# ---- xor_matrix_seq ----
### Zoomed window, xor_matrix_seq

Region (63, 11) to (93, 41) um. Cells in gray, sequential cells in the stronger gray; small squares are vias.
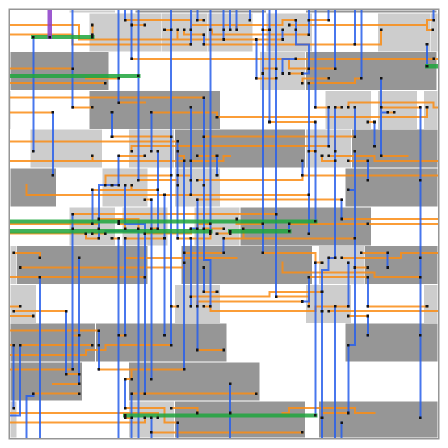

===== src/rtl/xor_matrix_pkg.sv =====
// xor_matrix_pkg
// Shared definitions for xor_matrix_seq: operation-select encodings, the
// controller state type and the result-count width helper.
package xor_matrix_pkg;

  localparam logic [1:0] MODE_XOR  = 2'b00;
  localparam logic [1:0] MODE_XNOR = 2'b01;
  localparam logic [1:0] MODE_AND  = 2'b10;
  localparam logic [1:0] MODE_OR   = 2'b11;

  typedef enum logic [1:0] {
    IDLE = 2'd0,
    CALC = 2'd1,
    HOLD = 2'd2
  } state_t;

  // Bits needed to count every bit of an na x nb matrix (0 .. na*nb).
  function automatic int cnt_width(input int na, input int nb);
    return $clog2(na * nb + 1);
  endfunction

endpackage


===== src/rtl/xor_row_unit.sv =====
// xor_row_unit
// Combinational row generator: applies the selected bitwise operation between
// one row-operand bit and the whole column-operand vector, and counts the
// ones in the resulting row.
// Ports:
//   i_a_bit  one captured row-operand bit
//   i_b      captured column operand (NB bits)
//   i_mode   operation select (XOR / XNOR / AND / OR)
//   o_row    NB-bit result row
//   o_pop    number of ones in o_row
module xor_row_unit
  import xor_matrix_pkg::*;
#(
  parameter  int NB = 8,
  localparam int PW = $clog2(NB + 1)
) (
  input  logic          i_a_bit,
  input  logic [NB-1:0] i_b,
  input  logic [1:0]    i_mode,
  output logic [NB-1:0] o_row,
  output logic [PW-1:0] o_pop
);

  logic [NB-1:0] w_a_vec;

  assign w_a_vec = {NB{i_a_bit}};

  always_comb begin
    o_row = '0;
    case (i_mode)
      MODE_XOR:  o_row = w_a_vec ^ i_b;
      MODE_XNOR: o_row = ~(w_a_vec ^ i_b);
      MODE_AND:  o_row = w_a_vec & i_b;
      MODE_OR:   o_row = w_a_vec | i_b;
      default:   o_row = '0;
    endcase
  end

  always_comb begin
    o_pop = '0;
    for (int unsigned i = 0; i < NB; i++) begin
      o_pop = o_pop + PW'(o_row[i]);
    end
  end

endmodule


===== src/rtl/xor_matrix_seq.sv =====
// xor_matrix_seq
// Sequential outer-product engine: captures a_i, b_i and mode_i on a
// valid/ready handshake, builds the NA x NB matrix c[NB*i+j] = op(a[i], b[j])
// R rows per clock, accumulates its population count, then presents the
// result with out_valid_o until the consumer takes it.
// Ports:
//   clk_i        clock, rising edge
//   rst_n_i      asynchronous active-low reset
//   a_i, b_i     row / column operands
//   mode_i       00 XOR, 01 XNOR, 10 AND, 11 OR
//   in_valid_i / in_ready_o    operand handshake
//   c_o          result matrix, row i at bits [NB*i +: NB]
//   cnt_o        number of ones in c_o
//   out_valid_o / out_ready_i  result handshake
module xor_matrix_seq
  import xor_matrix_pkg::*;
#(
  parameter  int NA = 8,
  parameter  int NB = 8,
  parameter  int R  = 1,
  localparam int CW = cnt_width(NA, NB)
) (
  input  logic             clk_i,
  input  logic             rst_n_i,
  input  logic [NA-1:0]    a_i,
  input  logic [NB-1:0]    b_i,
  input  logic [1:0]       mode_i,
  input  logic             in_valid_i,
  output logic             in_ready_o,
  output logic [NA*NB-1:0] c_o,
  output logic [CW-1:0]    cnt_o,
  output logic             out_valid_o,
  input  logic             out_ready_i
);

  localparam int NG = NA / R;
  localparam int GW = (NG > 1) ? $clog2(NG) : 1;
  localparam int PW = $clog2(NB + 1);

  if ((NA % R) != 0) begin : g_bad_r
    $error("xor_matrix_seq: NA must be a multiple of R");
  end

  state_t r_state, w_next;
  logic   w_in_ready, w_accept, w_last;

  // Operands and result are stored group-major so group g holds rows g*R .. g*R+R-1.
  logic [NG-1:0][R-1:0]         r_a;
  logic [NB-1:0]                r_b;
  logic [1:0]                   r_mode;
  logic [GW-1:0]                r_g;
  logic [NG-1:0][R-1:0][NB-1:0] r_c;
  logic [CW-1:0]                r_cnt;

  logic [R-1:0]                 w_a_grp;
  logic [R-1:0][NB-1:0]         w_rows;
  logic [R-1:0][PW-1:0]         w_pop;
  logic [CW-1:0]                w_grp_pop;

  // Group selection by compare-loop keeps index widths exact even when NG == 1.
  always_comb begin
    w_a_grp = '0;
    for (int unsigned g = 0; g < NG; g++) begin
      if (r_g == GW'(g)) w_a_grp = r_a[g];
    end
  end

  for (genvar r = 0; r < R; r++) begin : g_row
    xor_row_unit #(.NB(NB)) u_row (
      .i_a_bit (w_a_grp[r]),
      .i_b     (r_b),
      .i_mode  (r_mode),
      .o_row   (w_rows[r]),
      .o_pop   (w_pop[r])
    );
  end

  always_comb begin
    w_grp_pop = '0;
    for (int unsigned i = 0; i < R; i++) begin
      w_grp_pop = w_grp_pop + CW'(w_pop[i]);
    end
  end

  assign w_last = (r_g == GW'(NG - 1));

  always_ff @(posedge clk_i or negedge rst_n_i) begin
    if (!rst_n_i) r_state <= IDLE;
    else          r_state <= w_next;
  end

  always_comb begin
    w_next     = r_state;
    w_in_ready = 1'b0;
    case (r_state)
      IDLE: begin
        w_in_ready = 1'b1;
        if (in_valid_i) w_next = CALC;
      end
      CALC: begin
        if (w_last) w_next = HOLD;
      end
      HOLD: begin
        w_in_ready = out_ready_i;
        if (out_ready_i) w_next = in_valid_i ? CALC : IDLE;
      end
      default: w_next = IDLE;
    endcase
  end

  assign w_accept = in_valid_i && w_in_ready;

  always_ff @(posedge clk_i or negedge rst_n_i) begin
    if (!rst_n_i) begin
      r_a    <= '0;
      r_b    <= '0;
      r_mode <= '0;
      r_g    <= '0;
      r_c    <= '0;
      r_cnt  <= '0;
    end else if (w_accept) begin
      r_a    <= a_i;
      r_b    <= b_i;
      r_mode <= mode_i;
      r_g    <= '0;
      r_c    <= '0;
      r_cnt  <= '0;
    end else if (r_state == CALC) begin
      for (int unsigned g = 0; g < NG; g++) begin
        if (r_g == GW'(g)) r_c[g] <= w_rows;
      end
      r_cnt <= r_cnt + w_grp_pop;
      r_g   <= w_last ? '0 : r_g + GW'(1);
    end
  end

  assign in_ready_o  = w_in_ready;
  assign out_valid_o = (r_state == HOLD);
  assign c_o         = r_c;
  assign cnt_o       = r_cnt;

endmodule


===== config.mk =====
export PLATFORM = sky130hd
export DESIGN_NAME = xor_matrix_seq
export DESIGN_NICKNAME = d
export VERILOG_FILES = /design/src/rtl/xor_matrix_pkg.sv /design/src/rtl/xor_row_unit.sv /design/src/rtl/xor_matrix_seq.sv
export SDC_FILE = /design/constraint.sdc
export NUM_CORES = 1
export LEC_CHECK = 0
export CORE_MARGIN = 1
export CORE_UTILIZATION = 45
export DETAILED_ROUTE_END_ITERATION = 12
export PLACE_DENSITY = 0.71
export SYNTH_ARGS = -nofsm -noshare
export SYNTH_HDL_FRONTEND = slang
export SYNTH_SLANG_ARGS = --single-unit

===== constraint.sdc =====
create_clock -name clk_i -period 7.2 [get_ports clk_i]
set_clock_uncertainty 0.15 [all_clocks]
set_input_delay 1.44 -clock clk_i [delete_from_list [all_inputs] [get_ports clk_i]]
set_output_delay 1.44 -clock clk_i [all_outputs]
set_load 0.05 [all_outputs]

# ---- pipeline_stall_controller_flat ----
File: config.mk
export PLATFORM = sky130hd
export DESIGN_NAME = pipeline_stall_controller_flat
export DESIGN_NICKNAME = d
export VERILOG_FILES = /design/src/rtl/pipeline_stall_controller_pkg.sv /design/src/rtl/pipeline_stall_controller_if.sv /design/src/rtl/pipeline_stall_controller_sat_counter.sv /design/src/rtl/pipeline_stall_controller.sv /design/src/flat_wrapper.sv
export SDC_FILE = /design/constraint.sdc
export NUM_CORES = 1
export LEC_CHECK = 0
export CORE_MARGIN = 3
export CORE_UTILIZATION = 60
export CTS_CLUSTER_DIAMETER = 60
export DETAILED_ROUTE_END_ITERATION = 6
export DONT_BUFFER_PORTS = 1
export HOLD_SLACK_MARGIN = 0.08
export PLACE_DENSITY = 0.76
export SKIP_CTS_REPAIR_TIMING = 1
export SYNTH_ARGS = -nofsm -noshare
export SYNTH_HDL_FRONTEND = slang
export SYNTH_SLANG_ARGS = --single-unit
File: constraint.sdc
create_clock -name Clock -period 2.5 [get_ports Clock]
set_clock_uncertainty 0.15 [all_clocks]
set_input_delay 0.5 -clock Clock [delete_from_list [all_inputs] [get_ports Clock]]
set_output_delay 0.5 -clock Clock [all_outputs]
set_load 0.01 [all_outputs]
File: src/rtl/pipeline_stall_controller_pkg.sv
// Shared types and defaults for the pipeline stall controller.
package spu_pkg;

    localparam int unsigned MEM_TIMEOUT_DEF  = 255;
    localparam int unsigned DRAIN_CYCLES_DEF = 3;
    localparam int unsigned STALL_CNT_W      = 16;

    typedef enum logic [1:0] {
        ST_RUN     = 2'd0,
        ST_MEMWAIT = 2'd1,
        ST_DRAIN   = 2'd2,
        ST_HALTED  = 2'd3
    } state_e;

    // One cycle's worth of pipeline-register control.
    typedef struct packed {
        logic pc_write;
        logic ifid_write;
        logic exmem_write;
        logic memwb_write;
        logic ifid_flush;
        logic idex_bubble;
    } ctrl_t;

    // Free-running pipeline.
    localparam ctrl_t CTRL_RUN = '{pc_write: 1'b1, ifid_write: 1'b1, exmem_write: 1'b1,
                                   memwb_write: 1'b1, ifid_flush: 1'b0, idex_bubble: 1'b0};
    // Hold the front end, let older instructions retire, bubble into EX.
    localparam ctrl_t CTRL_STALL = '{pc_write: 1'b0, ifid_write: 1'b0, exmem_write: 1'b1,
                                     memwb_write: 1'b1, ifid_flush: 1'b0, idex_bubble: 1'b1};
    // Redirect fetch and squash the two wrong-path instructions.
    localparam ctrl_t CTRL_BRANCH = '{pc_write: 1'b1, ifid_write: 1'b1, exmem_write: 1'b1,
                                      memwb_write: 1'b1, ifid_flush: 1'b1, idex_bubble: 1'b1};
    // Whole pipeline frozen.
    localparam ctrl_t CTRL_FREEZE = '{pc_write: 1'b0, ifid_write: 1'b0, exmem_write: 1'b0,
                                      memwb_write: 1'b0, ifid_flush: 1'b0, idex_bubble: 1'b0};
    // Frozen with the front-end registers forced to NOPs.
    localparam ctrl_t CTRL_RESET = '{pc_write: 1'b0, ifid_write: 1'b0, exmem_write: 1'b0,
                                     memwb_write: 1'b0, ifid_flush: 1'b1, idex_bubble: 1'b1};

endpackage

File: src/rtl/pipeline_stall_controller_if.sv
// Hazard requests in, pipeline control and status out.
interface pipeline_stall_controller_if;
    import spu_pkg::*;

    logic                   Stall;
    logic                   MemBusy;
    logic                   BranchTaken_EX;
    logic                   Halt_ID;
    logic                   PCWrite;
    logic                   IFIDWrite;
    logic                   EXMEMWrite;
    logic                   MEMWBWrite;
    logic                   IFIDFlush;
    logic                   IDEXBubble;
    logic                   MemError;
    logic                   Halted;
    logic [STALL_CNT_W-1:0] StallCycles;

    // Side that raises hazard requests and consumes the controls.
    modport master (
        output Stall, MemBusy, BranchTaken_EX, Halt_ID,
        input  PCWrite, IFIDWrite, EXMEMWrite, MEMWBWrite,
        input  IFIDFlush, IDEXBubble, MemError, Halted, StallCycles
    );

    // The controller itself.
    modport slave (
        input  Stall, MemBusy, BranchTaken_EX, Halt_ID,
        output PCWrite, IFIDWrite, EXMEMWrite, MEMWBWrite,
        output IFIDFlush, IDEXBubble, MemError, Halted, StallCycles
    );

endinterface

File: src/rtl/pipeline_stall_controller_sat_counter.sv
// Up-counter that sticks at all-ones.
module sat_counter #(
    parameter int unsigned W = 16
) (
    input  logic         clk,
    input  logic         rst_n,
    input  logic         i_inc,
    output logic [W-1:0] o_count
);

    logic [W-1:0] r_count;

    // Count increments until the maximum value is reached.
    always_ff @(posedge clk or negedge rst_n) begin
        if (!rst_n) begin
            r_count <= '0;
        end else if (i_inc && (r_count != {W{1'b1}})) begin
            r_count <= r_count + W'(1);
        end
    end

    assign o_count = r_count;

endmodule

File: src/rtl/pipeline_stall_controller.sv
// Pipeline stall/flush/halt sequencing for a five-stage in-order core.
module pipeline_stall_controller
    import spu_pkg::*;
#(
    parameter int unsigned MEM_TIMEOUT  = MEM_TIMEOUT_DEF,
    parameter int unsigned DRAIN_CYCLES = DRAIN_CYCLES_DEF
) (
    input  logic                        Clock,
    input  logic                        Reset_n,
    pipeline_stall_controller_if.slave  bus
);

    localparam int unsigned WAIT_W  = $clog2(MEM_TIMEOUT + 1);
    localparam int unsigned DRAIN_W = (DRAIN_CYCLES > 1) ? $clog2(DRAIN_CYCLES) : 1;

    state_e              r_state;
    logic                r_branch_pending;
    logic [WAIT_W-1:0]   r_wait_cnt;
    logic [DRAIN_W-1:0]  r_drain_cnt;
    logic                r_mem_error;

    state_e              w_state_nx;
    logic                w_pending_nx;
    logic [WAIT_W-1:0]   w_wait_nx;
    logic [DRAIN_W-1:0]  w_drain_nx;
    logic                w_error_nx;
    logic                w_branch;
    ctrl_t               w_ctrl;
    ctrl_t               w_out;
    logic                w_stall_inc;

    // State and bookkeeping registers.
    always_ff @(posedge Clock or negedge Reset_n) begin
        if (!Reset_n) begin
            r_state          <= ST_RUN;
            r_branch_pending <= 1'b0;
            r_wait_cnt       <= '0;
            r_drain_cnt      <= '0;
            r_mem_error      <= 1'b0;
        end else begin
            r_state          <= w_state_nx;
            r_branch_pending <= w_pending_nx;
            r_wait_cnt       <= w_wait_nx;
            r_drain_cnt      <= w_drain_nx;
            r_mem_error      <= w_error_nx;
        end
    end

    // Next state and combinational pipeline controls.
    always_comb begin
        w_state_nx   = r_state;
        w_pending_nx = r_branch_pending;
        w_wait_nx    = r_wait_cnt;
        w_drain_nx   = r_drain_cnt;
        w_error_nx   = r_mem_error;
        w_ctrl       = CTRL_RUN;
        w_branch     = bus.BranchTaken_EX | r_branch_pending;

        // Consecutive-busy watchdog, active in every live state.
        if (r_state != ST_HALTED) begin
            if (!bus.MemBusy) begin
                w_wait_nx = '0;
            end else if (!r_mem_error) begin
                w_wait_nx = r_wait_cnt + WAIT_W'(1);
                if (r_wait_cnt == WAIT_W'(MEM_TIMEOUT - 1)) begin
                    w_error_nx = 1'b1;
                end
            end
        end

        case (r_state)
            ST_RUN, ST_MEMWAIT: begin
                if (r_mem_error) begin
                    w_ctrl     = CTRL_FREEZE;
                    w_state_nx = ST_HALTED;
                end else if (bus.MemBusy) begin
                    // Branch cannot redirect while frozen; remember it.
                    w_ctrl     = CTRL_FREEZE;
                    w_state_nx = ST_MEMWAIT;
                    if (bus.BranchTaken_EX) begin
                        w_pending_nx = 1'b1;
                    end
                end else if (w_branch) begin
                    w_ctrl       = CTRL_BRANCH;
                    w_pending_nx = 1'b0;
                    w_state_nx   = ST_RUN;
                end else if (bus.Halt_ID) begin
                    // Halt moves on to EX this cycle; younger work is bubbled.
                    w_ctrl     = CTRL_RUN;
                    w_drain_nx = '0;
                    w_state_nx = (DRAIN_CYCLES == 0) ? ST_HALTED : ST_DRAIN;
                end else if (bus.Stall) begin
                    w_ctrl     = CTRL_STALL;
                    w_state_nx = ST_RUN;
                end else begin
                    w_ctrl     = CTRL_RUN;
                    w_state_nx = ST_RUN;
                end
            end

            ST_DRAIN: begin
                if (r_mem_error) begin
                    w_ctrl     = CTRL_FREEZE;
                    w_state_nx = ST_HALTED;
                end else if (bus.MemBusy) begin
                    // Drain progress is held, not restarted.
                    w_ctrl = CTRL_FREEZE;
                end else begin
                    w_ctrl = CTRL_STALL;
                    if (r_drain_cnt == DRAIN_W'(DRAIN_CYCLES - 1)) begin
                        w_state_nx = ST_HALTED;
                    end else begin
                        w_drain_nx = r_drain_cnt + DRAIN_W'(1);
                    end
                end
            end

            ST_HALTED: begin
                w_ctrl = CTRL_FREEZE;
            end

            default: begin
                w_ctrl     = CTRL_FREEZE;
                w_state_nx = ST_HALTED;
            end
        endcase

        w_out = Reset_n ? w_ctrl : CTRL_RESET;
    end

    assign w_stall_inc = ~w_out.pc_write & (r_state != ST_HALTED);

    assign bus.PCWrite    = w_out.pc_write;
    assign bus.IFIDWrite  = w_out.ifid_write;
    assign bus.EXMEMWrite = w_out.exmem_write;
    assign bus.MEMWBWrite = w_out.memwb_write;
    assign bus.IFIDFlush  = w_out.ifid_flush;
    assign bus.IDEXBubble = w_out.idex_bubble;
    assign bus.MemError   = r_mem_error;
    assign bus.Halted     = (r_state == ST_HALTED);

    // Front-end stall cycle statistic.
    sat_counter #(
        .W (STALL_CNT_W)
    ) u_stall_cnt (
        .clk     (Clock),
        .rst_n   (Reset_n),
        .i_inc   (w_stall_inc),
        .o_count (bus.StallCycles)
    );

endmodule

File: src/flat_wrapper.sv
// flat-port wrapper written by rule: the top's interface ports become plain ports
module pipeline_stall_controller_flat import spu_pkg::*;
#(
    parameter int unsigned MEM_TIMEOUT  = MEM_TIMEOUT_DEF,
    parameter int unsigned DRAIN_CYCLES = DRAIN_CYCLES_DEF
)
  (Clock, Reset_n, bus_Stall, bus_MemBusy, bus_BranchTaken_EX, bus_Halt_ID, bus_PCWrite, bus_IFIDWrite, bus_EXMEMWrite, bus_MEMWBWrite, bus_IFIDFlush, bus_IDEXBubble, bus_MemError, bus_Halted, bus_StallCycles);
  pipeline_stall_controller_if bus_i ();
  input  logic Clock;
  input  logic Reset_n;
  input wire logic [$bits(bus_i.Stall)-1:0] bus_Stall;
  input wire logic [$bits(bus_i.MemBusy)-1:0] bus_MemBusy;
  input wire logic [$bits(bus_i.BranchTaken_EX)-1:0] bus_BranchTaken_EX;
  input wire logic [$bits(bus_i.Halt_ID)-1:0] bus_Halt_ID;
  output wire logic [$bits(bus_i.PCWrite)-1:0] bus_PCWrite;
  output wire logic [$bits(bus_i.IFIDWrite)-1:0] bus_IFIDWrite;
  output wire logic [$bits(bus_i.EXMEMWrite)-1:0] bus_EXMEMWrite;
  output wire logic [$bits(bus_i.MEMWBWrite)-1:0] bus_MEMWBWrite;
  output wire logic [$bits(bus_i.IFIDFlush)-1:0] bus_IFIDFlush;
  output wire logic [$bits(bus_i.IDEXBubble)-1:0] bus_IDEXBubble;
  output wire logic [$bits(bus_i.MemError)-1:0] bus_MemError;
  output wire logic [$bits(bus_i.Halted)-1:0] bus_Halted;
  output wire logic [$bits(bus_i.StallCycles)-1:0] bus_StallCycles;
  assign bus_i.Stall = bus_Stall;
  assign bus_i.MemBusy = bus_MemBusy;
  assign bus_i.BranchTaken_EX = bus_BranchTaken_EX;
  assign bus_i.Halt_ID = bus_Halt_ID;
  assign bus_PCWrite = bus_i.PCWrite;
  assign bus_IFIDWrite = bus_i.IFIDWrite;
  assign bus_EXMEMWrite = bus_i.EXMEMWrite;
  assign bus_MEMWBWrite = bus_i.MEMWBWrite;
  assign bus_IFIDFlush = bus_i.IFIDFlush;
  assign bus_IDEXBubble = bus_i.IDEXBubble;
  assign bus_MemError = bus_i.MemError;
  assign bus_Halted = bus_i.Halted;
  assign bus_StallCycles = bus_i.StallCycles;
  pipeline_stall_controller #(.MEM_TIMEOUT(MEM_TIMEOUT), .DRAIN_CYCLES(DRAIN_CYCLES)) u_core (.Clock(Clock), .Reset_n(Reset_n), .bus(bus_i));
endmodule
# ---- ring_arbiter_flat ----
[config.mk]
export PLATFORM = sky130hd
export DESIGN_NAME = ring_arbiter_flat
export DESIGN_NICKNAME = d
export VERILOG_FILES = /design/src/rtl/ring_arbiter_if.sv /design/src/rtl/ring_arbiter.sv /design/src/flat_wrapper.sv
export SDC_FILE = /design/constraint.sdc
export NUM_CORES = 1
export LEC_CHECK = 0
export ABC_AREA = 1
export CAP_MARGIN = 20
export CORE_MARGIN = 4
export CORE_UTILIZATION = 53
export CTS_CLUSTER_DIAMETER = 150
export CTS_CLUSTER_SIZE = 30
export DETAILED_ROUTE_END_ITERATION = 16
export PLACE_DENSITY = 0.81
export SLEW_MARGIN = 0
export SYNTH_ARGS = -nofsm -noshare
export SYNTH_HDL_FRONTEND = slang
export SYNTH_SLANG_ARGS = --single-unit
export TNS_END_PERCENT = 100
[constraint.sdc]
create_clock -name CLK -period 4.1 [get_ports CLK]
set_input_delay 1.025 -clock CLK [delete_from_list [all_inputs] [get_ports CLK]]
set_output_delay 1.025 -clock CLK [all_outputs]
set_load 0.02 [all_outputs]
[src/rtl/ring_arbiter_if.sv]
`default_nettype none
// ============================================================================
// Module  : ring_arbiter_if
// Purpose : Request/grant bundle between requesting engines and ring_arbiter.
// Rev     : 1.0  initial release
// ============================================================================
interface ring_arbiter_if #(
  parameter int N = 4
);
  logic [N-1:0] REQ;
  logic         DONE;
  logic [N-1:0] GRANT;
  logic         VALID;
  logic [N-1:0] TOKEN;
  logic         EXPIRED;

  modport master (
    output REQ, DONE,
    input  GRANT, VALID, TOKEN, EXPIRED
  );

  modport slave (
    input  REQ, DONE,
    output GRANT, VALID, TOKEN, EXPIRED
  );
endinterface
`default_nettype wire

[src/rtl/ring_arbiter.sv]
`default_nettype none
// ============================================================================
// Module  : ring_arbiter
// Purpose : Token-ring round-robin arbiter with completion/withdraw/timeout release.
// Rev     : 1.0  initial release
// ============================================================================
module ring_arbiter #(
  parameter int N        = 4,
  parameter int HOLD_MAX = 8
) (
  input  wire logic     CLK,
  input  wire logic     RESET,
  ring_arbiter_if.slave bus
);

  localparam int              C_CW        = (HOLD_MAX > 1) ? $clog2(HOLD_MAX) : 1;
  localparam logic [C_CW-1:0] C_HOLD_LAST = C_CW'(HOLD_MAX - 1);
  localparam logic [N-1:0]    C_ONE       = {{(N-1){1'b0}}, 1'b1};

  typedef enum logic [1:0] {
    S_IDLE = 2'd0,
    S_BUSY = 2'd1,
    S_GAP  = 2'd2
  } state_t;

  state_t          state_q, state_d;
  logic [N-1:0]    grant_q, grant_d;
  logic [N-1:0]    token_q, token_d;
  logic            valid_q, valid_d;
  logic            expired_q, expired_d;
  logic [C_CW-1:0] cnt_q, cnt_d;

  logic [N-1:0]    w_upper;
  logic [N-1:0]    w_upper_first;
  logic [N-1:0]    w_any_first;
  logic [N-1:0]    w_pick;
  logic            w_req_g;
  logic            w_timeout;

  // Requests at or above the token index win; otherwise wrap to the lowest request.
  assign w_upper       = bus.REQ & ~(token_q - C_ONE);
  assign w_upper_first = w_upper & (~w_upper + C_ONE);
  assign w_any_first   = bus.REQ & (~bus.REQ + C_ONE);
  assign w_pick        = (|w_upper) ? w_upper_first : w_any_first;

  assign w_req_g   = |(bus.REQ & grant_q);
  assign w_timeout = (cnt_q == C_HOLD_LAST);

  always_ff @(posedge CLK or posedge RESET) begin
    if (RESET) begin
      state_q   <= S_IDLE;
      grant_q   <= '0;
      token_q   <= C_ONE;
      valid_q   <= 1'b0;
      expired_q <= 1'b0;
      cnt_q     <= '0;
    end else begin
      state_q   <= state_d;
      grant_q   <= grant_d;
      token_q   <= token_d;
      valid_q   <= valid_d;
      expired_q <= expired_d;
      cnt_q     <= cnt_d;
    end
  end

  always_comb begin
    state_d   = state_q;
    grant_d   = grant_q;
    token_d   = token_q;
    expired_d = expired_q;
    cnt_d     = cnt_q;
    unique case (state_q)
      S_IDLE: begin
        expired_d = 1'b0;
        if (|bus.REQ) begin
          grant_d = w_pick;
          cnt_d   = '0;
          state_d = S_BUSY;
        end
      end
      S_BUSY: begin
        if (bus.DONE || !w_req_g || w_timeout) begin
          grant_d   = '0;
          token_d   = {grant_q[N-2:0], grant_q[N-1]};
          // A completion or withdrawal in the same cycle outranks the timeout.
          expired_d = w_timeout && !bus.DONE && w_req_g;
          state_d   = S_GAP;
        end else begin
          cnt_d = w_timeout ? cnt_q : cnt_q + 1'b1;
        end
      end
      S_GAP: begin
        expired_d = 1'b0;
        state_d   = S_IDLE;
      end
      default: begin
        grant_d   = '0;
        expired_d = 1'b0;
        state_d   = S_IDLE;
      end
    endcase
    valid_d = |grant_d;
  end

  assign bus.GRANT   = grant_q;
  assign bus.VALID   = valid_q;
  assign bus.TOKEN   = token_q;
  assign bus.EXPIRED = expired_q;

endmodule
`default_nettype wire

[src/flat_wrapper.sv]
// flat-port wrapper written by rule: the top's interface ports become plain ports
module ring_arbiter_flat 
#(
  parameter int N        = 4,
  parameter int HOLD_MAX = 8
)
  (CLK, RESET, bus_REQ, bus_DONE, bus_GRANT, bus_VALID, bus_TOKEN, bus_EXPIRED);
  ring_arbiter_if #(.N(N)) bus_i ();
  input  wire logic CLK;
  input  wire logic RESET;
  input wire logic [$bits(bus_i.REQ)-1:0] bus_REQ;
  input wire logic [$bits(bus_i.DONE)-1:0] bus_DONE;
  output wire logic [$bits(bus_i.GRANT)-1:0] bus_GRANT;
  output wire logic [$bits(bus_i.VALID)-1:0] bus_VALID;
  output wire logic [$bits(bus_i.TOKEN)-1:0] bus_TOKEN;
  output wire logic [$bits(bus_i.EXPIRED)-1:0] bus_EXPIRED;
  assign bus_i.REQ = bus_REQ;
  assign bus_i.DONE = bus_DONE;
  assign bus_GRANT = bus_i.GRANT;
  assign bus_VALID = bus_i.VALID;
  assign bus_TOKEN = bus_i.TOKEN;
  assign bus_EXPIRED = bus_i.EXPIRED;
  ring_arbiter #(.N(N), .HOLD_MAX(HOLD_MAX)) u_core (.CLK(CLK), .RESET(RESET), .bus(bus_i));
endmodule

## Gallery

Routed clock nets over the placement.
(a)
The bar under the picture is 10 um long.
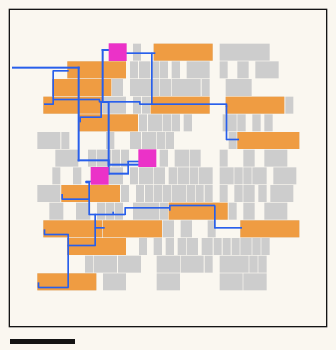
(b)
The bar under the picture is 20 um long.
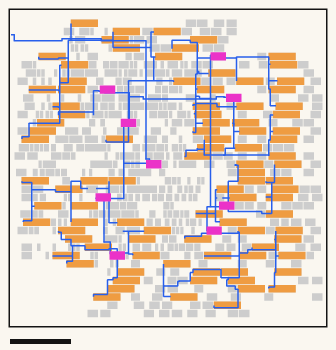
(c)
The bar under the picture is 20 um long.
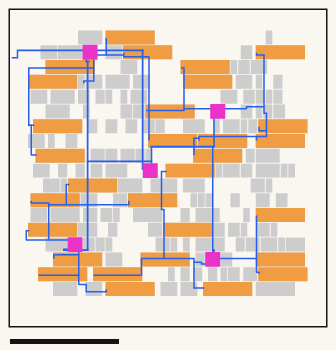
For pipeline_stall_controller_flat, see (c).
For xor_matrix_seq, see (b).
For ring_arbiter_flat, see (a).
Of these, fewest sequential cells: (a)
Of these, most sequential cells: (b)

Key to (a):
[orange] flip-flops | count: 15
[blue] clock wires | length: 203 um
[magenta] cells driving clock nets | count: 3
routed clock nets: 4

### Clock wiring as the flow saved it, pipeline_stall_controller_flat

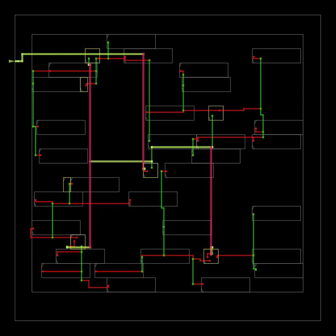
clock buffer count from CTS: 5

==> reports/notes.md, pipeline_stall_controller_flat <==
The proportion of final cell area spent on non-clock buffers came out at 3.04%. Combined flip-flop and latch cell area: 751 um^2. The register with the most flip-flops in the layout has 16 of them.

The cell class contributing the biggest share of worst-path delay is simple AND/OR/NAND/NOR gates. For the met1 usage, the log shows 22.0%. The run finished with clean final reports. With the worst setup slack after placement at 0.265 ns, the number of inserted diodes is 0. The post-synth count of flops with an enable pin is 0. Measured on the finished design, the core utilization comes to 68.6%. The tools report the floorplan core density as 64.5%. Headroom to the max-slew limit came out at 64.4%. The synthesized-area fraction occupied by and/or/nand/nor cells is 26.3%, and the max-cap violation count is 0. The clock slew at the register clock pins of the worst setup and hold paths was 0.09 ns.

The logs give 0 for the remaining global-route overflow and 0 for the initial antenna violation count. Across all hold checks on the routed design, the worst slack comes to 0.112 ns. In the layout the commonest cells are 30 x dfrtp_1, 14 x xor2_1, 12 x nor2_1, 12 x nand2_1, 9 x nand4_1.

The run gives 0 for the synthesis warning total.
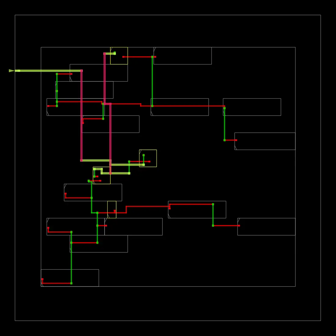
*Clock wiring as the flow saved it, ring_arbiter_flat*
clock buffer instance count of the final layout: 4
Max Clock Skew: 0.00582 ns

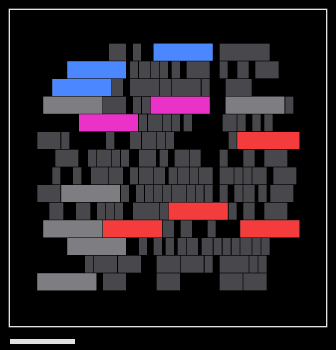
*Where the registers sit, ring_arbiter_flat*
The bar under the picture is 10 um long. Other sequential cells in the stronger gray, the rest of the logic in the fainter gray.
| color | signal | flops |
|---|---|---|
| blue | u_core.cnt_q | 3 |
| red | u_core.bus.TOKEN | 4 |
| magenta | u_core.state_q | 2 |
not colored: 6
Final Core Density: 70.2%

==> reports/notes.md, ring_arbiter_flat <==
The run finished with clean final reports. The initial utilization of the core area, before any placement, comes to 56.8%. With the wire length of the first global-routing pass at 3460 um, the clock slew at the register clock pins of the worst setup and hold paths is 0.08 ns. Per the CTS log, the root buffer master is clkbuf_4. The most repeated cell in the gate-level netlist after synthesis was nand2_1. The final setup violation count came out at 0. The critical path class was flip-flop to output port. Listed in order, past its start point the critical path passes clkdlybuf4s50_1. Dominant combinational cell family by area after synthesis: simple AND/OR/NAND/NOR gates.

The run gives 100% for the share of async-settable or async-resettable flops after synthesis. The end point of the critical path is bus_TOKEN[0]. The run gives 20 as the number of DRC violations after detailed-routing iteration 0. Master of the slowest instance on the critical path: clkdlybuf4s50_1. In the routed layout, each cell is associated on average with a via count of 5.16.

Counting flops with a built-in enable in the synthesized netlist gives 0. The final hold violation count is 0, and the number of hold-repair buffers added at the cts stage is 0. Synthesis warning total: 0.

The gate-level netlist out of Yosys references 16 unique cell types. The area fraction of the largest cell type after synthesis is 40.0%. The detailed router reports a met3 wire length of 101 um.

Entering global routing, the biggest net connects 16 pins. The report lists the number of cells resized after CTS as 0. Timing would allow up to 405 MHz. The critical register-to-register path endpoint was u_core.bus.VALID. The worst hold slack across all endpoints is 0.495 ns. Summing the sequential cell areas from Yosys gives 43.0% of the chip area. After global routing, the most crowded layer is met2.
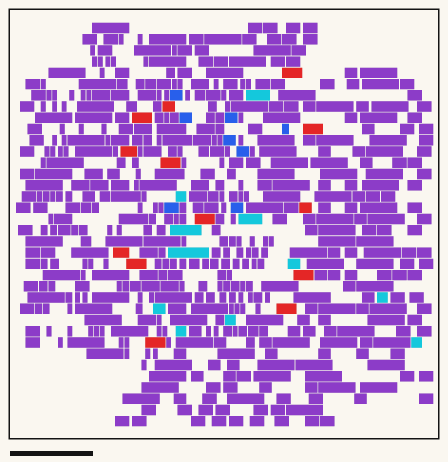
*Cell sizes after repair, xor_matrix_seq*
The bar under the picture is 20 um long.
| color | size | cells | share | most used |
|---|---|---|---|---|
| blue | drive 2 | 8 | 1.5% | a21oi_2 |
| cyan | drive 3 to 4 | 11 | 2.1% | buf_4 |
| purple | drive 1 or less | 498 | 94% | dfrtp_1 |
| red | drive 6 and up | 13 | 2.5% | clkbuf_8 |

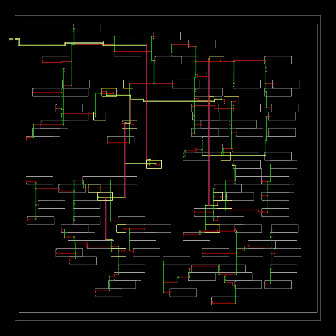
*Clock wiring as the flow saved it, xor_matrix_seq*
count of flip-flops and latches: 94
Num Clock Sinks: 94
clock buffer instance count of the final layout: 9

About 'Zoomed window' of xor_matrix_seq:
| color | layer |
|---|---|
| blue | met2 |
| green | met3 |
| purple | met4 |
| orange | met1 |
cells with their middle in the window: 38
netlist names of flops here include: c_o (16), r_state (1)
most frequent: a22o_1 (17), dfrtp_1 (17), clkbuf_8 (2)
sequential cells in the window: 17

==> reports/notes.md, xor_matrix_seq <==
The height of the chip is 104 um. The share of the core area taken by cells at floorplan is 46.9%. The tools report the worst hold path endpoint as r_a[7]. Data on the critical path arrives at its endpoint at 6.59 ns. The flow ran to the end, and the final reports show no timing, DRC or antenna violations. The longest clock path from root to sink contains 2 buffers. The clock slew at the register clock pins of the worst setup and hold paths was 0.09 ns. The type recorded for the worst min-delay path is flip-flop to flip-flop.

After layout, the minimum clock period comes to 6.44 ns. Number of flip-flops under the largest register name: 64. The delay of the slowest cell on the worst path works out to 0.63 ns. Detailed routing inserted a total of 3,755 vias. The layout report lists the combined flip-flop and latch area as 2350 um^2. The most numerous cell on the critical path is inv_1. The synthesized instance count is 440.

Pin placement for this block handled 95 I/O pins. The flip-flop and latch count after synthesis is 94. The run gives 40.1% for the share of cell area taken by flip-flops and latches.

The maximum number of pins on one net before global-route repair is 64. Setup slack on the worst flop-to-flop path: 0.76 ns. Leaving out fill and tap cells, the most frequent cell in the layout is dfrtp_1. The tools report the critical path required time as 7.35 ns.

The remaining global-route overflow was 0. The run gives 0 as the max-slew violation total from the final report. The number of global-route vias before repair was 3,650; the number of DRC violations after detailed-routing iteration 0 was 201. Setup total negative slack on the finished layout was measured at 0 ns.

The detailed-routing wirelength on met1 was 5510 um; the synthesized net count was 489. Per the layout report, the design carries 11 non-clock inverters. The XOR/XNOR share of the synthesized area came out at 0.565%. In the post-route analysis, the smallest setup slack over all paths is 0.762 ns. The share of synthesized area in the top cell type comes to 50.6%. The weighted congestion at the end of routability-driven global placement was 0.837. Highest routed metal layer: met4.

The tools report the critical path launch point as r_g[2]. The report gives the cell count of the worst hold path as 2. Per the timing report, the most critical flop-to-flop path originates at r_g[2]. Per the post-route antenna check, the number of violating nets is 0. Once layout is complete, the cells apart from fillers number 663. The layout has 98 buffers outside the clock class. Yosys reported that registers with async set or reset make up 100%. The total half-perimeter wirelength after legalization and detailed placement was 8420 um; the mean routed wirelength per cell was 17.8 um. Per the post-run analysis, buffers plus inverters along the critical path come to 6. For the number of nets in the layout, the log shows 574. The core region area was 9910 um^2; the number of multi-input logic gates was 311.

STA classifies the critical path endpoint as a flip-flop. The worst setup slack after placement is 0.735 ns. The run gives 0.38 ns for the clock network latency to the later pin of the worst-skew pair. The most repeated cell in the gate-level netlist after synthesis is dfrtp_1. In the layout the commonest cells are 94 x dfrtp_1, 93 x clkdlybuf4s50_1, 82 x nand2_1, 48 x a22o_1, 25 x nor2_1. The run gives 6.04% for the fraction of final layout cells sized beyond drive strength 1.

# ---- ex_stage_flat ----
`src/rtl/ex_stage_if.sv`:
```
// ex_stage_if: EX-stage instruction inputs and EX/MEM pipeline register outputs.
// The slave side is the execute stage; the master side is the upstream/downstream pipeline.
interface ex_stage_if;
   localparam int unsigned XLEN  = 32;
   localparam int unsigned REG_W = 5;
   localparam int unsigned WB_W  = 2;
   localparam int unsigned OP_W  = 3;

   // Instruction presented to EX
   logic             flush;
   logic             ex_valid;
   logic [OP_W-1:0]  ex_alu_op;
   logic             ex_alu_src;
   logic             ex_mem_br;
   logic             ex_mem_write;
   logic             ex_mem_read;
   logic [WB_W-1:0]  ex_wb;
   logic [XLEN-1:0]  rs_data;
   logic [XLEN-1:0]  rt_data;
   logic [XLEN-1:0]  imm;
   logic [XLEN-1:0]  pc_plus4;
   logic [REG_W-1:0] rt_addr;
   logic [REG_W-1:0] rd_addr;
   logic             reg_dst;

   // Stall back to upstream and EX/MEM register contents
   logic             ex_busy;
   logic             Mem_Br;
   logic             Zero;
   logic             write_En;
   logic             read_En;
   logic [XLEN-1:0]  DataAddress;
   logic [XLEN-1:0]  WriteData;
   logic [WB_W-1:0]  Mem_WB;
   logic [REG_W-1:0] dest;
   logic [XLEN-1:0]  branch_target;

   modport master (
      output flush, ex_valid, ex_alu_op, ex_alu_src, ex_mem_br, ex_mem_write, ex_mem_read,
             ex_wb, rs_data, rt_data, imm, pc_plus4, rt_addr, rd_addr, reg_dst,
      input  ex_busy, Mem_Br, Zero, write_En, read_En, DataAddress, WriteData, Mem_WB,
             dest, branch_target
   );

   modport slave (
      input  flush, ex_valid, ex_alu_op, ex_alu_src, ex_mem_br, ex_mem_write, ex_mem_read,
             ex_wb, rs_data, rt_data, imm, pc_plus4, rt_addr, rd_addr, reg_dst,
      output ex_busy, Mem_Br, Zero, write_En, read_En, DataAddress, WriteData, Mem_WB,
             dest, branch_target
   );
endinterface

```
`src/rtl/ex_stage.sv`:
```
// ex_stage: execute stage feeding the EX/MEM pipeline register.
// Single-cycle ALU ops (AND/OR/ADD/SUB/SLT) plus branch target generation.
// Optional macro EX_MUL_EN adds an iterative shift-add multiplier (op 011) that
// retires MUL_STEP_BITS multiplier bits per cycle and stalls upstream via ex_busy.
// Without EX_MUL_EN, op 011 is an unknown code (result 0) and ex_busy is tied low.
module ex_stage #(
   parameter int unsigned MUL_STEP_BITS = 1
) (
   input  logic       clk,
   input  logic       rst,
   ex_stage_if.slave  bus
);
   localparam int unsigned XLEN  = 32;
   localparam int unsigned REG_W = 5;
   localparam int unsigned WB_W  = 2;
   localparam int unsigned OP_W  = 3;

   localparam logic [OP_W-1:0] OP_AND = 3'b000;
   localparam logic [OP_W-1:0] OP_OR  = 3'b001;
   localparam logic [OP_W-1:0] OP_ADD = 3'b010;
   localparam logic [OP_W-1:0] OP_MUL = 3'b011;
   localparam logic [OP_W-1:0] OP_SUB = 3'b110;
   localparam logic [OP_W-1:0] OP_SLT = 3'b111;

   typedef struct packed {
      logic             mem_br;
      logic             zero;
      logic             write_en;
      logic             read_en;
      logic [XLEN-1:0]  data_address;
      logic [XLEN-1:0]  write_data;
      logic [WB_W-1:0]  mem_wb;
      logic [REG_W-1:0] dest;
      logic [XLEN-1:0]  branch_target;
   } exmem_t;

   if (!(MUL_STEP_BITS == 1 || MUL_STEP_BITS == 2 || MUL_STEP_BITS == 4)) begin : g_bad_step
      $error("ex_stage: MUL_STEP_BITS must be 1, 2 or 4");
   end

   logic [XLEN-1:0] op_b_c;
   logic [XLEN-1:0] alu_res_c;
   exmem_t          issue_c;
   exmem_t          exmem_d;
   exmem_t          exmem_q;

   // Operand B select and single-cycle ALU
   always_comb begin
      op_b_c    = bus.ex_alu_src ? bus.imm : bus.rt_data;
      alu_res_c = '0;
      case (bus.ex_alu_op)
         OP_AND:  alu_res_c = bus.rs_data & op_b_c;
         OP_OR:   alu_res_c = bus.rs_data | op_b_c;
         OP_ADD:  alu_res_c = bus.rs_data + op_b_c;
         OP_SUB:  alu_res_c = bus.rs_data - op_b_c;
         OP_SLT:  alu_res_c = XLEN'($signed(bus.rs_data) < $signed(op_b_c));
         // multiply result, when present, comes from the iterative unit
         OP_MUL:  alu_res_c = '0;
         default: alu_res_c = '0;
      endcase
   end

   // EX/MEM payload for the instruction currently in EX
   always_comb begin
      issue_c               = '0;
      issue_c.mem_br        = bus.ex_mem_br;
      issue_c.zero          = (alu_res_c == '0);
      issue_c.write_en      = bus.ex_mem_write;
      issue_c.read_en       = bus.ex_mem_read;
      issue_c.data_address  = alu_res_c;
      issue_c.write_data    = bus.rt_data;
      issue_c.mem_wb        = bus.ex_wb;
      issue_c.dest          = bus.reg_dst ? bus.rd_addr : bus.rt_addr;
      issue_c.branch_target = bus.pc_plus4 + (bus.imm << 2);
   end

`ifdef EX_MUL_EN
   localparam int unsigned MUL_ITERS = XLEN / MUL_STEP_BITS;
   localparam int unsigned CNT_W     = $clog2(MUL_ITERS);
   localparam logic [CNT_W-1:0] CNT_LAST = CNT_W'(MUL_ITERS - 1);

   typedef enum logic {S_IDLE, S_RUN} state_t;

   state_t          state_q;
   state_t          state_d;
   logic [XLEN-1:0] mcand_q;
   logic [XLEN-1:0] mplier_q;
   logic [XLEN-1:0] acc_q;
   logic [CNT_W-1:0] count_q;
   exmem_t          cap_q;
   logic [XLEN-1:0] partial_c;
   logic [XLEN-1:0] product_c;
   logic            issue_mul_c;

   assign issue_mul_c = (state_q == S_IDLE) && bus.ex_valid && !bus.flush &&
                        (bus.ex_alu_op == OP_MUL);

   // Partial product for the low MUL_STEP_BITS multiplier bits
   always_comb begin
      partial_c = '0;
      for (int unsigned i = 0; i < MUL_STEP_BITS; i++) begin
         if (mplier_q[5'(i)]) partial_c = partial_c + (mcand_q << i);
      end
      product_c = acc_q + partial_c;
   end

   // Multiplier FSM state register
   always_ff @(posedge clk) begin
      if (rst) state_q <= S_IDLE;
      else     state_q <= state_d;
   end

   // Multiplier FSM next state; flush aborts a running multiply
   always_comb begin
      state_d = state_q;
      case (state_q)
         S_IDLE:  if (issue_mul_c) state_d = S_RUN;
         S_RUN:   if (bus.flush || count_q == CNT_LAST) state_d = S_IDLE;
         default: state_d = S_IDLE;
      endcase
   end

   // EX/MEM next value: bubble unless a single-cycle op issues or a multiply completes
   always_comb begin
      exmem_d = '0;
      if (bus.flush) begin
         exmem_d = '0;
      end else if (state_q == S_RUN) begin
         if (count_q == CNT_LAST) begin
            exmem_d              = cap_q;
            exmem_d.data_address = product_c;
            exmem_d.zero         = (product_c == '0);
         end
      end else if (bus.ex_valid && bus.ex_alu_op != OP_MUL) begin
         exmem_d = issue_c;
      end
   end

   // Multiplier datapath: capture on issue, shift-add while running
   always_ff @(posedge clk) begin
      if (rst || bus.flush) begin
         mcand_q  <= '0;
         mplier_q <= '0;
         acc_q    <= '0;
         count_q  <= '0;
         cap_q    <= '0;
      end else if (issue_mul_c) begin
         mcand_q  <= bus.rs_data;
         mplier_q <= op_b_c;
         acc_q    <= '0;
         count_q  <= '0;
         cap_q    <= issue_c;
      end else if (state_q == S_RUN) begin
         acc_q    <= product_c;
         mcand_q  <= mcand_q << MUL_STEP_BITS;
         mplier_q <= mplier_q >> MUL_STEP_BITS;
         count_q  <= count_q + CNT_W'(1);
      end
   end

   assign bus.ex_busy = (state_q == S_RUN);
`else
   // EX/MEM next value: bubble unless an instruction issues without flush
   always_comb begin
      exmem_d = '0;
      if (!bus.flush && bus.ex_valid) exmem_d = issue_c;
   end

   assign bus.ex_busy = 1'b0;
`endif

   // EX/MEM pipeline register
   always_ff @(posedge clk) begin
      if (rst) exmem_q <= '0;
      else     exmem_q <= exmem_d;
   end

   assign bus.Mem_Br        = exmem_q.mem_br;
   assign bus.Zero          = exmem_q.zero;
   assign bus.write_En      = exmem_q.write_en;
   assign bus.read_En       = exmem_q.read_en;
   assign bus.DataAddress   = exmem_q.data_address;
   assign bus.WriteData     = exmem_q.write_data;
   assign bus.Mem_WB        = exmem_q.mem_wb;
   assign bus.dest          = exmem_q.dest;
   assign bus.branch_target = exmem_q.branch_target;
endmodule

```
`src/flat_wrapper.sv`:
```
// flat-port wrapper written by rule: the top's interface ports become plain ports
module ex_stage_flat 
#(
   parameter int unsigned MUL_STEP_BITS = 1
)
  (clk, rst, bus_flush, bus_ex_valid, bus_ex_alu_op, bus_ex_alu_src, bus_ex_mem_br, bus_ex_mem_write, bus_ex_mem_read, bus_ex_wb, bus_rs_data, bus_rt_data, bus_imm, bus_pc_plus4, bus_rt_addr, bus_rd_addr, bus_reg_dst, bus_ex_busy, bus_Mem_Br, bus_Zero, bus_write_En, bus_read_En, bus_DataAddress, bus_WriteData, bus_Mem_WB, bus_dest, bus_branch_target);
  ex_stage_if bus_i ();
  input  logic clk;
  input  logic rst;
  input wire logic [$bits(bus_i.flush)-1:0] bus_flush;
  input wire logic [$bits(bus_i.ex_valid)-1:0] bus_ex_valid;
  input wire logic [$bits(bus_i.ex_alu_op)-1:0] bus_ex_alu_op;
  input wire logic [$bits(bus_i.ex_alu_src)-1:0] bus_ex_alu_src;
  input wire logic [$bits(bus_i.ex_mem_br)-1:0] bus_ex_mem_br;
  input wire logic [$bits(bus_i.ex_mem_write)-1:0] bus_ex_mem_write;
  input wire logic [$bits(bus_i.ex_mem_read)-1:0] bus_ex_mem_read;
  input wire logic [$bits(bus_i.ex_wb)-1:0] bus_ex_wb;
  input wire logic [$bits(bus_i.rs_data)-1:0] bus_rs_data;
  input wire logic [$bits(bus_i.rt_data)-1:0] bus_rt_data;
  input wire logic [$bits(bus_i.imm)-1:0] bus_imm;
  input wire logic [$bits(bus_i.pc_plus4)-1:0] bus_pc_plus4;
  input wire logic [$bits(bus_i.rt_addr)-1:0] bus_rt_addr;
  input wire logic [$bits(bus_i.rd_addr)-1:0] bus_rd_addr;
  input wire logic [$bits(bus_i.reg_dst)-1:0] bus_reg_dst;
  output wire logic [$bits(bus_i.ex_busy)-1:0] bus_ex_busy;
  output wire logic [$bits(bus_i.Mem_Br)-1:0] bus_Mem_Br;
  output wire logic [$bits(bus_i.Zero)-1:0] bus_Zero;
  output wire logic [$bits(bus_i.write_En)-1:0] bus_write_En;
  output wire logic [$bits(bus_i.read_En)-1:0] bus_read_En;
  output wire logic [$bits(bus_i.DataAddress)-1:0] bus_DataAddress;
  output wire logic [$bits(bus_i.WriteData)-1:0] bus_WriteData;
  output wire logic [$bits(bus_i.Mem_WB)-1:0] bus_Mem_WB;
  output wire logic [$bits(bus_i.dest)-1:0] bus_dest;
  output wire logic [$bits(bus_i.branch_target)-1:0] bus_branch_target;
  assign bus_i.flush = bus_flush;
  assign bus_i.ex_valid = bus_ex_valid;
  assign bus_i.ex_alu_op = bus_ex_alu_op;
  assign bus_i.ex_alu_src = bus_ex_alu_src;
  assign bus_i.ex_mem_br = bus_ex_mem_br;
  assign bus_i.ex_mem_write = bus_ex_mem_write;
  assign bus_i.ex_mem_read = bus_ex_mem_read;
  assign bus_i.ex_wb = bus_ex_wb;
  assign bus_i.rs_data = bus_rs_data;
  assign bus_i.rt_data = bus_rt_data;
  assign bus_i.imm = bus_imm;
  assign bus_i.pc_plus4 = bus_pc_plus4;
  assign bus_i.rt_addr = bus_rt_addr;
  assign bus_i.rd_addr = bus_rd_addr;
  assign bus_i.reg_dst = bus_reg_dst;
  assign bus_ex_busy = bus_i.ex_busy;
  assign bus_Mem_Br = bus_i.Mem_Br;
  assign bus_Zero = bus_i.Zero;
  assign bus_write_En = bus_i.write_En;
  assign bus_read_En = bus_i.read_En;
  assign bus_DataAddress = bus_i.DataAddress;
  assign bus_WriteData = bus_i.WriteData;
  assign bus_Mem_WB = bus_i.Mem_WB;
  assign bus_dest = bus_i.dest;
  assign bus_branch_target = bus_i.branch_target;
  ex_stage #(.MUL_STEP_BITS(MUL_STEP_BITS)) u_core (.clk(clk), .rst(rst), .bus(bus_i));
endmodule
```
`config.mk`:
```
export PLATFORM = sky130hd
export DESIGN_NAME = ex_stage_flat
export DESIGN_NICKNAME = d
export VERILOG_FILES = /design/src/rtl/ex_stage_if.sv /design/src/rtl/ex_stage.sv /design/src/flat_wrapper.sv
export SDC_FILE = /design/constraint.sdc
export NUM_CORES = 1
export LEC_CHECK = 0
export CORE_MARGIN = 2
export CORE_UTILIZATION = 50
export CTS_CLUSTER_DIAMETER = 40
export DETAILED_ROUTE_END_ITERATION = 6
export GPL_ROUTABILITY_DRIVEN = 0
export PLACE_DENSITY = 0.82
export SETUP_SLACK_MARGIN = 0.2
export SYNTH_ARGS = -nofsm -noshare
export SYNTH_HDL_FRONTEND = slang
export SYNTH_SLANG_ARGS = --single-unit
```
`constraint.sdc`:
```
create_clock -name clk -period 5.2 [get_ports clk]
set_input_delay 0.78 -clock clk [delete_from_list [all_inputs] [get_ports clk]]
set_output_delay 0.78 -clock clk [all_outputs]
set_load 0.005 [all_outputs]
```
# ---- iod_tx_train_gen ----
==> src/rtl/iod_tx_train_pkg.sv <==
`default_nettype none
// ============================================================================
// Module  : iod_tx_train_pkg
// Purpose : Shared state type and default words for the TX IOD training lane.
// Revision: 1.0 - initial release
// ============================================================================
package iod_tx_train_pkg;

    typedef enum logic [1:0] {
        ST_IDLE      = 2'd0,
        ST_BIT_TRAIN = 2'd1,
        ST_SYNC      = 2'd2,
        ST_DATA      = 2'd3
    } iod_state_t;

    localparam logic [7:0] c_train_word = 8'h55;
    localparam logic [7:0] c_sync_word  = 8'hBC;
    localparam logic [7:0] c_idle_word  = 8'h00;

    // x^7 + x^6 + 1: feedback taps are bits 6 and 5 of the shift register
    localparam logic [6:0] c_prbs7_taps = 7'b110_0000;
    localparam logic [6:0] c_prbs7_seed = 7'h7F;

endpackage : iod_tx_train_pkg
`default_nettype wire

==> src/rtl/iod_tx_prbs7.sv <==
`default_nettype none
// ============================================================================
// Module  : iod_tx_prbs7
// Purpose : Parallel PRBS7 source, DATA_WIDTH bits per advance, MSB first.
// Revision: 1.0 - initial release
// ============================================================================
module iod_tx_prbs7
    import iod_tx_train_pkg::*;
#(
    parameter int DATA_WIDTH = 8
) (
    input  logic                  clk,
    input  logic                  rst_n,
    input  logic                  i_load,
    input  logic                  i_advance,
    output logic [DATA_WIDTH-1:0] o_word
);

    logic [6:0]            r_lfsr;
    logic [6:0]            w_lfsr_next;
    logic [DATA_WIDTH-1:0] w_word;

    always_comb begin
        w_lfsr_next = r_lfsr;
        w_word      = '0;
        for (int i = DATA_WIDTH - 1; i >= 0; i--) begin
            w_word[i]   = ^(w_lfsr_next & c_prbs7_taps);
            w_lfsr_next = {w_lfsr_next[5:0], w_word[i]};
        end
    end

    always_ff @(posedge clk) begin
        if (!rst_n || i_load) begin
            r_lfsr <= c_prbs7_seed;
        end else if (i_advance) begin
            r_lfsr <= w_lfsr_next;
        end
    end

    assign o_word = w_word;

endmodule : iod_tx_prbs7
`default_nettype wire

==> src/rtl/iod_tx_train_gen.sv <==
`default_nettype none
// ============================================================================
// Module  : iod_tx_train_gen
// Purpose : TX IOD lane controller: bit training, word sync, then user data.
//           Define IOD_TX_TRAIN_PRBS_EN to send PRBS7 filler in DATA.
// Revision: 1.0 - initial release
// ============================================================================
module iod_tx_train_gen
    import iod_tx_train_pkg::*;
#(
    parameter int                    DATA_WIDTH       = 8,
    parameter logic [DATA_WIDTH-1:0] TRAIN_WORD       = DATA_WIDTH'(c_train_word),
    parameter logic [DATA_WIDTH-1:0] SYNC_WORD        = DATA_WIDTH'(c_sync_word),
    parameter logic [DATA_WIDTH-1:0] IDLE_WORD        = DATA_WIDTH'(c_idle_word),
    parameter int                    MIN_TRAIN_CYCLES = 64,
    parameter int                    SYNC_WORDS       = 16,
    parameter int                    TIMEOUT_WIDTH    = 20
) (
    input  logic                  SCLK,
    input  logic                  RESETN,
    input  logic                  PLL_LOCK,
    input  logic                  TX_TRAIN_REQ,
    input  logic                  RX_ALGN_DONE,
    input  logic [DATA_WIDTH-1:0] TX_DATA_IN,
    input  logic                  TX_DATA_VALID,
    output logic                  TX_DATA_READY,
    output logic [DATA_WIDTH-1:0] TX_DATA_OUT,
    output logic                  TX_TRAIN_ACTIVE,
    output logic                  TX_LINK_UP,
    output logic                  TX_TRAIN_ERR
);

    localparam int TCW = (MIN_TRAIN_CYCLES > 1) ? $clog2(MIN_TRAIN_CYCLES) : 1;
    localparam int SCW = (SYNC_WORDS > 1) ? $clog2(SYNC_WORDS) : 1;
    localparam logic [TCW-1:0] c_train_last = TCW'(MIN_TRAIN_CYCLES - 1);
    localparam logic [SCW-1:0] c_sync_last  = SCW'(SYNC_WORDS - 1);

    iod_state_t              r_state;
    logic [TCW-1:0]          r_train_cnt;
    logic [SCW-1:0]          r_sync_cnt;
    logic [TIMEOUT_WIDTH-1:0] r_to_cnt;
    logic                    r_train_err;
    logic [DATA_WIDTH-1:0]   r_tx_data;
    logic [DATA_WIDTH-1:0]   w_filler;
    logic                    w_restart;

    assign w_restart = TX_TRAIN_REQ && (r_state != ST_IDLE);

`ifdef IOD_TX_TRAIN_PRBS_EN
    logic w_prbs_load;
    logic w_prbs_adv;

    // Reseed on the edge that enters DATA; step only when a filler word is sent
    assign w_prbs_load = PLL_LOCK && !w_restart && (r_state == ST_SYNC) &&
                         RX_ALGN_DONE && (r_sync_cnt == c_sync_last);
    assign w_prbs_adv  = PLL_LOCK && !w_restart && (r_state == ST_DATA) &&
                         RX_ALGN_DONE && !TX_DATA_VALID;

    iod_tx_prbs7 #(
        .DATA_WIDTH (DATA_WIDTH)
    ) u_prbs7 (
        .clk       (SCLK),
        .rst_n     (RESETN),
        .i_load    (w_prbs_load),
        .i_advance (w_prbs_adv),
        .o_word    (w_filler)
    );
`else
    assign w_filler = IDLE_WORD;
`endif

    always_ff @(posedge SCLK) begin
        if (!RESETN) begin
            r_state     <= ST_IDLE;
            r_train_cnt <= '0;
            r_sync_cnt  <= '0;
            r_to_cnt    <= '0;
            r_train_err <= 1'b0;
            r_tx_data   <= IDLE_WORD;
        end else if (!PLL_LOCK) begin
            r_state     <= ST_IDLE;
            r_train_cnt <= '0;
            r_sync_cnt  <= '0;
            r_to_cnt    <= '0;
            r_tx_data   <= IDLE_WORD;
        end else if (w_restart) begin
            r_state     <= ST_BIT_TRAIN;
            r_train_cnt <= '0;
            r_sync_cnt  <= '0;
            r_to_cnt    <= '0;
            r_train_err <= 1'b0;
            r_tx_data   <= TRAIN_WORD;
        end else begin
            case (r_state)
                ST_IDLE: begin
                    r_state     <= ST_BIT_TRAIN;
                    r_train_cnt <= '0;
                    r_sync_cnt  <= '0;
                    r_to_cnt    <= '0;
                    r_tx_data   <= TRAIN_WORD;
                end
                ST_BIT_TRAIN: begin
                    if ((r_train_cnt == c_train_last) && RX_ALGN_DONE) begin
                        r_state     <= ST_SYNC;
                        r_train_cnt <= '0;
                        r_sync_cnt  <= '0;
                        r_to_cnt    <= '0;
                        r_tx_data   <= SYNC_WORD;
                    end else begin
                        if (r_train_cnt != c_train_last) begin
                            r_train_cnt <= r_train_cnt + 1'b1;
                        end
                        // Timeout flags the error but keeps training; counter wraps
                        if (&r_to_cnt) begin
                            r_train_err <= 1'b1;
                            r_to_cnt    <= '0;
                        end else begin
                            r_to_cnt <= r_to_cnt + 1'b1;
                        end
                        r_tx_data <= TRAIN_WORD;
                    end
                end
                ST_SYNC: begin
                    if (!RX_ALGN_DONE) begin
                        r_state     <= ST_BIT_TRAIN;
                        r_train_cnt <= '0;
                        r_sync_cnt  <= '0;
                        r_to_cnt    <= '0;
                        r_tx_data   <= TRAIN_WORD;
                    end else if (r_sync_cnt == c_sync_last) begin
                        r_state   <= ST_DATA;
                        r_tx_data <= IDLE_WORD;
                    end else begin
                        r_sync_cnt <= r_sync_cnt + 1'b1;
                        r_tx_data  <= SYNC_WORD;
                    end
                end
                ST_DATA: begin
                    if (!RX_ALGN_DONE) begin
                        r_state     <= ST_BIT_TRAIN;
                        r_train_cnt <= '0;
                        r_sync_cnt  <= '0;
                        r_to_cnt    <= '0;
                        r_tx_data   <= TRAIN_WORD;
                    end else if (TX_DATA_VALID) begin
                        r_tx_data <= TX_DATA_IN;
                    end else begin
                        r_tx_data <= w_filler;
                    end
                end
                default: begin
                    r_state   <= ST_IDLE;
                    r_tx_data <= IDLE_WORD;
                end
            endcase
        end
    end

    assign TX_DATA_OUT     = r_tx_data;
    assign TX_TRAIN_ERR    = r_train_err;
    assign TX_DATA_READY   = (r_state == ST_DATA);
    assign TX_LINK_UP      = (r_state == ST_DATA);
    assign TX_TRAIN_ACTIVE = (r_state == ST_BIT_TRAIN) || (r_state == ST_SYNC);

endmodule : iod_tx_train_gen
`default_nettype wire
==> config.mk <==
export PLATFORM = sky130hd
export DESIGN_NAME = iod_tx_train_gen
export DESIGN_NICKNAME = d
export VERILOG_FILES = /design/src/rtl/iod_tx_train_pkg.sv /design/src/rtl/iod_tx_prbs7.sv /design/src/rtl/iod_tx_train_gen.sv
export SDC_FILE = /design/constraint.sdc
export NUM_CORES = 1
export LEC_CHECK = 0
export CORE_MARGIN = 2
export CORE_UTILIZATION = 34
export DETAILED_ROUTE_END_ITERATION = 8
export PLACE_DENSITY = 0.61
export SLEW_MARGIN = 30
export SYNTH_ARGS = -nofsm -noshare
export SYNTH_HDL_FRONTEND = slang
export SYNTH_SLANG_ARGS = --single-unit
==> constraint.sdc <==
create_clock -name SCLK -period 2 [get_ports SCLK]
set_input_delay 0.3 -clock SCLK [delete_from_list [all_inputs] [get_ports SCLK]]
set_output_delay 0.3 -clock SCLK [all_outputs]
set_load 0.02 [all_outputs]
# ---- vga_sync_gen ----
### config.mk
export PLATFORM = sky130hd
export DESIGN_NAME = vga_sync_gen
export DESIGN_NICKNAME = d
export VERILOG_FILES = /design/src/rtl/vga_timing_pkg.sv /design/src/rtl/vga_axis_counter.sv /design/src/rtl/vga_sync_gen.sv
export SDC_FILE = /design/constraint.sdc
export NUM_CORES = 1
export LEC_CHECK = 0
export ABC_CLOCK_PERIOD_IN_PS = 3200
export CAP_MARGIN = 15
export CORE_ASPECT_RATIO = 0.9
export CORE_MARGIN = 8
export CORE_UTILIZATION = 52
export CTS_CLUSTER_DIAMETER = 60
export CTS_CLUSTER_SIZE = 30
export DETAILED_ROUTE_END_ITERATION = 10
export PLACE_DENSITY = 0.79
export SETUP_SLACK_MARGIN = 0.1
export SLEW_MARGIN = 10
export SYNTH_ARGS = -nofsm -noshare
export SYNTH_HDL_FRONTEND = slang
export SYNTH_SLANG_ARGS = --single-unit
### constraint.sdc
create_clock -name clk -period 3.2 [get_ports clk]
set_input_delay 0.96 -clock clk [delete_from_list [all_inputs] [get_ports clk]]
set_output_delay 0.96 -clock clk [all_outputs]
set_load 0.1 [all_outputs]
### src/rtl/vga_timing_pkg.sv
// Default 640x480@60 timing constants and window helper shared by the VGA sync generator.
package vga_timing_pkg;

  localparam int CNT_W = 10;
  localparam int ROW_W = 9;

  localparam int H_DISPLAY_DEF = 640;
  localparam int H_FP_DEF      = 16;
  localparam int H_SYNC_DEF    = 96;
  localparam int H_BP_DEF      = 48;
  localparam int V_DISPLAY_DEF = 480;
  localparam int V_FP_DEF      = 10;
  localparam int V_SYNC_DEF    = 2;
  localparam int V_BP_DEF      = 33;
  localparam int BLINK_FRAMES_DEF = 32;

  localparam int H_TOTAL      = H_DISPLAY_DEF + H_FP_DEF + H_SYNC_DEF + H_BP_DEF;
  localparam int V_TOTAL      = V_DISPLAY_DEF + V_FP_DEF + V_SYNC_DEF + V_BP_DEF;
  localparam int H_SYNC_START = H_DISPLAY_DEF + H_FP_DEF;
  localparam int H_SYNC_END   = H_SYNC_START + H_SYNC_DEF - 1;
  localparam int V_SYNC_START = V_DISPLAY_DEF + V_FP_DEF;
  localparam int V_SYNC_END   = V_SYNC_START + V_SYNC_DEF - 1;

  // Inclusive range test of a counter value against integer bounds.
  function automatic logic in_window(input logic [CNT_W-1:0] cnt, input int lo, input int hi);
    return (int'(cnt) >= lo) && (int'(cnt) <= hi);
  endfunction

endpackage

### src/rtl/vga_axis_counter.sv
// Mod-N up counter with enable; o_wrap flags the enabled step that returns the count to zero.
module vga_axis_counter
#(
  parameter int N = 800,
  parameter int W = 10
) (
  input  logic         clk,
  input  logic         clr,
  input  logic         i_en,
  output logic [W-1:0] o_cnt,
  output logic         o_wrap
);

  localparam logic [W-1:0] LAST = W'(N - 1);

  logic [W-1:0] r_cnt;

  assign o_wrap = i_en && (r_cnt == LAST);
  assign o_cnt  = r_cnt;

  // NOTE: state registers use non-blocking assignment so every flop samples pre-edge values.
  always_ff @(posedge clk or posedge clr) begin
    if (clr)       r_cnt <= '0;
    else if (i_en) r_cnt <= o_wrap ? '0 : r_cnt + W'(1);
  end

endmodule

### src/rtl/vga_sync_gen.sv
// VGA sync generator: half-rate pixel tick, h/v counters, registered sync/visible/pixel outputs.
// Optional cursor blink phase is built only when VGA_BLINK_EN is defined.
module vga_sync_gen
  import vga_timing_pkg::*;
#(
  parameter int H_DISPLAY    = H_DISPLAY_DEF,
  parameter int H_FP         = H_FP_DEF,
  parameter int H_SYNC       = H_SYNC_DEF,
  parameter int H_BP         = H_BP_DEF,
  parameter int V_DISPLAY    = V_DISPLAY_DEF,
  parameter int V_FP         = V_FP_DEF,
  parameter int V_SYNC       = V_SYNC_DEF,
  parameter int V_BP         = V_BP_DEF,
  parameter int BLINK_FRAMES = BLINK_FRAMES_DEF
) (
  input  logic       clk,
  input  logic       clr,
  output logic       hsync,
  output logic       vsync,
  output logic       vga_on,
  output logic [9:0] Pixel_X,
  output logic [8:0] Pixel_Y,
  output logic       frame_tick,
  output logic       blink
);

  localparam int H_LEN    = H_DISPLAY + H_FP + H_SYNC + H_BP;
  localparam int V_LEN    = V_DISPLAY + V_FP + V_SYNC + V_BP;
  localparam int HS_FIRST = H_DISPLAY + H_FP;
  localparam int HS_LAST  = HS_FIRST + H_SYNC - 1;
  localparam int VS_FIRST = V_DISPLAY + V_FP;
  localparam int VS_LAST  = VS_FIRST + V_SYNC - 1;

  logic             r_tick;
  logic [CNT_W-1:0] w_h_cnt;
  logic [CNT_W-1:0] w_v_cnt;
  logic             w_h_wrap;
  logic             w_v_wrap;

  logic             r_hsync;
  logic             r_vsync;
  logic             r_vga_on;
  logic [9:0]       r_pixel_x;
  logic [8:0]       r_pixel_y;
  logic             r_frame_tick;

  always_ff @(posedge clk or posedge clr) begin
    if (clr) r_tick <= 1'b0;
    else     r_tick <= ~r_tick;
  end

  vga_axis_counter #(.N(H_LEN), .W(CNT_W)) u_h_counter (
    .clk    (clk),
    .clr    (clr),
    .i_en   (r_tick),
    .o_cnt  (w_h_cnt),
    .o_wrap (w_h_wrap)
  );

  // The horizontal wrap already carries the tick, so it alone steps the line count.
  vga_axis_counter #(.N(V_LEN), .W(CNT_W)) u_v_counter (
    .clk    (clk),
    .clr    (clr),
    .i_en   (w_h_wrap),
    .o_cnt  (w_v_cnt),
    .o_wrap (w_v_wrap)
  );

  always_ff @(posedge clk or posedge clr) begin
    if (clr) begin
      r_hsync      <= 1'b1;
      r_vsync      <= 1'b1;
      r_vga_on     <= 1'b0;
      r_pixel_x    <= '0;
      r_pixel_y    <= '0;
      r_frame_tick <= 1'b0;
    end else begin
      r_hsync      <= ~in_window(w_h_cnt, HS_FIRST, HS_LAST);
      r_vsync      <= ~in_window(w_v_cnt, VS_FIRST, VS_LAST);
      r_vga_on     <= in_window(w_h_cnt, 0, H_DISPLAY - 1) && in_window(w_v_cnt, 0, V_DISPLAY - 1);
      r_pixel_x    <= w_h_cnt;
      r_pixel_y    <= w_v_cnt[ROW_W-1:0];
      r_frame_tick <= w_v_wrap;
    end
  end

  assign hsync      = r_hsync;
  assign vsync      = r_vsync;
  assign vga_on     = r_vga_on;
  assign Pixel_X    = r_pixel_x;
  assign Pixel_Y    = r_pixel_y;
  assign frame_tick = r_frame_tick;

`ifdef VGA_BLINK_EN
  localparam int BLINK_W = $clog2(BLINK_FRAMES + 1);
  localparam logic [BLINK_W-1:0] BLINK_LAST = BLINK_W'(BLINK_FRAMES - 1);

  logic [BLINK_W-1:0] r_frame_cnt;
  logic               r_blink;

  always_ff @(posedge clk or posedge clr) begin
    if (clr) begin
      r_frame_cnt <= '0;
      r_blink     <= 1'b0;
    end else if (r_frame_tick) begin
      if (r_frame_cnt == BLINK_LAST) begin
        r_frame_cnt <= '0;
        r_blink     <= ~r_blink;
      end else begin
        r_frame_cnt <= r_frame_cnt + BLINK_W'(1);
      end
    end
  end

  assign blink = r_blink;
`else
  // Held low; BLINK_FRAMES is still referenced so both builds accept one parameter set.
  assign blink = 1'b0 && (BLINK_FRAMES != 0);
`endif

endmodule
# ---- cw_deserializer ----
File: src/rtl/cw_deserializer.sv
// Serial-to-parallel receive stage that assembles N-bit codewords and holds each one in a single valid/ready register.
// Define CW_DESERIALIZER_BITREV_EN to place the first received bit at cw_out[N-1] instead of cw_out[0].
module cw_deserializer #(
   parameter int N  = 42,
   parameter int CW = 6
) (
   input  logic          clk,
   input  logic          rst_n,
   input  logic          in_bit,
   input  logic          in_valid,
   input  logic          in_sof,
   output logic [0:N-1]  cw_out,
   output logic          cw_valid,
   input  logic          cw_ready,
   output logic          overflow,
   output logic          frame_err,
   output logic [CW-1:0] bit_cnt
);

   // The final bit never lands in sreg; it goes straight into the assembled word.
   logic [0:N-2]  sreg;
   logic [0:N-1]  word;
   logic [0:N-1]  word_o;
   logic [CW-1:0] pos;
   logic          last;

   always_comb begin
      pos  = in_sof ? '0 : bit_cnt;
      last = in_valid && (pos == CW'(N-1));
      word = {sreg, in_bit};
   end

`ifdef CW_DESERIALIZER_BITREV_EN
   always_comb begin
      word_o = '0;
      for (int i = 0; i < N; i++) word_o[i] = word[N-1-i];
   end
`else
   assign word_o = word;
`endif

   always_ff @(posedge clk or negedge rst_n) begin
      if (!rst_n) begin
         sreg      <= '0;
         bit_cnt   <= '0;
         cw_out    <= '0;
         cw_valid  <= 1'b0;
         overflow  <= 1'b0;
         frame_err <= 1'b0;
      end else begin
         frame_err <= 1'b0;
         if (in_valid) begin
            if (in_sof && bit_cnt != '0) frame_err <= 1'b1;
            if (last) begin
               bit_cnt <= '0;
            end else begin
               sreg[pos] <= in_bit;
               bit_cnt   <= pos + CW'(1);
            end
         end
         // A completing word may load whenever the slot is empty or draining this cycle.
         if (last && (!cw_valid || cw_ready)) begin
            cw_out   <= word_o;
            cw_valid <= 1'b1;
         end else begin
            if (last) overflow <= 1'b1;
            if (cw_valid && cw_ready) cw_valid <= 1'b0;
         end
      end
   end

endmodule

File: config.mk
export PLATFORM = sky130hd
export DESIGN_NAME = cw_deserializer
export DESIGN_NICKNAME = d
export VERILOG_FILES = /design/src/rtl/cw_deserializer.sv
export SDC_FILE = /design/constraint.sdc
export NUM_CORES = 1
export LEC_CHECK = 0
export ABC_AREA = 0
export ABC_CLOCK_PERIOD_IN_PS = 3200
export CORE_MARGIN = 2
export CORE_UTILIZATION = 58
export DETAILED_ROUTE_END_ITERATION = 16
export PLACE_DENSITY_LB_ADDON = 0.25
export SLEW_MARGIN = 20
export SYNTH_ARGS = -nofsm -noshare
export SYNTH_HDL_FRONTEND = slang
export SYNTH_SLANG_ARGS = --single-unit
File: constraint.sdc
create_clock -name clk -period 3.2 [get_ports clk]
set_input_delay 0.96 -clock clk [delete_from_list [all_inputs] [get_ports clk]]
set_output_delay 0.96 -clock clk [all_outputs]
set_load 0.02 [all_outputs]
### Where the registers sit, vga_sync_gen

The bar under the picture is 20 um long. Other sequential cells in the stronger gray, the rest of the logic in the fainter gray.
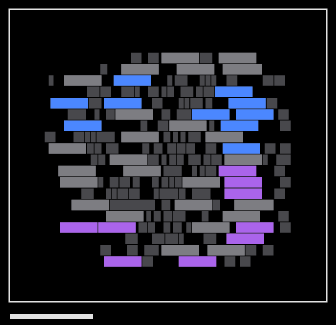
| color | signal | flops |
|---|---|---|
| purple | Pixel_Y | 9 |
| blue | Pixel_X | 10 |
not colored: 25
register share of the cell area: 55.8%
Final Core Density: 64.5%

==> reports/notes.md, vga_sync_gen <==
The flow ran to the end, and the final reports show no timing, DRC or antenna violations. For this run, the leading register cell type out of synthesis is dfrtp_1. The count of cells in the finished layout, fillers not included, comes to 209.

The critical register-to-register path endpoint was u_v_counter.o_cnt[9]. Before antenna repair, the detailed router went through 4 iterations. The total standard cell area after synthesis was 1690 um^2; the count of unresolved DRC violations after routing was 0. Overall routed net length: 2950 um.

The tools report the count of fill cells added during filler insertion as 249. The number of instances in the placed design was 201; the depth of the worst hold-timing path was 0. Post-synthesis, Yosys gives the total cell area as 1690 um^2.

Yosys instantiated no cell more often than dfrtp_1. Number of multi-input logic gates: 83. The cell count listed in synth_stat.txt came out at 139. Initial antenna violation count: 0.
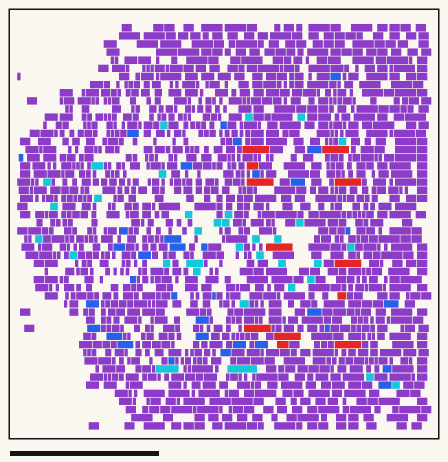
*Cell sizes after repair, ex_stage_flat*
The bar under the picture is 50 um long.
| color | size | cells | share | most used |
|---|---|---|---|---|
| red | drive 6 and up | 12 | 0.81% | clkbuf_16 |
| cyan | drive 3 to 4 | 34 | 2.3% | buf_4 |
| purple | drive 1 or less | 1,400 | 95% | clkdlybuf4s50_1 |
| blue | drive 2 | 34 | 2.3% | or2_2 |
Area Overhead vs Synth: 32.8%
Non-clk bufs: 285
Design Area, Final: 12,900 um^2
Setup WS post-layout: 0.426 ns

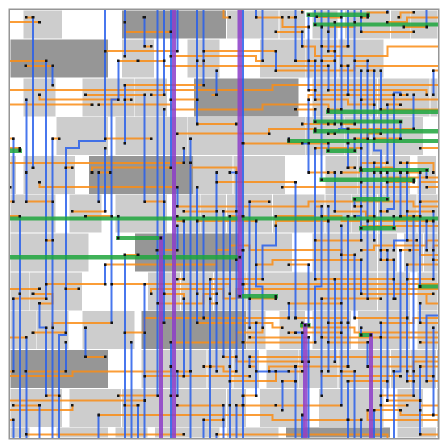
*Zoomed window, ex_stage_flat*
Region (92, 21) to (122, 51) um. Cells in gray, sequential cells in the stronger gray; small squares are vias.
| color | layer |
|---|---|
| blue | met2 |
| purple | met4 |
| green | met3 |
| orange | met1 |
most frequent: clkdlybuf4s50_1 (16), and2_1 (7), dfxtp_1 (7)
cells with their middle in the window: 85
sequential cells in the window: 7
netlist names of flops here include: u_core.bus.WriteData (6), u_core.bus.branch_target (1)

==> reports/notes.md, ex_stage_flat <==
The main area contributors are dfxtp_1 22%, ha_1 17%, mux2i_1 6.2%, nor2_1 4.8%, inv_1 4.7%. Sequential elements use 22.1% of the synthesized area. The synthesis stat section lists a flop and latch total of 107. The flow ran to the end, and the final reports show no timing, DRC or antenna violations. The highest routed metal layer was met4.

Per the synthesis report, the dominant area consumer among library cells is dfxtp_1. In the layout the commonest cells are 256 x clkdlybuf4s50_1, 128 x ha_1, 125 x nor2_1, 122 x inv_1, 107 x dfxtp_1. The layout has 9 clock buffers.

Once the clock tree was built, the setup fixing pass inserted 0 buffers. The STA report counts the stages on the worst setup path as 15. TritonCTS built the clock tree.

By instance count after routing, the leading logic cell type is clkdlybuf4s50_1. Including well taps, the total number of placed cells is 1,724. Per the slew report, the remaining headroom to the max-slew limit stands at 50.8%.

With the worst ir drop on vdd at 0.144 mV, the number of buffers added by the clock tree synthesis step is 9. The synthesized netlist devotes 17.1% of its cell area to adder and majority cells. With the multiplexer share of the synthesized area at 6.42%, the count of fill cells added during filler insertion is 1,595.

The logs give 51.8% for the met2 routing resource usage after global routing and 0 for the max-slew violation total from the final report. Dividing the detail-routed via count by the number of cells gives 5.88. Summed over all layers, the global routing overflow is 0.

Total global-route track usage over all layers is 31.6%. In this run the core area contains 50 standard-cell rows. The post-route setup TNS is 0 ns. For reference, the most critical setup path is categorized as input port to flip-flop. Hold is met by 0.973 ns.

Depth of the worst hold-timing path: 3. The logic gate fraction of the total cell area is 53.5%. The commonest cells after synthesis are 128 x ha_1, 125 x nor2_1, 122 x inv_1. The region available for standard cell placement spans 18,900 um^2. Looking at the max-slew report, the worst-margin pin has a slew of 0.737 ns.

The most numerous cell on the critical path was o211ai_1. The H-tree was split into 3 levels. On the critical path, the stage with the largest delay is an instance of or4_1.

The number of synthesized flops with an enable pin works out to 0. The portion of total power attributed to the clock network is 25.1%. Dominant combinational cell family by area after synthesis: AND-OR/OR-AND gates.
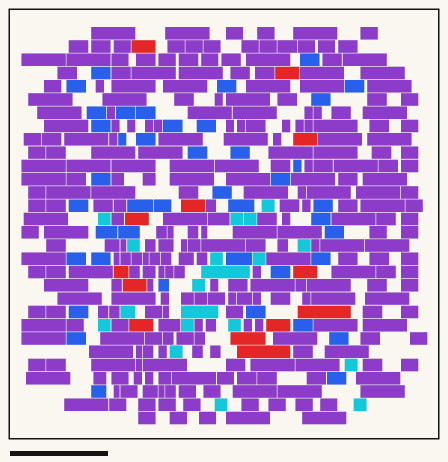
*Cell sizes after repair, cw_deserializer*
The bar under the picture is 20 um long.
| color | size | cells | share | most used |
|---|---|---|---|---|
| cyan | drive 3 to 4 | 19 | 5.2% | buf_4 |
| blue | drive 2 | 42 | 11% | mux2_2 |
| red | drive 6 and up | 13 | 3.6% | clkbuf_8 |
| purple | drive 1 or less | 292 | 80% | dfrtp_1 |

==> reports/notes.md, cw_deserializer <==
The run finished with clean final reports. TritonCTS built the clock tree. For this run, global-route usage on met1 was measured as 29.6%.

Master of the slowest instance on the critical path: dfrtp_1. The pre-CTS setup check shows a worst slack of 0.102 ns. The run gives 0 as the final setup violation count. Post-route worst setup slack: 0.465 ns. The die is 87.7 um tall.

In this run the most used layer during global routing was met2. The post-synth register bit count is 92. The final critical-path required period works out to 2.74 ns.

The most frequent logic cell in the layout is dfrtp_1. STA classifies the critical path startpoint as a flip-flop. At the worst endpoint, the arrival time is 1.78 ns. A synthesized cell averages 13.4 um^2. The synthesized netlist devotes 12.5% of its cell area to simple gates. The routed design shows a wire length per standard cell of 16.5 um.

The clock tree synthesis step divided the H-tree into 3 levels. The number of OpenROAD warnings is 26. Per the breakdown, switching nets consume 27.9% of all power.

Setup repair after global routing left no endpoint under its margin. The critical path starts at bit_cnt[3]. For reference, the critical path cell chain is clkdlybuf4s50_1. By area the synthesized netlist is led by dfrtp_1 57%, mux2_1 14%, mux2_2 8.9%, nand3_1 2.7%, clkbuf_1 1.2%. Buffers outside the clock tree occupy 13.9% of the routed design's cell area.

With the number of logic stages on the critical path including buffering at 1, the share of the cycle needed by the critical path after routing is 85.5%. The total number of sequential cells was 92. The tools report the worst hold path endpoint as overflow. The placement report lists the number of port buffers as 56. The highest routed metal layer was met4. Non-clock buffers in the final layout number 72. Ranking logic cells in the layout by count gives the top entries 92 x dfrtp_1, 55 x clkdlybuf4s50_1, 51 x mux2_1, 32 x mux2_2, 22 x nand3_1.

Synthesis handed over a netlist of 303 instances. The tools report the number of detailed-route iterations in the first pass as 4. Counting the clock-network buffers in the layout gives 9.

After Yosys synthesis, full adders, half adders and majority gates account for 0.308% of the synthesized area. The worst setup path is captured at an output port. For the power in combinational cells, the log shows 447 uW. For the I/O pin total, the log shows 57.

Power share of the combinational group: 16.5%.
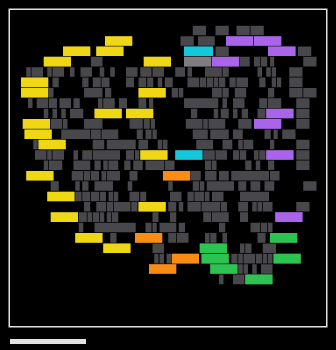
*Where the registers sit, iod_tx_train_gen*
The bar under the picture is 20 um long. Other sequential cells in the stronger gray, the rest of the logic in the fainter gray.
| color | signal | flops |
|---|---|---|
| orange | r_sync_cnt | 4 |
| purple | TX_DATA_OUT | 8 |
| yellow | r_to_cnt | 20 |
| cyan | r_state | 2 |
| green | r_train_cnt | 6 |
register share of the cell area: 30.1%
Reg area: 822 um^2
sequential power: 830 uW
Final Core Density: 45.9%

==> reports/notes.md, iod_tx_train_gen <==
The flow ran to the end, and the final reports show no timing, DRC or antenna violations. The synthesized-area fraction occupied by and/or/nand/nor cells was 28.4%; the portion of total power attributed to the clock network was 41.5%. For reference, the most critical setup path is categorized as flip-flop to flip-flop. The tools report the number of nets in the layout as 319.

Buffer cell driving the clock tree root: clkbuf_8. Per the synth log, the flip-flop and latch total comes to 41. The run gives 0.481 ns as the worst hold slack across all endpoints. In the layout the commonest cells are 40 x dfxtp_1, 33 x nand2_1, 31 x nor2_1, 23 x clkdlybuf4s50_1, 21 x a21oi_1. Counting flops per register, the top entry is r_to_cnt. With the routed length on met2 at 2220 um, the arrival time at the worst endpoint is 2.11 ns. With the final hold violation count at 0, the XOR/XNOR share of the synthesized area is 7.45%.

Per the synthesis report, the dominant area consumer among library cells is dfxtp_1. Counting pins that exceed their max-slew limit in the final report gives 0. The run gives 0 ns as the post-route setup TNS. The initial antenna violation count came out at 0. Dividing the detail-routed via count by the number of cells gives 5.08.

After synthesis, flip-flops and latches occupy 38.8% of the total area. Per report_power, the top consumer among the power groups is registers. Entering global routing, the biggest net connects 13 pins. For reference, the post-synthesis area per instance comes to 8.37 um^2.

Most frequent logic cell in the layout: dfxtp_1. The remaining global-route overflow was 0. The repair_antennas step left the layout with diodes totalling 0. Before placement the cells fill 35.5% of the core. Combinational cells consume a total of 154 uW.

==> gallery <==
Clock wiring as the flow saved it.
panel A
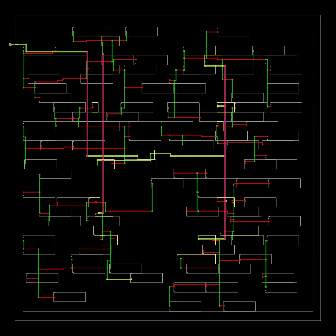
panel B
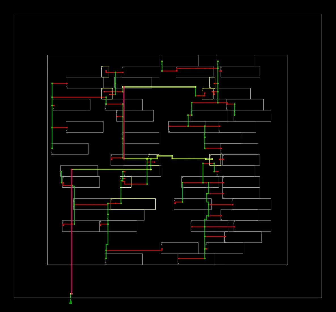
panel C
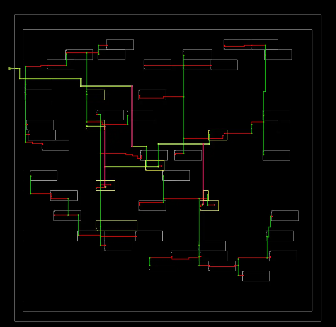
panel D
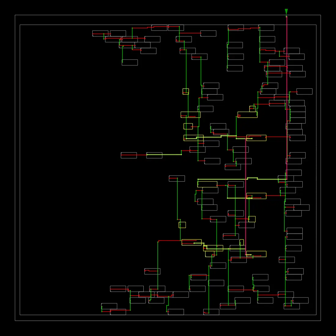
panel D: ex_stage_flat
panel B: vga_sync_gen
panel C: iod_tx_train_gen
panel A: cw_deserializer



==> gallery <==
Zoomed window.
shot_01.png
Region (28, 0) to (58, 30) um. Cells in gray, sequential cells in the stronger gray; small squares are vias.
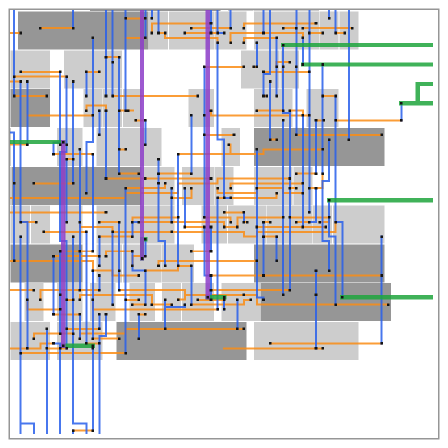
shot_02.png
Region (51, 7) to (81, 37) um. Cells in gray, sequential cells in the stronger gray; small squares are vias.
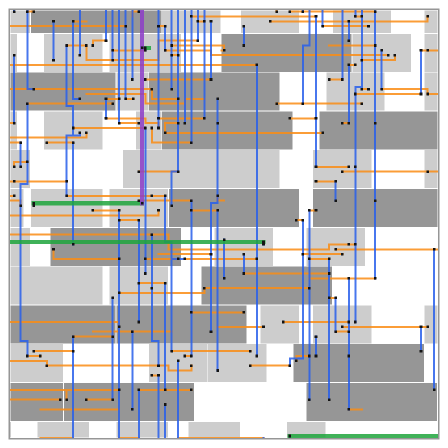
shot_03.png
Region (42, 3) to (72, 33) um. Cells in gray, sequential cells in the stronger gray; small squares are vias.
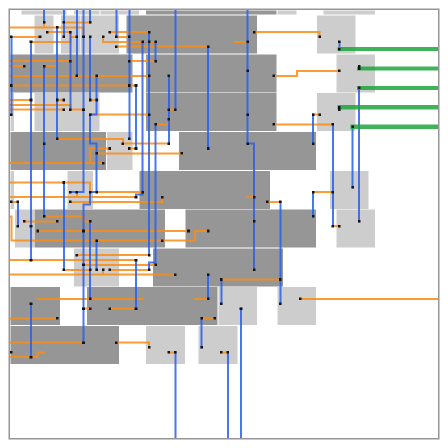
shot_04.png
Region (19, 0) to (49, 30) um. Cells in gray, sequential cells in the stronger gray; small squares are vias.
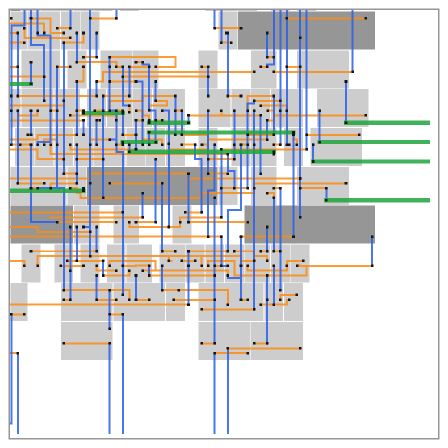
shot_05.png
Region (47, 6) to (77, 36) um. Cells in gray, sequential cells in the stronger gray; small squares are vias.
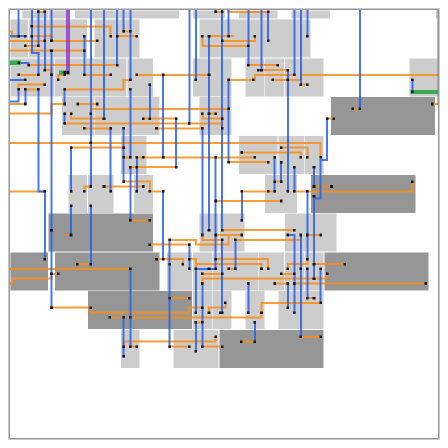
| picture | from |
|---|---|
| shot_04.png | ring_arbiter_flat |
| shot_02.png | cw_deserializer |
| shot_01.png | pipeline_stall_controller_flat |
| shot_03.png | vga_sync_gen |
| shot_05.png | iod_tx_train_gen |

Key to shot_05.png:
| color | layer |
|---|---|
| blue | met2 |
| orange | met1 |
| green | met3 |
| purple | met4 |
most frequent: dfxtp_1 (7), nor2_1 (7)
sequential cells in the window: 7
netlist names of flops here include: r_train_cnt (6), TX_DATA_OUT (1)
cells with their middle in the window: 46


==> notes/layouts.md <==
Pictures saved along the way, in no particular order.

Routed clock nets over the placement.
picture 1
The bar under the picture is 50 um long.
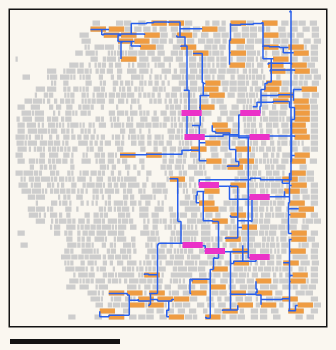
picture 2
The bar under the picture is 20 um long.
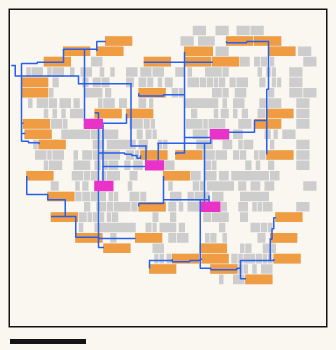
picture 3
The bar under the picture is 20 um long.
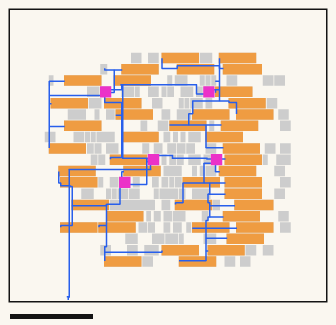
picture 4
The bar under the picture is 20 um long.
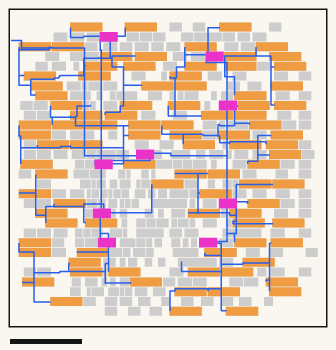
| picture | from |
|---|---|
| picture 2 | iod_tx_train_gen |
| picture 4 | cw_deserializer |
| picture 1 | ex_stage_flat |
| picture 3 | vga_sync_gen |
- largest die: picture 1

Power is estimated from default activity; no workload was simulated.
